# vmem_update_unit

==> vmem_update_unit/congestion.png <==
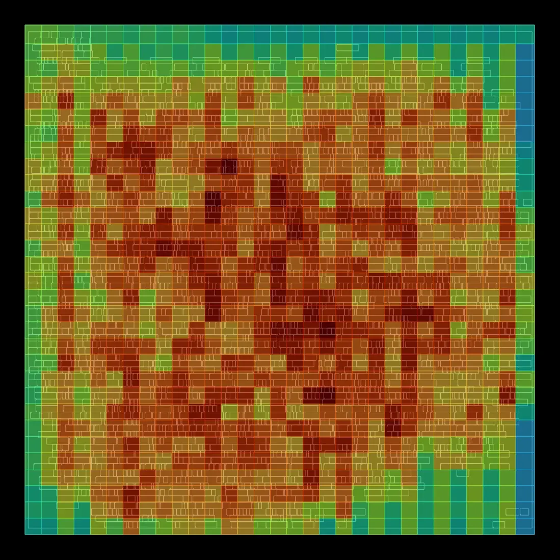

`config.mk`:
```
export PLATFORM = sky130hd
export DESIGN_NAME = vmem_update_unit
export DESIGN_NICKNAME = d
export VERILOG_FILES = /design/src/rtl/snn_pkg.sv /design/src/rtl/spike_packer.sv /design/src/rtl/vmem_update_unit.sv
export SDC_FILE = /design/constraint.sdc
export NUM_CORES = 1
export LEC_CHECK = 0
export CAP_MARGIN = 20
export CORE_UTILIZATION = 62
export DETAILED_ROUTE_END_ITERATION = 8
export HOLD_SLACK_MARGIN = 0.1
export PLACE_DENSITY = 0.8
export SETUP_SLACK_MARGIN = 0.05
export SYNTH_ARGS = -nofsm -noshare
export SYNTH_HDL_FRONTEND = slang
export SYNTH_SLANG_ARGS = --single-unit
```
`constraint.sdc`:
```
create_clock -name clk -period 3.4 [get_ports clk]
set_input_delay 0.68 -clock clk [delete_from_list [all_inputs] [get_ports clk]]
set_output_delay 0.68 -clock clk [all_outputs]
set_load 0.02 [all_outputs]
```
`src/rtl/snn_pkg.sv`:
```
// Shared definitions for the SNN writeback path: FSM encoding, conv result layout and
// the reset rule applied to a membrane potential after a spike.
package snn_pkg;

  localparam int unsigned SpikeWDefault = 16;

  typedef logic [1:0] state_t;
  localparam state_t StIdle  = 2'd0;
  localparam state_t StRun   = 2'd1;
  localparam state_t StFlush = 2'd2;
  localparam state_t StDone  = 2'd3;

  typedef struct packed {
    logic [7:0] vmem;
    logic       spike;
  } conv_result_t;

  // Subtractive reset saturates at zero rather than wrapping.
  function automatic logic [7:0] apply_reset(input logic [7:0] v, input logic s,
                                             input logic sub, input logic [7:0] vth);
    if (!s) begin
      return v;
    end else if (sub && (v > vth)) begin
      return v - vth;
    end else begin
      return 8'd0;
    end
  endfunction

endpackage

```
`src/rtl/spike_packer.sv`:
```
// Collects one spike bit per accepted neuron into SPIKE_W-bit words and presents each
// word on a valid/ready output register.
module spike_packer
  import snn_pkg::*;
#(
  parameter int unsigned SPIKE_W    = SpikeWDefault,
  parameter int unsigned WORD_IDX_W = 2
) (
  input  logic                  clk,
  input  logic                  nrst,
  input  logic                  clear,
  input  logic                  bit_valid,
  input  logic                  bit_in,
  input  logic                  bit_last,
  output logic [SPIKE_W-1:0]    spike_word,
  output logic [WORD_IDX_W-1:0] spike_word_idx,
  output logic                  spike_valid,
  input  logic                  spike_ready
);

  localparam int unsigned BitW = $clog2(SPIKE_W);

  logic [SPIKE_W-1:0]    acc_q, acc_d;
  logic [BitW-1:0]       bcnt_q;
  logic [WORD_IDX_W-1:0] widx_q;
  logic [SPIKE_W-1:0]    word_q;
  logic [WORD_IDX_W-1:0] idx_q;
  logic                  valid_q;
  logic                  full;

  always_comb begin
    acc_d = acc_q | (SPIKE_W'(bit_in) << bcnt_q);
    full  = bit_valid && ((bcnt_q == BitW'(SPIKE_W - 1)) || bit_last);
  end

  always_ff @(posedge clk or negedge nrst) begin
    if (!nrst) begin
      acc_q   <= '0;
      bcnt_q  <= '0;
      widx_q  <= '0;
      word_q  <= '0;
      idx_q   <= '0;
      valid_q <= 1'b0;
    end else begin
      if (clear) begin
        acc_q  <= '0;
        bcnt_q <= '0;
        widx_q <= '0;
      end else if (bit_valid) begin
        if (full) begin
          acc_q  <= '0;
          bcnt_q <= '0;
          widx_q <= widx_q + 1'b1;
        end else begin
          acc_q  <= acc_d;
          bcnt_q <= bcnt_q + 1'b1;
        end
      end
      // Upstream only feeds a bit when the output register is empty or draining now.
      if (full) begin
        word_q  <= acc_d;
        idx_q   <= widx_q;
        valid_q <= 1'b1;
      end else if (spike_ready) begin
        valid_q <= 1'b0;
      end
    end
  end

  assign spike_word     = word_q;
  assign spike_word_idx = idx_q;
  assign spike_valid    = valid_q;

endmodule

```
`src/rtl/vmem_update_unit.sv`:
```
// Writeback stage: applies the membrane reset rule to each PE result, stores it in the
// membrane buffer, packs spikes for the next layer and serves registered reads.
module vmem_update_unit
  import snn_pkg::*;
#(
  parameter int unsigned NUM_NEURONS = 64,
  parameter int unsigned SPIKE_W     = SpikeWDefault,
  localparam int unsigned AddrW      = (NUM_NEURONS > 1) ? $clog2(NUM_NEURONS) : 1,
  localparam int unsigned NumWords   = (NUM_NEURONS + SPIKE_W - 1) / SPIKE_W,
  localparam int unsigned WidxW      = (NumWords > 1) ? $clog2(NumWords) : 1
) (
  input  logic               clk,
  input  logic               nrst,
  input  logic               start,
  input  logic               clear_mem,
  input  logic               mode,
  input  logic               reset_sub,
  input  logic [7:0]         vth,
  input  logic               res_valid,
  output logic               res_ready,
  input  logic [8:0]         conv_result,
  input  logic [7:0]         ap_result,
  input  logic [AddrW-1:0]   vmem_rd_addr,
  output logic [7:0]         vmem_rd_data,
  output logic [SPIKE_W-1:0] spike_word,
  output logic [WidxW-1:0]   spike_word_idx,
  output logic               spike_valid,
  input  logic               spike_ready,
  output logic               busy,
  output logic               done
);

  state_t           state_q, state_d;
  logic             mode_q, rsub_q;
  logic [7:0]       vth_q;
  logic [AddrW-1:0] ncnt_q;
  logic [7:0]       mem_q [NUM_NEURONS];
  logic [7:0]       rd_q;

  conv_result_t cres;
  logic         accept, last, start_ok, spike_bit;
  logic [7:0]   wr_data;

  assign cres      = conv_result_t'(conv_result);
  assign start_ok  = start && (state_q == StIdle);
  assign res_ready = (state_q == StRun) && !(spike_valid && !spike_ready);
  assign accept    = res_valid && res_ready;
  assign last      = (ncnt_q == AddrW'(NUM_NEURONS - 1));

  always_comb begin
    if (mode_q) begin
      wr_data   = ap_result;
      spike_bit = |ap_result;
    end else begin
      wr_data   = apply_reset(cres.vmem, cres.spike, rsub_q, vth_q);
      spike_bit = cres.spike;
    end
  end

  always_comb begin
    state_d = state_q;
    case (state_q)
      StIdle:  if (start) state_d = StRun;
      StRun:   if (accept && last) state_d = StFlush;
      // Leave as soon as the final word is gone or is being taken this cycle.
      StFlush: if (!spike_valid || spike_ready) state_d = StDone;
      StDone:  state_d = StIdle;
      default: state_d = StIdle;
    endcase
  end

  always_ff @(posedge clk or negedge nrst) begin
    if (!nrst) begin
      state_q <= StIdle;
      mode_q  <= 1'b0;
      rsub_q  <= 1'b0;
      vth_q   <= '0;
      ncnt_q  <= '0;
    end else begin
      state_q <= state_d;
      if (start_ok) begin
        mode_q <= mode;
        rsub_q <= reset_sub;
        vth_q  <= vth;
        ncnt_q <= '0;
      end else if (accept) begin
        ncnt_q <= ncnt_q + 1'b1;
      end
    end
  end

  always_ff @(posedge clk or negedge nrst) begin
    if (!nrst) begin
      for (int unsigned i = 0; i < NUM_NEURONS; i++) mem_q[i] <= '0;
      rd_q <= '0;
    end else begin
      if (start_ok && clear_mem) begin
        for (int unsigned i = 0; i < NUM_NEURONS; i++) mem_q[i] <= '0;
      end else if (accept) begin
        mem_q[ncnt_q] <= wr_data;
      end
      rd_q <= mem_q[vmem_rd_addr];
    end
  end

  spike_packer #(
    .SPIKE_W    (SPIKE_W),
    .WORD_IDX_W (WidxW)
  ) u_spike_packer (
    .clk            (clk),
    .nrst           (nrst),
    .clear          (start_ok),
    .bit_valid      (accept),
    .bit_in         (spike_bit),
    .bit_last       (last),
    .spike_word     (spike_word),
    .spike_word_idx (spike_word_idx),
    .spike_valid    (spike_valid),
    .spike_ready    (spike_ready)
  );

  assign vmem_rd_data = rd_q;
  assign busy         = (state_q != StIdle);
  assign done         = (state_q == StDone);

endmodule

```
# seq_alu_flat

## src/rtl/alu_pkg.sv

```systemverilog
// Shared definitions for the sequential ALU: opcodes, flag bit positions and
// control FSM state encoding.
package alu_pkg;

  localparam logic [3:0] OP_ADD = 4'd0;
  localparam logic [3:0] OP_SUB = 4'd1;
  localparam logic [3:0] OP_AND = 4'd2;
  localparam logic [3:0] OP_OR  = 4'd3;
  localparam logic [3:0] OP_XOR = 4'd4;
  localparam logic [3:0] OP_NOT = 4'd5;
  localparam logic [3:0] OP_CMP = 4'd6;
  localparam logic [3:0] OP_SHL = 4'd7;
  localparam logic [3:0] OP_SHR = 4'd8;
  localparam logic [3:0] OP_MUL = 4'd9;
  localparam logic [3:0] OP_DIV = 4'd10;

  localparam int unsigned F_EQ   = 32'd0;
  localparam int unsigned F_GRT  = 32'd1;
  localparam int unsigned F_Z    = 32'd2;
  localparam int unsigned F_C    = 32'd3;
  localparam int unsigned F_N    = 32'd4;
  localparam int unsigned F_V    = 32'd5;
  localparam int unsigned F_DIV0 = 32'd6;

  typedef enum logic [1:0] {
    ST_IDLE = 2'd0,
    ST_BUSY = 2'd1,
    ST_DONE = 2'd2
  } state_t;

endpackage

```

## src/rtl/seq_alu_if.sv

```systemverilog
// Request/response bundle between the CPU control FSM (master) and the
// sequential ALU (slave).
interface seq_alu_if #(
  parameter int WIDTH = 8
) ();

  logic             start;
  logic [3:0]       op;
  logic [WIDTH-1:0] a;
  logic [WIDTH-1:0] b;
  logic             ready;
  logic             done;
  logic [WIDTH-1:0] res_lo;
  logic [WIDTH-1:0] res_hi;
  logic [7:0]       flags;

  modport master (
    output start, op, a, b,
    input  ready, done, res_lo, res_hi, flags
  );

  modport slave (
    input  start, op, a, b,
    output ready, done, res_lo, res_hi, flags
  );

endinterface

```

## src/rtl/alu_muldiv.sv

```systemverilog
// Iterative unsigned multiply (shift-add) / divide (restoring) datapath,
// one bit per step; lo_nxt/hi_nxt show the value the current step produces.
module alu_muldiv #(
  parameter int WIDTH = 8
) (
  input  logic             clk,
  input  logic             rst_n,
  input  logic             load,
  input  logic             step,
  input  logic             is_div,
  input  logic [WIDTH-1:0] a,
  input  logic [WIDTH-1:0] b,
  output logic             last,
  output logic [WIDTH-1:0] lo_nxt,
  output logic [WIDTH-1:0] hi_nxt
);
  import alu_pkg::*;

  localparam int CW = $clog2(WIDTH + 1);
  localparam logic [CW-1:0] CNT_INIT = CW'(WIDTH);
  localparam logic [CW-1:0] CNT_LAST = {{(CW-1){1'b0}}, 1'b1};

  logic             mode_div_r;
  logic [WIDTH-1:0] acc_r;
  logic [WIDTH-1:0] q_r;
  logic [WIDTH-1:0] b_r;
  logic [CW-1:0]    cnt_r;

  logic [WIDTH:0]   add_s;
  logic [WIDTH:0]   shl_s;
  logic [WIDTH:0]   trial_s;
  logic [WIDTH-1:0] acc_nxt_s;
  logic [WIDTH-1:0] q_nxt_s;

  // acc holds the product high half (MUL) or partial remainder (DIV)
  assign add_s   = {1'b0, acc_r} + (q_r[0] ? {1'b0, b_r} : {(WIDTH+1){1'b0}});
  assign shl_s   = {acc_r, q_r[WIDTH-1]};
  assign trial_s = shl_s - {1'b0, b_r};

  // One iteration: shift-add for MUL, trial subtract and restore for DIV
  always_comb begin
    acc_nxt_s = acc_r;
    q_nxt_s   = q_r;
    if (mode_div_r) begin
      if (!trial_s[WIDTH]) begin
        acc_nxt_s = trial_s[WIDTH-1:0];
        q_nxt_s   = {q_r[WIDTH-2:0], 1'b1};
      end else begin
        acc_nxt_s = shl_s[WIDTH-1:0];
        q_nxt_s   = {q_r[WIDTH-2:0], 1'b0};
      end
    end else begin
      acc_nxt_s = add_s[WIDTH:1];
      q_nxt_s   = {add_s[0], q_r[WIDTH-1:1]};
    end
  end

  // Operand capture on load, iteration state advance on step
  always_ff @(posedge clk) begin
    if (!rst_n) begin
      mode_div_r <= 1'b0;
      acc_r      <= {WIDTH{1'b0}};
      q_r        <= {WIDTH{1'b0}};
      b_r        <= {WIDTH{1'b0}};
      cnt_r      <= {CW{1'b0}};
    end else if (load) begin
      mode_div_r <= is_div;
      acc_r      <= {WIDTH{1'b0}};
      q_r        <= a;
      b_r        <= b;
      cnt_r      <= CNT_INIT;
    end else if (step) begin
      acc_r      <= acc_nxt_s;
      q_r        <= q_nxt_s;
      cnt_r      <= cnt_r - CNT_LAST;
    end
  end

  assign last   = (cnt_r == CNT_LAST);
  assign lo_nxt = q_nxt_s;
  assign hi_nxt = acc_nxt_s;

endmodule

```

## src/rtl/seq_alu.sv

```systemverilog
// Handshaked ALU: single-cycle logic/arith/compare/shift ops, optional
// iterative MUL/DIV, and a persistent flags register.
module seq_alu #(
  parameter int WIDTH     = 8,
  parameter bit MULDIV_EN = 1'b1
) (
  input  logic    clk,
  input  logic    rst_n,
  seq_alu_if.slave bus
);
  import alu_pkg::*;

  localparam int MSB = WIDTH - 1;

  state_t           state_r;
  state_t           state_nxt_s;
  logic             ready_r;
  logic             done_r;
  logic [WIDTH-1:0] res_lo_r;
  logic [WIDTH-1:0] res_hi_r;
  logic [7:0]       flags_r;
  logic             is_div_r;

  logic [WIDTH:0]   sum_s;
  logic [WIDTH:0]   dif_s;
  logic [WIDTH-1:0] alu_lo_s;
  logic [WIDTH-1:0] alu_hi_s;
  logic [7:0]       alu_flags_s;
  logic             upd_res_s;
  logic             zn_s;
  logic             multi_s;

  logic             md_load_s;
  logic             md_step_s;
  logic             md_last_s;
  logic [WIDTH-1:0] md_lo_s;
  logic [WIDTH-1:0] md_hi_s;
  logic [7:0]       md_flags_s;
  logic             lat_alu_s;
  logic             lat_md_s;

  assign sum_s   = {1'b0, bus.a} + {1'b0, bus.b};
  assign dif_s   = {1'b0, bus.a} - {1'b0, bus.b};
  // Divide by zero completes in one cycle, so it never enters the iterator
  assign multi_s = MULDIV_EN && ((bus.op == OP_MUL) || ((bus.op == OP_DIV) && (|bus.b)));

  // Single-cycle result and flag update for the opcode presented on the bus
  always_comb begin
    alu_lo_s    = bus.a;
    alu_hi_s    = {WIDTH{1'b0}};
    alu_flags_s = flags_r;
    upd_res_s   = 1'b1;
    zn_s        = 1'b0;
    case (bus.op)
      OP_ADD: begin
        alu_lo_s         = sum_s[MSB:0];
        alu_flags_s[F_C] = sum_s[WIDTH];
        alu_flags_s[F_V] = (bus.a[MSB] == bus.b[MSB]) && (sum_s[MSB] != bus.a[MSB]);
        zn_s             = 1'b1;
      end
      OP_SUB: begin
        alu_lo_s         = dif_s[MSB:0];
        alu_flags_s[F_C] = dif_s[WIDTH];
        alu_flags_s[F_V] = (bus.a[MSB] != bus.b[MSB]) && (dif_s[MSB] != bus.a[MSB]);
        zn_s             = 1'b1;
      end
      OP_AND, OP_OR, OP_XOR, OP_NOT: begin
        case (bus.op)
          OP_AND:  alu_lo_s = bus.a & bus.b;
          OP_OR:   alu_lo_s = bus.a | bus.b;
          OP_XOR:  alu_lo_s = bus.a ^ bus.b;
          default: alu_lo_s = ~bus.a;
        endcase
        alu_flags_s[F_C] = 1'b0;
        alu_flags_s[F_V] = 1'b0;
        zn_s             = 1'b1;
      end
      OP_CMP: begin
        upd_res_s          = 1'b0;
        alu_flags_s[F_EQ]  = (bus.a == bus.b);
        alu_flags_s[F_GRT] = (bus.a > bus.b);
      end
      OP_SHL: begin
        alu_lo_s         = {bus.a[MSB-1:0], 1'b0};
        alu_flags_s[F_C] = bus.a[MSB];
        alu_flags_s[F_V] = 1'b0;
        zn_s             = 1'b1;
      end
      OP_SHR: begin
        alu_lo_s         = {1'b0, bus.a[MSB:1]};
        alu_flags_s[F_C] = bus.a[0];
        alu_flags_s[F_V] = 1'b0;
        zn_s             = 1'b1;
      end
      OP_DIV: begin
        if (MULDIV_EN) begin
          alu_lo_s            = {WIDTH{1'b1}};
          alu_hi_s            = bus.a;
          alu_flags_s[F_Z]    = 1'b0;
          alu_flags_s[F_C]    = 1'b0;
          alu_flags_s[F_V]    = 1'b0;
          alu_flags_s[F_DIV0] = 1'b1;
        end else begin
          alu_lo_s = bus.a;
        end
      end
      default: begin
        alu_lo_s = bus.a;
      end
    endcase
    alu_flags_s[F_Z] = zn_s ? ~|alu_lo_s : alu_flags_s[F_Z];
    alu_flags_s[F_N] = zn_s ? alu_lo_s[MSB] : alu_flags_s[F_N];
  end

  // Flags for a completed MUL/DIV, taken from the final iteration's values
  always_comb begin
    md_flags_s         = flags_r;
    md_flags_s[F_C]    = 1'b0;
    md_flags_s[F_V]    = 1'b0;
    if (is_div_r) begin
      md_flags_s[F_Z]    = ~|md_lo_s;
      md_flags_s[F_DIV0] = 1'b0;
    end else begin
      md_flags_s[F_Z]    = ~|{md_hi_s, md_lo_s};
      md_flags_s[F_N]    = md_hi_s[MSB];
      md_flags_s[F_C]    = |md_hi_s;
    end
  end

  // Control FSM next state and datapath strobes
  always_comb begin
    state_nxt_s = state_r;
    md_load_s   = 1'b0;
    md_step_s   = 1'b0;
    lat_alu_s   = 1'b0;
    lat_md_s    = 1'b0;
    case (state_r)
      ST_IDLE: begin
        if (bus.start) begin
          if (multi_s) begin
            md_load_s   = 1'b1;
            state_nxt_s = ST_BUSY;
          end else begin
            lat_alu_s   = 1'b1;
            state_nxt_s = ST_DONE;
          end
        end else begin
          state_nxt_s = ST_IDLE;
        end
      end
      ST_BUSY: begin
        md_step_s = 1'b1;
        if (md_last_s) begin
          lat_md_s    = 1'b1;
          state_nxt_s = ST_DONE;
        end else begin
          state_nxt_s = ST_BUSY;
        end
      end
      ST_DONE: state_nxt_s = ST_IDLE;
      default: state_nxt_s = ST_IDLE;
    endcase
  end

  // State, handshake outputs and architectural result/flags registers
  always_ff @(posedge clk) begin
    if (!rst_n) begin
      state_r  <= ST_IDLE;
      ready_r  <= 1'b1;
      done_r   <= 1'b0;
      res_lo_r <= {WIDTH{1'b0}};
      res_hi_r <= {WIDTH{1'b0}};
      flags_r  <= 8'h00;
      is_div_r <= 1'b0;
    end else begin
      state_r <= state_nxt_s;
      ready_r <= (state_nxt_s == ST_IDLE);
      done_r  <= (state_nxt_s == ST_DONE);
      if (md_load_s) begin
        is_div_r <= (bus.op == OP_DIV);
      end
      if (lat_alu_s) begin
        if (upd_res_s) begin
          res_lo_r <= alu_lo_s;
          res_hi_r <= alu_hi_s;
        end
        flags_r <= {1'b0, alu_flags_s[6:0]};
      end else if (lat_md_s) begin
        res_lo_r <= md_lo_s;
        res_hi_r <= md_hi_s;
        flags_r  <= {1'b0, md_flags_s[6:0]};
      end
    end
  end

  generate
    if (MULDIV_EN) begin : g_md
      alu_muldiv #(.WIDTH(WIDTH)) u_md (
        .clk    (clk),
        .rst_n  (rst_n),
        .load   (md_load_s),
        .step   (md_step_s),
        .is_div (bus.op == OP_DIV),
        .a      (bus.a),
        .b      (bus.b),
        .last   (md_last_s),
        .lo_nxt (md_lo_s),
        .hi_nxt (md_hi_s)
      );
    end else begin : g_no_md
      assign md_last_s = 1'b0;
      assign md_lo_s   = {WIDTH{1'b0}};
      assign md_hi_s   = {WIDTH{1'b0}};
    end
  endgenerate

  assign bus.ready  = ready_r;
  assign bus.done   = done_r;
  assign bus.res_lo = res_lo_r;
  assign bus.res_hi = res_hi_r;
  assign bus.flags  = flags_r;

endmodule

```

## src/flat_wrapper.sv

```systemverilog
// flat-port wrapper written by rule: the top's interface ports become plain ports
module seq_alu_flat import alu_pkg::*;
#(
  parameter int WIDTH     = 8,
  parameter bit MULDIV_EN = 1'b1
)
  (clk, rst_n, bus_start, bus_op, bus_a, bus_b, bus_ready, bus_done, bus_res_lo, bus_res_hi, bus_flags);
  seq_alu_if #(.WIDTH(WIDTH)) bus_i ();
  input  logic clk;
  input  logic rst_n;
  input wire logic [$bits(bus_i.start)-1:0] bus_start;
  input wire logic [$bits(bus_i.op)-1:0] bus_op;
  input wire logic [$bits(bus_i.a)-1:0] bus_a;
  input wire logic [$bits(bus_i.b)-1:0] bus_b;
  output wire logic [$bits(bus_i.ready)-1:0] bus_ready;
  output wire logic [$bits(bus_i.done)-1:0] bus_done;
  output wire logic [$bits(bus_i.res_lo)-1:0] bus_res_lo;
  output wire logic [$bits(bus_i.res_hi)-1:0] bus_res_hi;
  output wire logic [$bits(bus_i.flags)-1:0] bus_flags;
  assign bus_i.start = bus_start;
  assign bus_i.op = bus_op;
  assign bus_i.a = bus_a;
  assign bus_i.b = bus_b;
  assign bus_ready = bus_i.ready;
  assign bus_done = bus_i.done;
  assign bus_res_lo = bus_i.res_lo;
  assign bus_res_hi = bus_i.res_hi;
  assign bus_flags = bus_i.flags;
  seq_alu #(.WIDTH(WIDTH), .MULDIV_EN(MULDIV_EN)) u_core (.clk(clk), .rst_n(rst_n), .bus(bus_i));
endmodule
```

## config.mk

```make
export PLATFORM = sky130hd
export DESIGN_NAME = seq_alu_flat
export DESIGN_NICKNAME = d
export VERILOG_FILES = /design/src/rtl/alu_pkg.sv /design/src/rtl/seq_alu_if.sv /design/src/rtl/alu_muldiv.sv /design/src/rtl/seq_alu.sv /design/src/flat_wrapper.sv
export SDC_FILE = /design/constraint.sdc
export NUM_CORES = 1
export LEC_CHECK = 0
export CORE_UTILIZATION = 46
export DETAILED_ROUTE_END_ITERATION = 8
export PLACE_DENSITY = 0.73
export SLEW_MARGIN = 20
export SYNTH_ARGS = -nofsm -noshare
export SYNTH_HDL_FRONTEND = slang
export SYNTH_HIERARCHICAL = 1
export SYNTH_SLANG_ARGS = --single-unit
export TNS_END_PERCENT = 50
```

## constraint.sdc

```tcl
create_clock -name clk -period 4.4 [get_ports clk]
set_clock_uncertainty 0.1 [all_clocks]
set_input_delay 0.44 -clock clk [delete_from_list [all_inputs] [get_ports clk]]
set_output_delay 0.44 -clock clk [all_outputs]
set_load 0.05 [all_outputs]
```

# fetch_unit

[src/rtl/fetch_unit.sv]
`default_nettype none
// ============================================================================
// Module      : fetch_unit
// Description : Instruction fetch stage. Holds the architectural PC, issues
//               sequential word fetches to instruction memory, accepts
//               redirects from the jump-target stage, buffers returned
//               instructions in a small in-order queue and hands
//               {pc, instr} pairs to decode over a valid/ready handshake.
//               Responses belonging to fetches issued before a redirect are
//               counted in a kill counter and silently discarded.
//
// Ports       :
//   clk            in   1   clock, rising edge
//   rst_n          in   1   synchronous reset, active low
//   redirect_valid in   1   taken control transfer this cycle
//   redirect_pc    in  32   new PC (bits [1:0] ignored)
//   imem_req       out  1   fetch request valid
//   imem_addr      out 32   word-aligned fetch address
//   imem_gnt       in   1   memory accepts the request this cycle
//   imem_rvalid    in   1   read data valid (in order, >=1 cycle after grant)
//   imem_rdata     in  32   instruction word
//   if_valid       out  1   queue head valid toward decode
//   if_ready       in   1   decode accepts head
//   if_pc          out 32   PC of head instruction
//   if_instr       out 32   head instruction
//
// Revision    : 1.0  initial release
// ============================================================================
module fetch_unit #(
    parameter logic [31:0] RESET_PC = 32'h0000_0000,
    parameter int          DEPTH    = 2
) (
    input  logic        clk,
    input  logic        rst_n,
    input  logic        redirect_valid,
    input  logic [31:0] redirect_pc,
    output logic        imem_req,
    output logic [31:0] imem_addr,
    input  logic        imem_gnt,
    input  logic        imem_rvalid,
    input  logic [31:0] imem_rdata,
    output logic        if_valid,
    input  logic        if_ready,
    output logic [31:0] if_pc,
    output logic [31:0] if_instr
);

    localparam int c_ptr_w = $clog2(DEPTH);
    localparam int c_cnt_w = c_ptr_w + 1;
    // outstanding + occupancy + kill each fit in c_cnt_w bits; two extra
    // bits keep their sum from overflowing before the credit compare.
    localparam int c_sum_w = c_cnt_w + 2;

    // ------------------------------------------------------------------
    // State
    // ------------------------------------------------------------------
    logic [31:0]        r_pc;
    logic [c_cnt_w-1:0] r_outstanding;   // live requests granted, not returned
    logic [c_cnt_w-1:0] r_kill;          // wrong-path responses still to drop

    // In-flight PC FIFO: one entry per granted request (live or killed),
    // popped by every response so the head always matches imem_rdata.
    logic [31:0]        r_fl_pc [DEPTH];
    logic [c_ptr_w-1:0] r_fl_wr;
    logic [c_ptr_w-1:0] r_fl_rd;

    // Instruction queue toward decode
    logic [31:0]        r_q_pc    [DEPTH];
    logic [31:0]        r_q_instr [DEPTH];
    logic [c_ptr_w-1:0] r_q_wr;
    logic [c_ptr_w-1:0] r_q_rd;
    logic [c_cnt_w-1:0] r_q_count;

    // ------------------------------------------------------------------
    // Combinational control
    // ------------------------------------------------------------------
    logic [c_sum_w-1:0] w_sum;
    logic               w_credit;
    logic               w_grant;
    logic               w_resp_live;
    logic               w_resp_killed;
    logic               w_push;
    logic               w_pop;
    logic [c_cnt_w-1:0] w_out_upd;
    logic [c_cnt_w-1:0] w_kill_upd;

    // Credit uses registered counts only, so neither if_ready nor
    // imem_rvalid can reach imem_req combinationally.
    assign w_sum    = c_sum_w'(r_outstanding) + c_sum_w'(r_q_count) + c_sum_w'(r_kill);
    assign w_credit = (w_sum < c_sum_w'(DEPTH));

    // Request is suppressed during a redirect so a grant can never pair
    // with a PC that is about to be replaced.
    assign imem_req  = rst_n & ~redirect_valid & w_credit;
    assign imem_addr = r_pc;

    assign w_grant       = imem_req & imem_gnt;
    // Killed responses are always older than live ones (in-order memory),
    // so the kill counter is drained first.
    assign w_resp_killed = imem_rvalid & (r_kill != '0);
    assign w_resp_live   = imem_rvalid & (r_kill == '0);
    // A live response coinciding with a redirect is wrong-path as well.
    assign w_push        = w_resp_live & ~redirect_valid;
    assign w_pop         = if_valid & if_ready;

    // Counts after this cycle's grant/response, before any redirect fold.
    assign w_out_upd  = r_outstanding + c_cnt_w'(w_grant) - c_cnt_w'(w_resp_live);
    assign w_kill_upd = r_kill - c_cnt_w'(w_resp_killed);

    // ------------------------------------------------------------------
    // Outputs toward decode come straight from queue storage
    // ------------------------------------------------------------------
    assign if_valid = (r_q_count != '0);
    assign if_pc    = r_q_pc[r_q_rd];
    assign if_instr = r_q_instr[r_q_rd];

    // ------------------------------------------------------------------
    // Sequential update
    // ------------------------------------------------------------------
    always_ff @(posedge clk) begin
        if (!rst_n) begin
            r_pc          <= RESET_PC;
            r_outstanding <= '0;
            r_kill        <= '0;
            r_fl_wr       <= '0;
            r_fl_rd       <= '0;
            r_q_wr        <= '0;
            r_q_rd        <= '0;
            r_q_count     <= '0;
            // Storage is cleared so if_pc/if_instr read zero out of reset.
            for (int i = 0; i < DEPTH; i++) begin
                r_fl_pc[i]   <= '0;
                r_q_pc[i]    <= '0;
                r_q_instr[i] <= '0;
            end
        end else begin
            // In-flight FIFO tracks every request, independent of redirects.
            if (w_grant) begin
                r_fl_pc[r_fl_wr] <= r_pc;
                r_fl_wr          <= r_fl_wr + c_ptr_w'(1);
            end
            if (imem_rvalid) begin
                r_fl_rd <= r_fl_rd + c_ptr_w'(1);
            end

            if (redirect_valid) begin
                r_pc          <= redirect_pc & ~32'h3;
                // Everything still live becomes wrong-path.
                r_kill        <= w_kill_upd + w_out_upd;
                r_outstanding <= '0;
                // Flush: empty the queue, any same-cycle pop is moot.
                r_q_rd        <= r_q_wr;
                r_q_count     <= '0;
            end else begin
                if (w_grant) begin
                    r_pc <= r_pc + 32'd4;
                end
                r_kill        <= w_kill_upd;
                r_outstanding <= w_out_upd;

                if (w_push) begin
                    r_q_pc[r_q_wr]    <= r_fl_pc[r_fl_rd];
                    r_q_instr[r_q_wr] <= imem_rdata;
                    r_q_wr            <= r_q_wr + c_ptr_w'(1);
                end
                if (w_pop) begin
                    r_q_rd <= r_q_rd + c_ptr_w'(1);
                end
                r_q_count <= r_q_count + c_cnt_w'(w_push) - c_cnt_w'(w_pop);
            end
        end
    end

    // ------------------------------------------------------------------
    // Protocol checks
    // ------------------------------------------------------------------
`ifndef SYNTHESIS
    always_ff @(posedge clk) begin
        if (rst_n) begin
            // Credit accounting guarantees a free slot for every live response.
            assert (!(w_push && (r_q_count == c_cnt_w'(DEPTH))));
            // A response with nothing in flight means the memory misbehaved.
            assert (!(imem_rvalid && (r_outstanding == '0) && (r_kill == '0)));
        end
    end
`endif

endmodule
`default_nettype wire

[config.mk]
export PLATFORM = sky130hd
export DESIGN_NAME = fetch_unit
export DESIGN_NICKNAME = d
export VERILOG_FILES = /design/src/rtl/fetch_unit.sv
export SDC_FILE = /design/constraint.sdc
export NUM_CORES = 1
export LEC_CHECK = 0
export CORE_ASPECT_RATIO = 1.4
export CORE_MARGIN = 10
export CORE_UTILIZATION = 40
export DETAILED_ROUTE_END_ITERATION = 12
export GPL_TIMING_DRIVEN = 0
export HOLD_SLACK_MARGIN = 0.03
export PLACE_DENSITY = 0.7
export REMOVE_ABC_BUFFERS = 1
export SETUP_SLACK_MARGIN = 0.4
export SYNTH_ARGS = -nofsm -noshare
export SYNTH_HDL_FRONTEND = slang
export SYNTH_SLANG_ARGS = --single-unit
export TNS_END_PERCENT = 30
[constraint.sdc]
create_clock -name clk -period 7.7 [get_ports clk]
set_input_delay 1.54 -clock clk [delete_from_list [all_inputs] [get_ports clk]]
set_output_delay 1.54 -clock clk [all_outputs]
set_load 0.03 [all_outputs]

==> gallery <==
Selected gate families.
shot_01.png
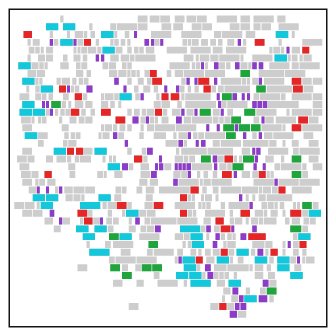
shot_02.png
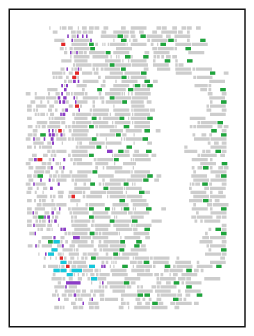
shot_03.png
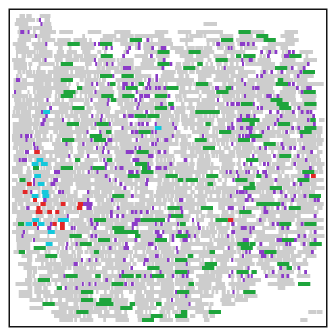
The one with the most cells is shot_03.png.
The one with the fewest cells is shot_01.png.
| picture | from |
|---|---|
| shot_02.png | fetch_unit |
| shot_03.png | vmem_update_unit |
| shot_01.png | seq_alu_flat |

==> vmem_update_unit/layer_met2.png <==
Cells faint in the background.
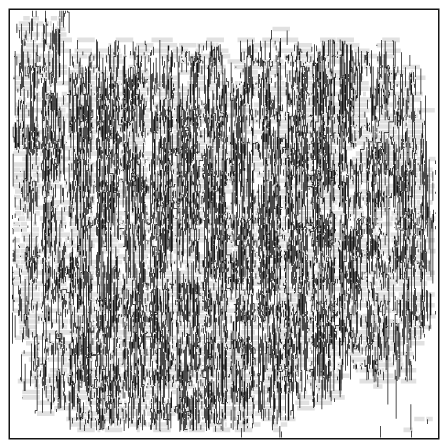
share of all routed wire = 46%
wire length on this layer = 38.2 mm
met2 usage: 55.6%
routed wire length: 82400 um

==> vmem_update_unit/layer_met3.png <==
Bar = 50 um.
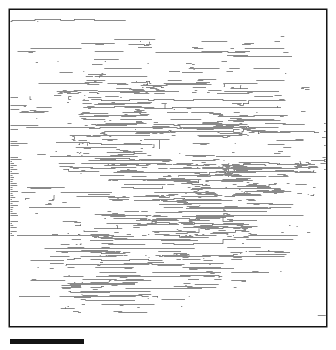
wire length on this layer = 9370 um
main direction = horizontal
share of all routed wire = 11%
longest straight run = 102 um
GR Layer Usage met3: 9.65%
vias post-DR: 23100

About vmem_update_unit/congestion.png:
GRT Total Usage: 36.4%
busiest grt layer: met2
post-layout util: 71.5%
met1 Use GR: 48.4%

==> Slide: Implementation Results, vmem_update_unit <==
Synthesis and Place & Route Summary

Outcome
  – Status: complete, no violations

Final layout
  – Largest Register: mem_q
  – Non-clk invs: 18
  – Comb/total area: 39.2%
  – Most numerous logic cell after layout: dfrtp_1
  – Non-clk buf share: 6.65%
  – FF/Latch Area: 0.0145 mm2

Floorplanning
  – Tap cells: 592
  – Core Density at Floorplan: 63.2%
  – IO Pins: 69
  – Chip area: 0.0462 mm2

Synth
  – Syn avg cell area: 10.6 um2
  – Yosys xor share: 0.312%
  – Top cells, area: dfrtp_1 52%, mux4_2 10%, o21ai_0 6.5%
  – Area leader share: 51.5%
  – Post-Synth Adder-Cell Area: 0.739%
  – Async S/R FF share, synth: 100%
  – Count leader, synth: dfrtp_1
  – Post-Syn Area: 0.0281 mm2
  – Dominant comb cell: AND-OR/OR-AND gates
  – Main flop type: dfrtp_1
  – Yosys chip area: 0.0281 mm2

STA
  – Clk_skew: 0.0248 ns
  – Endpoints failing hold: 0
  – Max Slew Vio Count: 0
  – RSZ-0062 raised after global routing: false
  – Final period util: 88.4%
  – Final worst setup slack: 0.393 ns

GRT
  – Largest net degree at the start of global routing: 98

Critical path
  – Data arrival, critical path: 2.33 ns
  – Worst path cell trace: clkdlybuf4s50_1 > nand2b_1 > and2_1 > clkdlybuf4s50_1
  – Slowest stage delay, CP: 0.60 ns
  – CP max-delay cell: clkdlybuf4s50_1

Drt
  – Pre-Repair DR Iteration Count: 8
  – Detailed router's first-iteration violation count: 2936
  – Final ANT Viol Nets: 0

Clock tree
  – TritonCTS clock tree: yes
  – Clock Sink Count: 579
  – Latency at later pin: 0.64 ns

Power
  – Leak: 13.5 nW
  – Logic pwr share: 24.9%
  – Pint: 12.4 mW
  – PwrDens: 584 mW/mm2

Placed design
  – I/O Buffers: 68
-- vmem_update_unit: power groups by stage --
stage               combinational [mW]  clock, mW  sequential (mW)
floorplan                         2.92          0             7.47
global placement                  4.31          0             7.58
detailed placement                4.45          0             7.61
CTS                               4.48       6.49             7.49
global route                      4.86       6.75             7.53
finish                            4.63       6.47             7.50
-- vmem_update_unit: worst paths after layout --
| kind | from | cells past startpoint | slack [ns] | to |
|---|---|---|---|---|
| worst min-delay path | mem_q[66] | 2 | 0.48 | mem_q[66] |
| worst max-delay path | spike_ready | 4 | 0.39 | res_ready |
| min in group asynchronous | nrst | 2 | 0.65 | mem_q[412] |
| worst max register to register | state_q[1] | 9 | 0.47 | mem_q[134] |
| worst min register to register | mem_q[66] | 2 | 0.48 | mem_q[66] |
| max in group asynchronous | nrst | 3 | 1.71 | u_spike_packer.spike_word[8] |
-- vmem_update_unit: per-layer routing --
| layer | track usage, % | up-vias | share of wire [%] |
|---|---|---|---|
| li1 | - | 9841 | - |
| met1 | 48.4 | 11500 | 37 |
| met2 | 55.6 | 1428 | 46 |
| met3 | 9.65 | 287 | 11 |
| met4 | 18.3 | 0 | 5.3 |
| met5 | 0 | - | 0 |
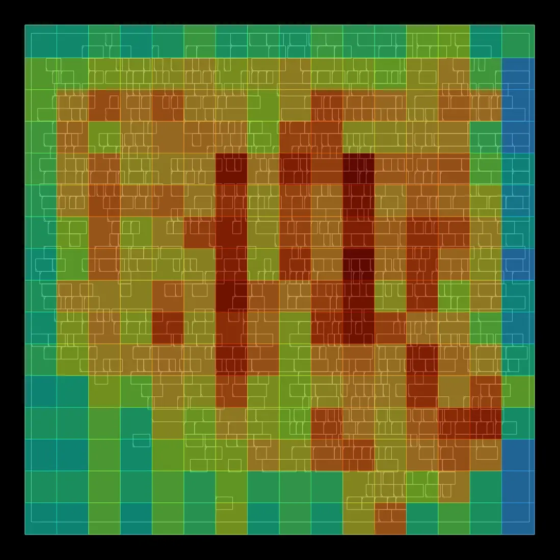
(seq_alu_flat/congestion.png)
met2 usage: 45.5%
GRT Total Usage: 27.9%
GR Layer Usage met3: 3.57%
met1 Use GR: 38.2%

==> seq_alu_flat/layer_met3.png <==
Bar = 20 um.
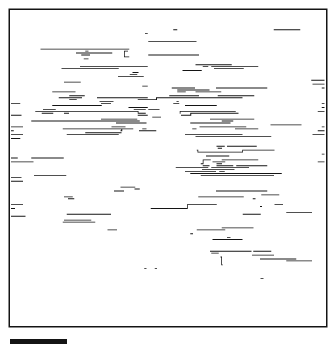
share of all routed wire = 7.4%
wire length on this layer = 1250 um
longest straight run = 37.7 um
main direction = horizontal
routed wire length: 16800 um
vias post-DR: 5535

==> Slide: Implementation Results, seq_alu_flat <==
Synthesis and Place & Route Summary

GRT
  – Largest net degree at the start of global routing: 35
  – Vias in the first global route: 5228

Outcome
  – Status: complete, no violations

Synth
  – Async S/R FF share, synth: 0%
  – Main flop type: dfxtp_1

Placed design
  – Detailed placer's ending HPWL: 12600 um

Critical path
  – CP max-delay cell: o31ai_2
  – Worst setup endpoint: u_core/bus.flags[2]
  – Kind of critical path: reg -> reg
  – RR Startpoint: u_core/g_md.u_md/q_r[7]

STA
  – Fmax: 271 MHz
  – Max Slew Vio Count: 0

Final layout
  – Dominant class by area: multi-input combinational cells
  – Most numerous logic cell after layout: nand2_1

Power
  – Leak: 2.58 nW
  – Pint: 1.29 mW
  – Sequential Power: 558 uW
  – Clock Power Share: 43.5%

Floorplanning
  – IO Pins: 49
  – Row Count: 39

Drt
  – Final ANT Viol Nets: 0
  – Residual DRC: 0
seq_alu_flat: through the flow:
stage / util, % / setup slack, ns
2_1_floorplan: - / 1.30
3_3_place_gp: 52.4 / 0.552
3_5_place_dp: 52.4 / 0.523
4_1_cts: 55.4 / 0.774
5_1_grt: 55.4 / 0.421
6_report: 55.4 / 0.711
seq_alu_flat: metal layers:
layer	GRT usage [%]	share of wire, %	vias to the layer above
met5	0	0	-
li1	-	-	2657
met2	45.5	46	264
met1	38.2	44	2581
met4	8.09	2.4	0
met3	3.57	7.4	33
seq_alu_flat: flip-flops by register name, summed over array words and instances (netlist names), 2 cells and up:
name,count
u_core/bus.res_lo,8
u_core/g_md.u_md/acc_r,8
u_core/bus.res_hi,8
u_core/g_md.u_md/q_r,8
u_core/bus.flags,7
u_core/g_md.u_md/cnt_r,4
u_core/state_r,2
u_core/g_md.u_md/b_r,8
seq_alu_flat: cells by family (layout without fill, tap and decap cells):
group	Yosys count	after routing
XOR/XNOR	14	14
AND-OR/OR-AND	213	213
AND/OR/NAND/NOR	264	264
buffers and inverters	99	136
adder cells (fa/ha/maj)	47	47
multiplexers	25	25
other	1	1
flip-flops	57	57
==> fetch_unit/layer_met3.png <==
Bar = 50 um.
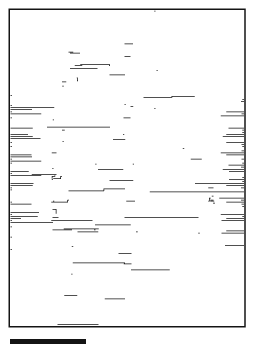
longest straight run = 62.0 um
nets with wire on the layer = 110
main direction = horizontal
share of all routed wire = 5.6%

==> Slide: Implementation Results, fetch_unit <==
Synthesis and Place & Route Summary

Drt
  – WL/cell: 17.9 um
  – Residual DRC: 0
  – Met3 WL: 1290 um
  – Vias post-DR: 6478

Final layout
  – Largest Register: r_q_instr
  – Antenna cells: 0
  – Dominant class by area: flip-flops and latches
  – Max reg flops: 64
  – Logic area: 0.00363 mm2
  – Comb/total area: 28.2%

Clock tree
  – Root Driver: clkbuf_16
  – Clock Sink Count: 226
  – Inserted Clock Buffers: 23
  – # H-tree levels: 1
  – TritonCTS clock tree: yes
  – Cts repair resizes: 0
  – Latency at later pin: 0.51 ns

GRT
  – Largest net degree at the start of global routing: 63
  – Gr ovfl total: 0
  – First-pass GRT wire length: 36700 um

Outcome
  – Status: complete, no violations

STA
  – Clk_skew: 0.0190 ns
  – Worst slew pin tran: 1.31 ns
  – Final worst setup slack: 2.80 ns
  – Endpoints failing hold: 0
  – Max Slew Vio Count: 0
  – Fmax: 204 MHz
  – Hold Slack: 0.583 ns

Critical path
  – Reg2reg path depth: 15
  – CP max-delay cell: nand2_4
  – Crit. End Element: flip-flop
  – Crit path required time: 7.82 ns

Floorplanning
  – IO Pins: 168
  – CORE AREA: 0.0253 mm2
  – Row Count: 69
  – Core Density at Floorplan: 40.4%

Synth
  – Yosys warns: 0
  – Yosys aoi share: 3.77%
  – Netlist cell types: 54
  – Synth area leader: edfxtp_1
  – Syn avg cell area: 12.6 um2

Power
  – Power in combinational cells: 683 uW
  – Net Sw Power: 896 uW
  – Peak VDD IR: 0.000163 V
  – Sequential Power: 1.51 mW
  – Clock distribution power: 1.03 mW
  – Clock Power Share: 31.9%

Placed design
  – Final Wtd Congestion: 0.777
  – Post-Place Setup Slack: 2.17 ns

Worst hold path
  – Worst hold-check path type: reg -> reg
-- fetch_unit: cells in the mapped netlist, types with 2 or more instances --
cell / n
a31oi_1: 2
or2_2: 2
a21oi_1: 13
nor3_1: 9
edfxtp_1: 184
nand3_1: 14
and2_1: 109
a22o_1: 4
dfxtp_1: 42
nand2_1: 38
clkbuf_1: 43
o311ai_0: 2
mux2_2: 65
buf_2: 4
mux2i_1: 31
inv_1: 12
xor2_1: 9
o31ai_1: 2
nor4_1: 4
o21ai_0: 26
buf_1: 2
buf_4: 4
ha_1: 9
xnor2_1: 21
nor2b_1: 2
and3_1: 36
o21a_1: 3
a21boi_0: 5
nand4_1: 14
nor2_1: 72
nor4_4: 2
-- fetch_unit: per-stage QoR --
stage / area (um2) / util [%] / instances / TNS [ns]
after floorplan: 10000 / - / 757 / 0
after global placement: 12000 / 47.5 / 1237 / -343.18
after detailed placement: 12200 / 48.2 / 1244 / 0
after CTS: 12900 / 50.9 / 1286 / 0
after global routing: 12900 / 50.9 / 1286 / 0
final: 12900 / 50.9 / 1286 / 0

# itof_wb_queue

==> itof_wb_queue/logic_types.png <==
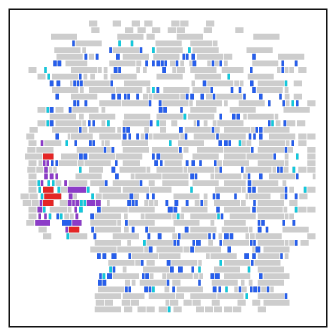

==> src/rtl/fpu_pkg.sv <==
// Shared FPU definitions: tag width, itof writeback entry layout and leading-one helper.
package fpu_pkg;

    localparam int unsigned TAG_W = 6;

    typedef struct packed {
        logic [31:0]      y;
        logic [TAG_W-1:0] tag;
        logic             inexact;
    } itof_wb_entry_t;

    // Index of the most significant set bit; 0 for a zero operand.
    function automatic logic [4:0] lzc32(input logic [31:0] a);
        logic [4:0] pos;
        pos = 5'd0;
        for (int i = 0; i < 32; i++) begin
            if (a[i]) pos = 5'(i);
        end
        return pos;
    endfunction

endpackage

==> src/rtl/fpu_fifo.sv <==
// Generic DEPTH x WIDTH FIFO with wrap-bit pointers; ready depends on registered state only.
module fpu_fifo
    import fpu_pkg::*;
#(
    parameter int unsigned DEPTH = 4,
    parameter int unsigned WIDTH = 32
) (
    input  logic                     clk,
    input  logic                     rst,
    input  logic                     flush,
    input  logic                     push_valid,
    output logic                     push_ready,
    input  logic [WIDTH-1:0]         push_data,
    output logic                     pop_valid,
    input  logic                     pop_ready,
    output logic [WIDTH-1:0]         pop_data,
    output logic [$clog2(DEPTH):0]   count
);

    localparam int unsigned AW = $clog2(DEPTH);

    logic [WIDTH-1:0] mem_q [DEPTH];
    logic [AW:0]      wptr_q;
    logic [AW:0]      rptr_q;
    logic             full;
    logic             empty;
    logic             do_push;
    logic             do_pop;

    assign full       = (wptr_q[AW] != rptr_q[AW]) && (wptr_q[AW-1:0] == rptr_q[AW-1:0]);
    assign empty      = (wptr_q == rptr_q);
    assign push_ready = !full;
    assign pop_valid  = !empty;
    assign do_push    = push_valid && !full;
    assign do_pop     = pop_ready && !empty;
    assign pop_data   = mem_q[rptr_q[AW-1:0]];
    assign count      = wptr_q - rptr_q;

    // Storage is cleared on reset so the head outputs read zero afterwards.
    always_ff @(posedge clk) begin
        if (rst) begin
            wptr_q <= '0;
            rptr_q <= '0;
            for (int i = 0; i < int'(DEPTH); i++) mem_q[i] <= '0;
        end else if (flush) begin
            wptr_q <= '0;
            rptr_q <= '0;
        end else begin
            if (do_push) begin
                mem_q[wptr_q[AW-1:0]] <= push_data;
                wptr_q                <= wptr_q + 1'b1;
            end
            if (do_pop) rptr_q <= rptr_q + 1'b1;
        end
    end

endmodule

==> src/rtl/itof_wb_queue.sv <==
// itof result queue ahead of FPU writeback. Optional per-entry inexact flag
// is built when ITOF_INEXACT_EN is defined.
module itof_wb_queue
    import fpu_pkg::*;
#(
    parameter int unsigned DEPTH = 4,
    parameter int unsigned TAG_W = fpu_pkg::TAG_W
) (
    input  logic                   clk,
    input  logic                   rst,
    input  logic                   flush,
    input  logic                   in_valid,
    output logic                   in_ready,
    input  logic [31:0]            in_int,
    input  logic [31:0]            in_y,
    input  logic [TAG_W-1:0]       in_tag,
    output logic                   out_valid,
    input  logic                   out_ready,
    output logic [31:0]            out_y,
    output logic [TAG_W-1:0]       out_tag,
    output logic                   out_inexact,
    output logic [$clog2(DEPTH):0] count
);

`ifdef ITOF_INEXACT_EN
    localparam int unsigned W = 32 + TAG_W + 1;

    // Inexact when |in_int| has set bits below the 24-bit significand window.
    function automatic logic calc_inexact(input logic [31:0] v);
        logic [31:0] a;
        logic [31:0] mask;
        logic [4:0]  p;
        a    = v[31] ? (~v + 32'd1) : v;
        p    = lzc32(a);
        mask = (p > 5'd23) ? ((32'd1 << (p - 5'd23)) - 32'd1) : 32'd0;
        return |(a & mask);
    endfunction

    logic [W-1:0] in_data;
    logic [W-1:0] out_data;

    assign in_data = {in_y, in_tag, calc_inexact(in_int)};
    assign {out_y, out_tag, out_inexact} = out_data;
`else
    localparam int unsigned W = 32 + TAG_W;

    logic [W-1:0] in_data;
    logic [W-1:0] out_data;
    logic         unused_int;

    assign unused_int  = ^in_int;
    assign in_data     = {in_y, in_tag};
    assign {out_y, out_tag} = out_data;
    assign out_inexact = 1'b0;
`endif

    fpu_fifo #(
        .DEPTH(DEPTH),
        .WIDTH(W)
    ) u_fifo (
        .clk       (clk),
        .rst       (rst),
        .flush     (flush),
        .push_valid(in_valid),
        .push_ready(in_ready),
        .push_data (in_data),
        .pop_valid (out_valid),
        .pop_ready (out_ready),
        .pop_data  (out_data),
        .count     (count)
    );

endmodule
==> config.mk <==
export PLATFORM = sky130hd
export DESIGN_NAME = itof_wb_queue
export DESIGN_NICKNAME = d
export VERILOG_FILES = /design/src/rtl/fpu_pkg.sv /design/src/rtl/fpu_fifo.sv /design/src/rtl/itof_wb_queue.sv
export SDC_FILE = /design/constraint.sdc
export NUM_CORES = 1
export LEC_CHECK = 0
export ABC_AREA = 1
export CORE_MARGIN = 4
export CORE_UTILIZATION = 48
export CTS_CLUSTER_DIAMETER = 200
export DETAILED_ROUTE_END_ITERATION = 7
export HOLD_SLACK_MARGIN = 0.02
export PLACE_DENSITY = 0.74
export SLEW_MARGIN = 30
export SYNTH_ARGS = -nofsm -noshare
export SYNTH_HDL_FRONTEND = slang
export SYNTH_SLANG_ARGS = --single-unit
==> constraint.sdc <==
create_clock -name clk -period 4.5 [get_ports clk]
set_clock_uncertainty 0.2 [all_clocks]
set_input_delay 0.9 -clock clk [delete_from_list [all_inputs] [get_ports clk]]
set_output_delay 0.9 -clock clk [all_outputs]
set_load 0.01 [all_outputs]
# shift_serializer_ctrl

[src/rtl/shift_pkg.sv]
// Shared types and helpers for the MSB-first shift serializer slice.
package shift_pkg;

  typedef enum logic [1:0] {
    IDLE  = 2'd0,
    SHIFT = 2'd1,
    DONE  = 2'd2
  } state_e;

  localparam int MSB_DEFAULT   = 16;
  localparam int LEN_W_DEFAULT = 5;

  // A zero or oversized length request means "send the whole word".
  function automatic int eff_len(input int len, input int msb);
    return ((len == 0) || (len > msb)) ? msb : len;
  endfunction

endpackage

[src/rtl/shift_reg_en.sv]
// Left-shift register with synchronous reset, clear, parallel load and hold.
module shift_reg_en
  import shift_pkg::*;
#(
  parameter int W = MSB_DEFAULT
) (
  input  logic         i_clk,
  input  logic         i_rst,
  input  logic         i_clr,
  input  logic         i_load,
  input  logic         i_shift,
  input  logic [W-1:0] i_din,
  output logic [W-1:0] o_q
);

  logic [W-1:0] q_d;
  logic [W-1:0] q_q;

  // Clear beats load beats shift; with nothing asserted the word holds.
  always_comb begin
    q_d = q_q;
    if (i_clr) begin
      q_d = '0;
    end else if (i_load) begin
      q_d = i_din;
    end else if (i_shift) begin
      q_d = {q_q[W-2:0], 1'b0};
    end
  end

  always_ff @(posedge i_clk) begin
    if (i_rst) begin
      q_q <= '0;
    end else begin
      q_q <= q_d;
    end
  end

  assign o_q = q_q;

endmodule

[src/rtl/shift_serializer_ctrl.sv]
// Load/shift sequencer: accepts a parallel word, then streams it MSB-first
// one bit per accepted beat, honouring sink backpressure and flush.
module shift_serializer_ctrl
  import shift_pkg::*;
#(
  parameter int MSB   = MSB_DEFAULT,
  parameter int LEN_W = LEN_W_DEFAULT
) (
  input  logic             i_clk,
  input  logic             i_rst,
  input  logic [MSB-1:0]   din,
  input  logic             din_valid,
  output logic             din_ready,
  input  logic [LEN_W-1:0] i_len,
  input  logic             i_flush,
  output logic             o_bit,
  output logic             o_bit_valid,
  input  logic             i_bit_ready,
  output logic             o_busy,
  output logic             o_done
);

  state_e           state_q;
  state_e           state_d;
  logic [LEN_W-1:0] cnt_q;
  logic [LEN_W-1:0] cnt_d;
  logic [MSB-1:0]   sr_q;
  logic             accept;
  logic             beat;
  logic             sr_clr;
  logic             sr_load;
  logic             sr_shift;

  assign din_ready   = (state_q == IDLE) && !i_flush;
  assign accept      = din_ready && din_valid;
  assign o_bit_valid = (state_q == SHIFT);
  assign beat        = o_bit_valid && i_bit_ready;

  // Flush abandons any word in flight; otherwise the counter tracks bits left.
  always_comb begin
    state_d  = state_q;
    cnt_d    = cnt_q;
    sr_clr   = 1'b0;
    sr_load  = 1'b0;
    sr_shift = 1'b0;
    if (i_flush && (state_q != IDLE)) begin
      state_d = IDLE;
      cnt_d   = '0;
      sr_clr  = 1'b1;
    end else begin
      case (state_q)
        IDLE: begin
          if (accept) begin
            sr_load = 1'b1;
            cnt_d   = LEN_W'(eff_len(32'(i_len), MSB));
            state_d = SHIFT;
          end
        end
        SHIFT: begin
          if (beat) begin
            sr_shift = 1'b1;
            cnt_d    = cnt_q - LEN_W'(1);
            if (cnt_q == LEN_W'(1)) begin
              state_d = DONE;
            end
          end
        end
        DONE: begin
          state_d = IDLE;
        end
        default: begin
          state_d = IDLE;
        end
      endcase
    end
  end

  always_ff @(posedge i_clk) begin
    if (i_rst) begin
      state_q <= IDLE;
      cnt_q   <= '0;
    end else begin
      state_q <= state_d;
      cnt_q   <= cnt_d;
    end
  end

  shift_reg_en #(
    .W(MSB)
  ) u_shift_reg (
    .i_clk  (i_clk),
    .i_rst  (i_rst),
    .i_clr  (sr_clr),
    .i_load (sr_load),
    .i_shift(sr_shift),
    .i_din  (din),
    .o_q    (sr_q)
  );

  assign o_bit  = sr_q[MSB-1];
  assign o_busy = (state_q == SHIFT) || (state_q == DONE);
  assign o_done = (state_q == DONE) && !i_flush;

endmodule

[config.mk]
export PLATFORM = sky130hd
export DESIGN_NAME = shift_serializer_ctrl
export DESIGN_NICKNAME = d
export VERILOG_FILES = /design/src/rtl/shift_pkg.sv /design/src/rtl/shift_reg_en.sv /design/src/rtl/shift_serializer_ctrl.sv
export SDC_FILE = /design/constraint.sdc
export NUM_CORES = 1
export LEC_CHECK = 0
export CORE_MARGIN = 2
export CORE_UTILIZATION = 43
export DETAILED_ROUTE_END_ITERATION = 16
export HOLD_SLACK_MARGIN = 0.12
export PLACE_DENSITY = 0.7
export SKIP_CTS_REPAIR_TIMING = 1
export SLEW_MARGIN = 15
export SYNTH_ARGS = -nofsm -noshare
export SYNTH_HDL_FRONTEND = slang
export SYNTH_HIERARCHICAL = 1
export SYNTH_SLANG_ARGS = --single-unit
export TNS_END_PERCENT = 100
[constraint.sdc]
create_clock -name i_clk -period 3 [get_ports i_clk]
set_clock_uncertainty 0.2 [all_clocks]
set_input_delay 0.3 -clock i_clk [delete_from_list [all_inputs] [get_ports i_clk]]
set_output_delay 0.3 -clock i_clk [all_outputs]
set_load 0.05 [all_outputs]
# bcd_serial_adder

## src/rtl/bcd_serial_adder_pkg.sv

```systemverilog
// Shared definitions for the digit-serial packed-BCD adder:
// FSM encoding, decimal constants and a digit-validity helper.
package bcd_serial_adder_pkg;

   typedef enum logic [1:0] {
      ST_IDLE = 2'd0,
      ST_RUN  = 2'd1,
      ST_DONE = 2'd2
   } state_t;

   localparam logic [3:0] DEC_MAX = 4'd9;
   localparam logic [3:0] DEC_ADJ = 4'd6;

   function automatic logic digit_bad(input logic [3:0] d);
      return (d > DEC_MAX);
   endfunction

endpackage

```

## src/rtl/bcd_digit_add.sv

```systemverilog
// Single-digit BCD adder with decimal-carry correction.
// Invalid digits go through the same correction rule and are flagged on bad.
module bcd_digit_add
   import bcd_serial_adder_pkg::*;
(
   input  logic [3:0] a,
   input  logic [3:0] b,
   input  logic       ci,
   output logic [3:0] s,
   output logic       co,
   output logic       bad
);

   logic [4:0] z_s;

   // binary sum, then +6 (mod 16) whenever the sum leaves the decimal range
   always_comb begin
      z_s = {1'b0, a} + {1'b0, b} + {4'b0000, ci};
      if (z_s > {1'b0, DEC_MAX}) begin
         s  = z_s[3:0] + DEC_ADJ;
         co = 1'b1;
      end else begin
         s  = z_s[3:0];
         co = 1'b0;
      end
      bad = digit_bad(a) | digit_bad(b);
   end

endmodule

```

## src/rtl/bcd_serial_adder.sv

```systemverilog
// Multi-digit packed-BCD adder, one digit per clock, least significant first,
// sharing a single bcd_digit_add through idx-selected digit muxes.
module bcd_serial_adder
   import bcd_serial_adder_pkg::*;
#(
   parameter int NDIG = 4
) (
   input  logic              clk,
   input  logic              rst,
   input  logic              start,
   input  logic [4*NDIG-1:0] a,
   input  logic [4*NDIG-1:0] b,
   input  logic              cin,
   output logic              busy,
   output logic              done,
   output logic [4*NDIG-1:0] sum,
   output logic              cout,
   output logic              err
);

   localparam int W  = 4 * NDIG;
   localparam int IW = (NDIG > 1) ? $clog2(NDIG) : 1;
   localparam logic [IW-1:0] LAST = IW'(NDIG - 1);

   state_t          state_q, state_d;
   logic [IW-1:0]   idx_q, idx_d;
   logic            carry_q, carry_d;
   logic [W-1:0]    a_q, a_d;
   logic [W-1:0]    b_q, b_d;
   logic [W-1:0]    work_q, work_d;
   logic [W-1:0]    sum_q, sum_d;
   logic            cout_q, cout_d;
   logic            err_q, err_d;
   logic            busy_q, busy_d;
   logic            done_q, done_d;

   logic [W-1:0]    a_sh_s, b_sh_s;
   logic [3:0]      dig_a_s, dig_b_s, dig_s_s;
   logic            dig_co_s, dig_bad_s;

   // select the current digit of each latched operand
   always_comb begin
      a_sh_s  = a_q >> {idx_q, 2'b00};
      b_sh_s  = b_q >> {idx_q, 2'b00};
      dig_a_s = a_sh_s[3:0];
      dig_b_s = b_sh_s[3:0];
   end

   bcd_digit_add u_digit (
      .a   (dig_a_s),
      .b   (dig_b_s),
      .ci  (carry_q),
      .s   (dig_s_s),
      .co  (dig_co_s),
      .bad (dig_bad_s)
   );

   // FSM state register
   always_ff @(posedge clk or posedge rst) begin
      if (rst) begin
         state_q <= ST_IDLE;
      end else begin
         state_q <= state_d;
      end
   end

   // FSM next-state logic
   always_comb begin
      state_d = state_q;
      case (state_q)
         ST_IDLE: begin
            if (start) state_d = ST_RUN;
            else       state_d = ST_IDLE;
         end
         ST_RUN: begin
            if (idx_q == LAST) state_d = ST_DONE;
            else               state_d = ST_RUN;
         end
         ST_DONE: begin
            if (start) state_d = ST_RUN;
            else       state_d = ST_IDLE;
         end
         default: state_d = ST_IDLE;
      endcase
   end

   // FSM outputs, registered from the next state
   always_comb begin
      busy_d = (state_d == ST_RUN);
      done_d = (state_d == ST_DONE);
   end

   // datapath next state: latch on accepted start, one digit per RUN edge
   always_comb begin
      a_d     = a_q;
      b_d     = b_q;
      idx_d   = idx_q;
      carry_d = carry_q;
      work_d  = work_q;
      sum_d   = sum_q;
      cout_d  = cout_q;
      err_d   = err_q;
      case (state_q)
         ST_IDLE, ST_DONE: begin
            if (start) begin
               a_d     = a;
               b_d     = b;
               carry_d = cin;
               work_d  = '0;
               err_d   = 1'b0;
               idx_d   = '0;
            end else begin
               idx_d   = idx_q;
            end
         end
         ST_RUN: begin
            work_d[{idx_q, 2'b00} +: 4] = dig_s_s;
            carry_d = dig_co_s;
            err_d   = err_q | dig_bad_s;
            // the final digit publishes the whole result at once
            if (idx_q == LAST) begin
               sum_d  = work_d;
               cout_d = dig_co_s;
               idx_d  = idx_q;
            end else begin
               idx_d  = idx_q + IW'(1);
            end
         end
         default: begin
            idx_d = '0;
         end
      endcase
   end

   // datapath and output registers
   always_ff @(posedge clk or posedge rst) begin
      if (rst) begin
         a_q     <= '0;
         b_q     <= '0;
         idx_q   <= '0;
         carry_q <= 1'b0;
         work_q  <= '0;
         sum_q   <= '0;
         cout_q  <= 1'b0;
         err_q   <= 1'b0;
         busy_q  <= 1'b0;
         done_q  <= 1'b0;
      end else begin
         a_q     <= a_d;
         b_q     <= b_d;
         idx_q   <= idx_d;
         carry_q <= carry_d;
         work_q  <= work_d;
         sum_q   <= sum_d;
         cout_q  <= cout_d;
         err_q   <= err_d;
         busy_q  <= busy_d;
         done_q  <= done_d;
      end
   end

   assign busy = busy_q;
   assign done = done_q;
   assign sum  = sum_q;
   assign cout = cout_q;
   assign err  = err_q;

endmodule

```

## config.mk

```make
export PLATFORM = sky130hd
export DESIGN_NAME = bcd_serial_adder
export DESIGN_NICKNAME = d
export VERILOG_FILES = /design/src/rtl/bcd_serial_adder_pkg.sv /design/src/rtl/bcd_digit_add.sv /design/src/rtl/bcd_serial_adder.sv
export SDC_FILE = /design/constraint.sdc
export NUM_CORES = 1
export LEC_CHECK = 0
export CORE_UTILIZATION = 43
export DETAILED_ROUTE_END_ITERATION = 16
export GPL_ROUTABILITY_DRIVEN = 0
export PLACE_DENSITY = 0.63
export SKIP_LAST_GASP = 1
export SLEW_MARGIN = 25
export SYNTH_ARGS = -nofsm -noshare
export SYNTH_HDL_FRONTEND = slang
export SYNTH_HIERARCHICAL = 1
export SYNTH_SLANG_ARGS = --single-unit
```

## constraint.sdc

```tcl
create_clock -name clk -period 11.6 [get_ports clk]
set_input_delay 2.9 -clock clk [delete_from_list [all_inputs] [get_ports clk]]
set_output_delay 2.9 -clock clk [all_outputs]
set_load 0.02 [all_outputs]
```

# pipe_stage_skid_flat

`src/rtl/pipe_pkg.sv`:
```
// Shared constants for the pipe_stage_skid slice: reset PC, exception codes
// and the encoded occupancy states (bit0 = main valid, bit1 = skid valid).
package pipe_pkg;

    localparam logic [31:0] RESET_PC_DEF = 32'h0000_3000;

    localparam int EX_W_DEF = 5;
    localparam logic [EX_W_DEF-1:0] EX_NONE = '0;

    typedef logic [1:0] state_t;

    localparam state_t ST_EMPTY = 2'b00;
    localparam state_t ST_ONE   = 2'b01;
    localparam state_t ST_TWO   = 2'b11;

endpackage

```
`src/rtl/pipe_stage_skid_if.sv`:
```
// Ready/valid stream carrying one pipeline entry (PC, payload, exception, delay-slot flag).
interface pipe_stage_skid_if #(
  parameter int DATA_W = 64,
  parameter int PC_W   = 32,
  parameter int EX_W   = 5
);
  logic              valid;
  logic              ready;
  logic [PC_W-1:0]   pc;
  logic [DATA_W-1:0] data;
  logic [EX_W-1:0]   ex;
  logic              bd;

  modport master (output valid, pc, data, ex, bd, input ready);
  modport slave  (input valid, pc, data, ex, bd, output ready);
endinterface

```
`src/rtl/pipe_entry_reg.sv`:
```
// One stored pipeline entry with load enable; reset loads RESET_PC and zeros.
module pipe_entry_reg
  import pipe_pkg::*;
#(
  parameter int              DATA_W   = 64,
  parameter int              PC_W     = 32,
  parameter int              EX_W     = 5,
  parameter logic [PC_W-1:0] RESET_PC = RESET_PC_DEF[PC_W-1:0]
) (
  input  logic              clk,
  input  logic              reset,
  input  logic              load,
  input  logic [PC_W-1:0]   d_pc,
  input  logic [DATA_W-1:0] d_data,
  input  logic [EX_W-1:0]   d_ex,
  input  logic              d_bd,
  output logic [PC_W-1:0]   q_pc,
  output logic [DATA_W-1:0] q_data,
  output logic [EX_W-1:0]   q_ex,
  output logic              q_bd
);
  always_ff @(posedge clk) begin
    if (reset) begin
      q_pc   <= RESET_PC;
      q_data <= '0;
      q_ex   <= EX_NONE[EX_W-1:0];
      q_bd   <= 1'b0;
    end else if (load) begin
      q_pc   <= d_pc;
      q_data <= d_data;
      q_ex   <= d_ex;
      q_bd   <= d_bd;
    end
  end
endmodule

```
`src/rtl/pipe_stage_skid.sv`:
```
// Two-entry ready/valid skid stage with registered in_ready, flush and post-reset marker.
// Optional PIPE_STAGE_BUBBLE_CNT_EN adds a saturating count of cycles with out_valid=0.
module pipe_stage_skid
  import pipe_pkg::*;
#(
  parameter int              DATA_W   = 64,
  parameter int              PC_W     = 32,
  parameter int              EX_W     = EX_W_DEF,
  parameter logic [PC_W-1:0] RESET_PC = RESET_PC_DEF[PC_W-1:0]
) (
  input  logic              clk,
  input  logic              reset,
  input  logic              flush,
  pipe_stage_skid_if.slave  in_if,
  pipe_stage_skid_if.master out_if,
  output logic              out_res
`ifdef PIPE_STAGE_BUBBLE_CNT_EN
  ,
  output logic [31:0]       bubble_cnt
`endif
);
  localparam int IDX_M = 0;
  localparam int IDX_S = 1;

  state_t state_reg, state_next;
  logic   in_ready_reg;
  logic   out_res_reg;
  logic   acc, dep, mv;
  logic   m_load, s_load, m_from_skid;

  logic              entry_load [2];
  logic [PC_W-1:0]   entry_d_pc [2];
  logic [DATA_W-1:0] entry_d_data [2];
  logic [EX_W-1:0]   entry_d_ex [2];
  logic              entry_d_bd [2];
  logic [PC_W-1:0]   entry_q_pc [2];
  logic [DATA_W-1:0] entry_q_data [2];
  logic [EX_W-1:0]   entry_q_ex [2];
  logic              entry_q_bd [2];

  assign mv  = state_reg[0];
  assign acc = in_if.valid & in_ready_reg;
  assign dep = mv & out_if.ready;

  always_ff @(posedge clk) begin
    if (reset) begin
      state_reg    <= ST_EMPTY;
      in_ready_reg <= 1'b1;
      out_res_reg  <= 1'b1;
    end else begin
      state_reg    <= state_next;
      in_ready_reg <= (state_next != ST_TWO);
      if (acc && !flush)
        out_res_reg <= 1'b0;
    end
  end

  always_comb begin
    state_next = state_reg;
    if (flush) begin
      state_next = ST_EMPTY;
    end else begin
      case (state_reg)
        ST_EMPTY: if (acc) state_next = ST_ONE;
        ST_ONE: begin
          if (acc && !dep)      state_next = ST_TWO;
          else if (!acc && dep) state_next = ST_EMPTY;
        end
        ST_TWO:   if (dep) state_next = ST_ONE;
        default:  state_next = ST_EMPTY;
      endcase
    end
  end

  // Flush suppresses every payload load, so held fields stay as they were.
  always_comb begin
    m_load      = 1'b0;
    s_load      = 1'b0;
    m_from_skid = 1'b0;
    if (!flush) begin
      case (state_reg)
        ST_EMPTY: m_load = acc;
        ST_ONE: begin
          m_load = acc & dep;
          s_load = acc & ~dep;
        end
        ST_TWO: begin
          m_load      = dep;
          m_from_skid = 1'b1;
        end
        default: ;
      endcase
    end
  end

  assign entry_load[IDX_M]   = m_load;
  assign entry_load[IDX_S]   = s_load;
  assign entry_d_pc[IDX_M]   = m_from_skid ? entry_q_pc[IDX_S]   : in_if.pc;
  assign entry_d_data[IDX_M] = m_from_skid ? entry_q_data[IDX_S] : in_if.data;
  assign entry_d_ex[IDX_M]   = m_from_skid ? entry_q_ex[IDX_S]   : in_if.ex;
  assign entry_d_bd[IDX_M]   = m_from_skid ? entry_q_bd[IDX_S]   : in_if.bd;
  assign entry_d_pc[IDX_S]   = in_if.pc;
  assign entry_d_data[IDX_S] = in_if.data;
  assign entry_d_ex[IDX_S]   = in_if.ex;
  assign entry_d_bd[IDX_S]   = in_if.bd;

  generate
    for (genvar gi = 0; gi < 2; gi++) begin : g_entry
      pipe_entry_reg #(
        .DATA_W   (DATA_W),
        .PC_W     (PC_W),
        .EX_W     (EX_W),
        .RESET_PC (RESET_PC)
      ) u_entry (
        .clk    (clk),
        .reset  (reset),
        .load   (entry_load[gi]),
        .d_pc   (entry_d_pc[gi]),
        .d_data (entry_d_data[gi]),
        .d_ex   (entry_d_ex[gi]),
        .d_bd   (entry_d_bd[gi]),
        .q_pc   (entry_q_pc[gi]),
        .q_data (entry_q_data[gi]),
        .q_ex   (entry_q_ex[gi]),
        .q_bd   (entry_q_bd[gi])
      );
    end
  endgenerate

  assign in_if.ready  = in_ready_reg;
  assign out_if.valid = mv;
  assign out_if.pc    = entry_q_pc[IDX_M];
  assign out_if.data  = entry_q_data[IDX_M];
  assign out_if.ex    = entry_q_ex[IDX_M];
  assign out_if.bd    = entry_q_bd[IDX_M];
  assign out_res      = out_res_reg;

`ifdef PIPE_STAGE_BUBBLE_CNT_EN
  logic [31:0] bubble_cnt_reg;

  always_ff @(posedge clk) begin
    if (reset)
      bubble_cnt_reg <= '0;
    else if (!mv && bubble_cnt_reg != 32'hFFFF_FFFF)
      bubble_cnt_reg <= bubble_cnt_reg + 32'd1;
  end

  assign bubble_cnt = bubble_cnt_reg;
`endif
endmodule

```
`src/flat_wrapper.sv`:
```
// flat-port wrapper written by rule: the top's interface ports become plain ports
module pipe_stage_skid_flat import pipe_pkg::*;
#(
  parameter int              DATA_W   = 64,
  parameter int              PC_W     = 32,
  parameter int              EX_W     = EX_W_DEF,
  parameter logic [PC_W-1:0] RESET_PC = RESET_PC_DEF[PC_W-1:0]
)
  (clk, reset, flush, out_res, in_if_valid, in_if_pc, in_if_data, in_if_ex, in_if_bd, in_if_ready, out_if_valid, out_if_pc, out_if_data, out_if_ex, out_if_bd, out_if_ready);
  pipe_stage_skid_if #(.DATA_W(DATA_W), .PC_W(PC_W), .EX_W(EX_W)) in_if_i ();
  pipe_stage_skid_if #(.DATA_W(DATA_W), .PC_W(PC_W), .EX_W(EX_W)) out_if_i ();
  input  logic clk;
  input  logic reset;
  input  logic flush;
  output logic out_res;
  input wire logic [$bits(in_if_i.valid)-1:0] in_if_valid;
  input wire logic [$bits(in_if_i.pc)-1:0] in_if_pc;
  input wire logic [$bits(in_if_i.data)-1:0] in_if_data;
  input wire logic [$bits(in_if_i.ex)-1:0] in_if_ex;
  input wire logic [$bits(in_if_i.bd)-1:0] in_if_bd;
  output wire logic [$bits(in_if_i.ready)-1:0] in_if_ready;
  output wire logic [$bits(out_if_i.valid)-1:0] out_if_valid;
  output wire logic [$bits(out_if_i.pc)-1:0] out_if_pc;
  output wire logic [$bits(out_if_i.data)-1:0] out_if_data;
  output wire logic [$bits(out_if_i.ex)-1:0] out_if_ex;
  output wire logic [$bits(out_if_i.bd)-1:0] out_if_bd;
  input wire logic [$bits(out_if_i.ready)-1:0] out_if_ready;
  assign in_if_i.valid = in_if_valid;
  assign in_if_i.pc = in_if_pc;
  assign in_if_i.data = in_if_data;
  assign in_if_i.ex = in_if_ex;
  assign in_if_i.bd = in_if_bd;
  assign in_if_ready = in_if_i.ready;
  assign out_if_valid = out_if_i.valid;
  assign out_if_pc = out_if_i.pc;
  assign out_if_data = out_if_i.data;
  assign out_if_ex = out_if_i.ex;
  assign out_if_bd = out_if_i.bd;
  assign out_if_i.ready = out_if_ready;
  pipe_stage_skid #(.DATA_W(DATA_W), .PC_W(PC_W), .EX_W(EX_W), .RESET_PC(RESET_PC)) u_core (.clk(clk), .reset(reset), .flush(flush), .in_if(in_if_i), .out_if(out_if_i), .out_res(out_res));
endmodule
```
`config.mk`:
```
export PLATFORM = sky130hd
export DESIGN_NAME = pipe_stage_skid_flat
export DESIGN_NICKNAME = d
export VERILOG_FILES = /design/src/rtl/pipe_pkg.sv /design/src/rtl/pipe_stage_skid_if.sv /design/src/rtl/pipe_entry_reg.sv /design/src/rtl/pipe_stage_skid.sv /design/src/flat_wrapper.sv
export SDC_FILE = /design/constraint.sdc
export NUM_CORES = 1
export LEC_CHECK = 0
export CORE_UTILIZATION = 40
export CTS_CLUSTER_SIZE = 40
export DETAILED_ROUTE_END_ITERATION = 8
export GPL_TIMING_DRIVEN = 0
export RECOVER_POWER = 50
export SLEW_MARGIN = 25
export SYNTH_ARGS = -nofsm -noshare
export SYNTH_HDL_FRONTEND = slang
export SYNTH_SLANG_ARGS = --single-unit
```
`constraint.sdc`:
```
create_clock -name clk -period 4.3 [get_ports clk]
set_input_delay 0.86 -clock clk [delete_from_list [all_inputs] [get_ports clk]]
set_output_delay 0.86 -clock clk [all_outputs]
set_load 0.03 [all_outputs]
```
==> itof_wb_queue/flops_by_reg.png <==
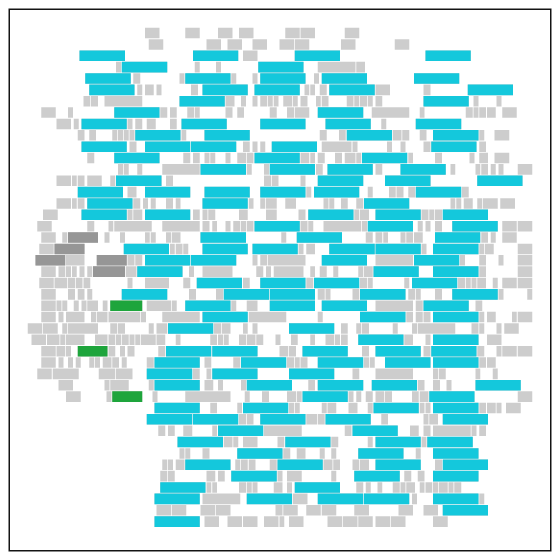
u_fifo.wptr_q -> green  # sequential cells 3
u_fifo.mem_q -> cyan  # sequential cells 152
not coloured = 5
FF/Latch Area: 0.00473 mm2
Seq/total area: 55.1%
post-layout util: 59.3%

About itof_wb_queue/logic_types.png:
inv cells -> cyan  # cells 52, where spread over the die
fa/ha/maj cells -> red  # cells 5, where left middle
nor cells -> blue  # cells 232
nand cells -> purple  # cells 25, where left middle
Non-Filler Instances: 914
most numerous logic cell after layout: edfxtp_1
Comb/total area: 22.5%

==> Slide: Implementation Results, itof_wb_queue <==
Synthesis and Place & Route Summary

Critical path
  – RR Startpoint: u_fifo.wptr_q[0]
  – CP max-delay cell: dfxtp_1
  – Reg-to-reg setup timing slack: 1.71 ns
  – Crit. End Element: primary output
  – Crit-path max FO: 23
  – Data arrival, critical path: 2.56 ns

Job
  – Max-Cap Viols: 0
  – Log Warnings: 60

Clock tree
  – Inserted Clock Buffers: 17
  – # H-tree levels: 4
  – Hold_buf cts: 0

Synth
  – Main flop type: edfxtp_1
  – Netlist cell types: 30
  – Top cells, area: edfxtp_1 65%, nor2_1 7.8%, nor3_1 5.4%
  – Dominant comb cell: simple AND/OR/NAND/NOR gates
  – Top cells by count, synth: 152 x edfxtp_1, 146 x nor2_1, 76 x nor3_1
  – Count leader, synth: edfxtp_1
  – Flops out of synthesis: 160
  – Async S/R FF share, synth: 0%

STA
  – Rel. slew slack: 43.9%
  – Min Tclk post-route: 3.66 ns
  – Worst slew pin tran: 0.840 ns
  – Setup violators final: 0

Outcome
  – Status: complete, no violations

GRT
  – Met2 usage: 35.7%
  – Vias in the first global route: 5229
  – Largest net degree at the start of global routing: 77
  – GRT Total Usage: 20.5%
  – Initial antenna violation count: 0

Final layout
  – Logic Gate Count: 389
  – Fill cells: 1175
  – Clk tree area frac: 5.95%
  – Final net count: 798

Drt
  – Pre-Repair DR Iteration Count: 5
  – DRT met1 WL: 6650 um
  – Residual DRC: 0

Worst hold path
  – Hold Path Origin: u_fifo.rptr_q[2]

Floorplanning
  – Tap cells: 184

Placed design
  – I/O Buffers: 85
itof_wb_queue: per-stage QoR:
step | hold WS (ns) | cells
3_5_place_dp | 0.322 | 883
2_1_floorplan | 0.284 | 651
4_1_cts | 0.331 | 914
3_3_place_gp | 0.299 | 883
6_report | 0.328 | 914
5_1_grt | 0.370 | 914
itof_wb_queue: cell usage in the layout (no fill, tap or decap), types with 2 or more instances in the layout:
cell               n
nor2_2             9
nor3_1            76
nor2_1           146
a21oi_1            5
inv_1             47
ha_1               4
edfxtp_1         152
o21ai_1            4
buf_4             10
clkbuf_1           3
nand2_1           13
inv_2              4
dfxtp_1            6
nand2_2            2
clkdlybuf4s50_1   85
o21ai_4            2
clkbuf_16         17
clkinv_2           6
o21ai_0           73
dfxtp_2            2
clkinv_1           5
buf_12             3
nand3_1            6
o22ai_1           38
xor2_1             2
itof_wb_queue: worst max-delay path, delay by kind of cell, from the launching register on:
kind                   cells  cell delay (ns)
buffers and inverters      2             1.00
DFF                        1             0.72
AOI/OAI and AO/OA          2             0.41
itof_wb_queue: sequential cells by signal, indices dropped and copies added, names as in the netlist, named ones only:
signal / flops
u_fifo.mem_q: 152
u_fifo.rptr_q: 3
u_fifo.wptr_q: 3
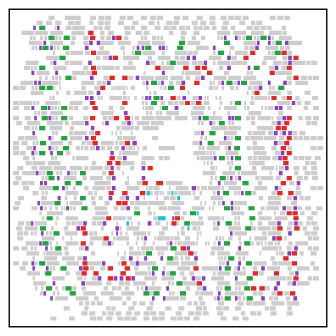
(pipe_stage_skid_flat/logic_types.png)
mux cells -> green  # cells 102, where spread over the die
nand cells -> purple  # cells 206, where spread over the die
nor cells -> cyan  # cells 7
non-inverting ao/oa cells -> red  # cells 103, where spread over the die
Non-Filler Instances: 1931
Comb/total area: 39.6%

==> Slide: Implementation Results, pipe_stage_skid_flat <==
Synthesis and Place & Route Summary

Outcome
  – Status: complete, no violations

Final layout
  – Top flop regs: u_core.g_entry.u_entry.q_data x128, u_core.g_entry.u_entry.q_pc x64, u_core.g_entry.u_entry.q_ex x10
  – Max reg flops: 128
  – Layout cell share with drive strength beyond 1: 12.5%
  – Largest Register: u_core.g_entry.u_entry.q_data
  – Logic Gate Count: 832
  – Most numerous logic cell after layout: dfxtp_1

Floorplanning
  – Chip area: 0.0294 mm2
  – Die Ht: 172 um
  – IO Pins: 212
  – Tap cells: 378

STA
  – Min Tclk post-route: 2.88 ns
  – Sum Neg Setup Slack: 0 ns
  – Final worst setup slack: 1.42 ns
  – Endpoints failing hold: 0
  – Clk_skew: 0.0145 ns

Placed design
  – I/O Buffers: 209
  – Detailed placer's ending HPWL: 24900 um

Synth
  – Post-Syn Area: 0.0115 mm2
  – Post-synth EDFFs: 0
  – Top cells, area: dfxtp_1 36%, mux2i_1 8.9%, a211o_1 7.8%

GRT
  – Vias in the first global route: 9816
  – Largest net degree at the start of global routing: 12
  – GRT Total Usage: 23.9%
  – First-pass GRT wire length: 55100 um

Clock tree
  – Cts repair resizes: 0
  – Clock Sink Count: 208
  – Deepest clock path buffer count: 3

Drt
  – Detailed router's first-iteration violation count: 1037

Worst hold path
  – Hold depth: 1

Critical path
  – R2R Path End: u_core.g_entry[0].u_entry.q_ex[1]
==> pipe_stage_skid_flat: critical path, stage by stage <==
cell,delay (ns)
dlygate4sd3_1,0.60
and2_0,0.23
o221a_2,0.21
clkbuf_1,0.64
clkbuf_1,0.51
a211oi_1,0.17
==> pipe_stage_skid_flat: kinds of logic (layout without fill, tap and decap cells) <==
kind of cell	Yosys count	after routing
muxes	102	102
AOI/OAI and AO/OA	508	508
DFF	208	208
other	0	3
buffers and inverters	259	510
and+or+nand+nor	222	222
==> pipe_stage_skid_flat: metal layers <==
| metal | global-route usage [%] | share of wire (%) | up-vias |
|---|---|---|---|
| li1 | - | - | 5317 |
| met1 | 34.4 | 47 | 5119 |
| met2 | 37.0 | 45 | 346 |
| met3 | 2.76 | 5.3 | 50 |
| met4 | 7.41 | 2.4 | 0 |
| met5 | 0 | 0 | - |
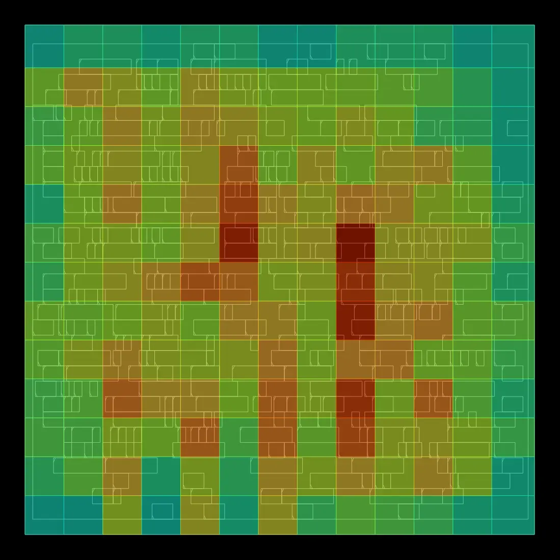
(bcd_serial_adder/congestion.png)
GR Layer Usage met3: 3.37%
post-layout util: 55.6%
met1 Use GR: 23.7%
busiest grt layer: met2
met2 usage: 30.1%

==> Slide: Implementation Results, bcd_serial_adder <==
Synthesis and Place & Route Summary

Outcome
  – Status: complete, no violations

Synth
  – Post-synth EDFFs: 0
  – Flops out of synthesis: 69
  – Top cells by count, synth: 113 x nand2_1, 69 x dfrtp_1, 14 x nor2_1
  – Main flop type: dfrtp_1
  – Count leader, synth: nand2_1
  – Netlist cell types: 41
  – Yosys xor share: 0.522%
  – Dominant comb cell: simple AND/OR/NAND/NOR gates

Final layout
  – FF/Latch Area: 0.00173 mm2
  – Top Layout Cells: 113 x nand2_1, 69 x dfrtp_1, 55 x clkdlybuf4s50_1
  – Flops: 69
  – Clock buffer count: 14
  – Layout cell share with drive strength beyond 1: 10.1%
  – Design Area, Final: 0.00412 mm2
  – Area grow syn2layout: 22.7%
  – Final net count: 418

Floorplanning
  – Die X: 90.4 um
  – Die Ht: 90.4 um

Critical path
  – Slowest stage delay, CP: 0.77 ns
  – Worst path cell trace: mux4_2 > fa_1 > fa_1 > xnor2_1 > ha_1 > a31o_1 > o31ai_4 > mux2i_1 > nand4_1 > a31oi_1
  – CP dominant cell by count: fa_1

STA
  – Sum Neg Setup Slack: 0 ns
  – Clk_skew: 0.00574 ns
  – Final worst setup slack: 7.26 ns
  – Endpoints failing hold: 0
  – Fmax: 230 MHz

Drt
  – Final ANT Viol Nets: 0
  – Pre-Repair DR Iteration Count: 4
  – Vias post-DR: 2412

Clock tree
  – # H-tree levels: 3

Job
  – Max-Cap Viols: 0

Placed design
  – Placed Area: 0.00394 mm2

GRT
  – Largest net degree at the start of global routing: 70
[bcd_serial_adder: final timing paths]
check,start,to,slack (ns),depth (start not counted)
setup reg to reg,idx_q[0],sum[6],7.26,10
setup / recovery,idx_q[0],sum[6],7.26,10
min in group asynchronous,rst,a_q[11],3.12,3
hold / removal,a_q[6],a_q[6],0.47,2
max in group asynchronous,rst,sum[2],7.92,3
hold reg to reg,a_q[6],a_q[6],0.47,2
[bcd_serial_adder: worst reg2reg max path: stages, from the launching register on]
cell	delay [ns]
dfrtp_1	0.77
mux4_2	0.62
fa_1	0.44
fa_1	0.42
xnor2_1	0.18
ha_1	0.26
a31o_1	0.24
o31ai_4	0.35
mux2i_1	0.60
nand4_1	0.18
a31oi_1	0.19
[bcd_serial_adder: flip-flops by register name, summed over array words and instances, names as in the netlist]
register / count
work_q: 12
a_q: 16
err: 1
busy: 1
idx_q: 2
sum: 16
done: 1
cout: 1
carry_q: 1
b_q: 16
state_q: 2
[bcd_serial_adder: layer usage]
metal	vias to the layer above	routed length [um]
li1	1196	-
met1	1154	3150
met2	51	3240
met3	11	217
met4	0	121
met5	-	0
==> shift_serializer_ctrl/layer_met2.png <==
Cells faint in the background.
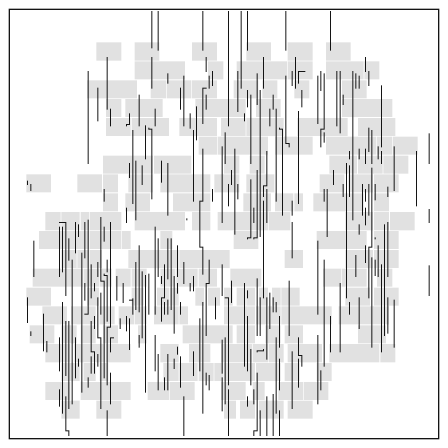
main direction = vertical
nets with wire on the layer = 180
share of all routed wire = 51%
met2 usage: 28.6%
vias post-DR: 1151
routed wire length: 2790 um

==> Slide: Implementation Results, shift_serializer_ctrl <==
Synthesis and Place & Route Summary

Floorplanning
  – Die Ht: 61.7 um
  – IO Pins: 31
  – Chip area: 0.00381 mm2
  – Core Density at Floorplan: 46.2%

Critical path
  – Crit. End Element: primary output
  – CP bufs+invs: 2
  – Crit path required time: 2.50 ns
  – Worst path cell trace: inv_1 > ha_1 > clkdlybuf4s50_1
  – Reg2reg path depth: 6
  – WP depth: 3

Final layout
  – Clk tree area frac: 1.55%
  – Non-clk invs: 5
  – Max reg flops: 16
  – Design Area, Final: 0.00178 mm2
  – Flops: 23
  – Fill cells: 314
  – Clock buffer count: 3
  – Layout cell share with drive strength beyond 1: 14.4%

STA
  – Rel. slew slack: 32.6%
  – Final period util: 90.1%
  – RSZ-0062 raised after global routing: false

Synth
  – Register share after synthesis: 32.1%
  – Syn avg cell area: 9.89 um2
  – Dominant comb cell: simple AND/OR/NAND/NOR gates
  – Netlist cell types: 34
  – Post-Syn Area: 0.00143 mm2

Drt
  – WL/cell: 12.8 um
  – Highest routing layer actually used: met4
  – Final ANT Viol Nets: 0

Clock tree
  – # H-tree levels: 1
  – Deepest clock path buffer count: 2
  – Clock Sink Count: 23

Outcome
  – Status: complete, no violations

Placed design
  – Final Wtd Congestion: 0.791

GRT
  – GR Layer Usage met3: 2.48%
  – Busiest grt layer: met2
  – Largest net degree at the start of global routing: 19
  – GRT Total Usage: 15.7%

Worst hold path
  – Hold Path Origin: cnt_q[4]
==> shift_serializer_ctrl: cell usage after synthesis, drive strengths merged <==
cell,n,area (um2)
dfxtp,23,460
nand2b,18,120
mux2,15,203
o211a,15,150
nor2b,9,56.3
nor2,8,32.5
ha,7,87.6
nor3,6,30.0
buf,5,52.6
inv,5,18.8
nand2,4,15.0
o22ai,4,25.0
a211oi,3,22.5
a21oi,3,15.0
clkbuf,3,11.3
mux2i,2,20.0
nand3,2,10.0
or4b,2,20.0
a211o,1,8.76
a21boi,1,7.51
a221oi,1,8.76
a31oi,1,6.26
and2,1,6.26
nand3b,1,7.51
nor3b,1,7.51
o32ai,1,8.76
or2,1,6.26
or3b,1,8.76
or4,1,7.51
==> shift_serializer_ctrl: worst max path at each step <==
stage / slack, ns / to / from
floorplan: 0.44 / u_shift_reg/o_q[13] / state_q[0]
global placement: 0.56 / cnt_q[0] / i_len[0]
detailed placement: 0.50 / cnt_q[0] / i_len[1]
CTS: 0.26 / o_bit_valid / state_q[1]
global route: 0.15 / o_bit_valid / state_q[1]
finish: 0.30 / o_bit_valid / state_q[1]


==> screenshots <==
Metal 2.
Cells faint in the background.
(a)
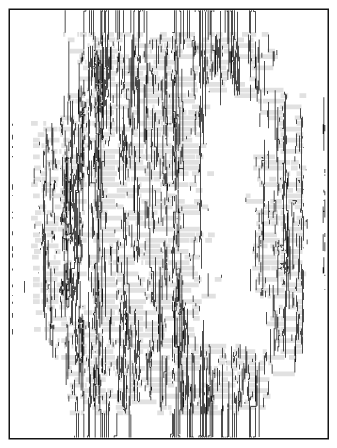
(b)
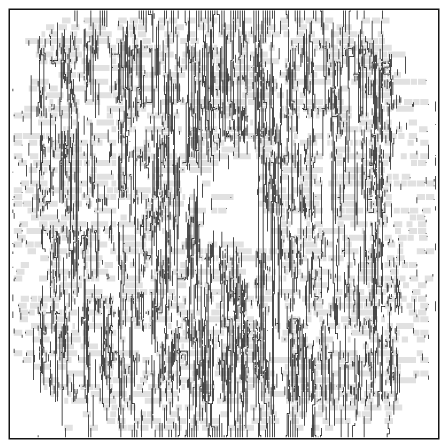
(c)
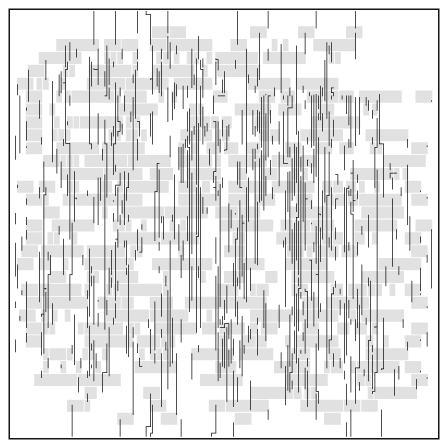
(d)
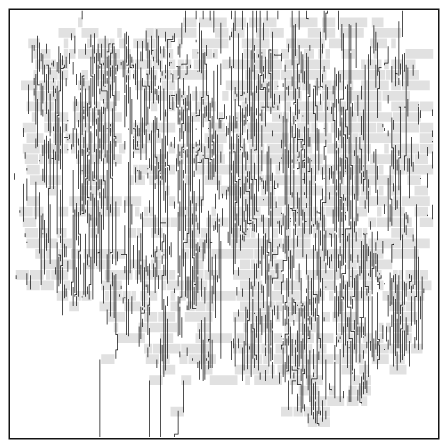
(e)
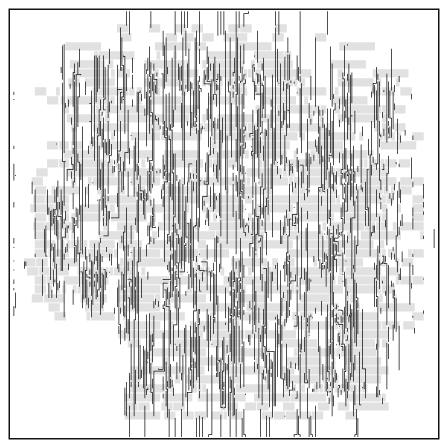
| picture | from |
|---|---|
| (e) | itof_wb_queue |
| (b) | pipe_stage_skid_flat |
| (c) | bcd_serial_adder |
| (a) | fetch_unit |
| (d) | seq_alu_flat |

Key to (d):
main direction = vertical
share of all routed wire = 46%


==> screenshots <==
Signal wires on met3.
image #1
Bar = 20 um.
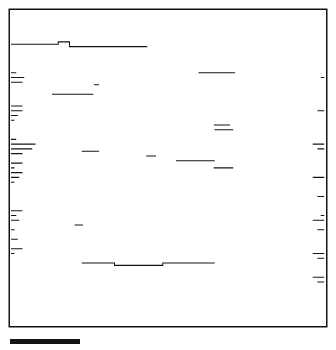
image #2
Bar = 50 um.
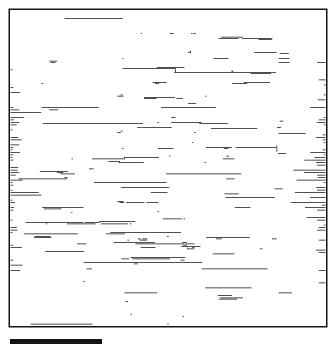
image #3
Bar = 50 um.
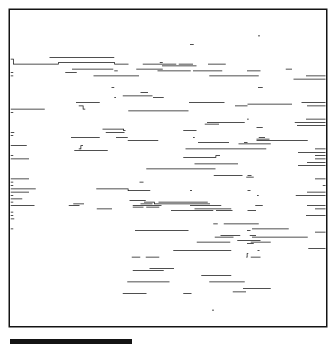
Of these, largest die: image #2
Of these, smallest die: image #1
image #3 -> itof_wb_queue
image #1 -> bcd_serial_adder
image #2 -> pipe_stage_skid_flat

Key to image #2:
nets with wire on the layer = 185
main direction = horizontal
longest straight run = 64.2 um
wire length on this layer = 1930 um
share of all routed wire = 5.3%

Power figures rest on the tool's default switching activity, not on a simulated workload.
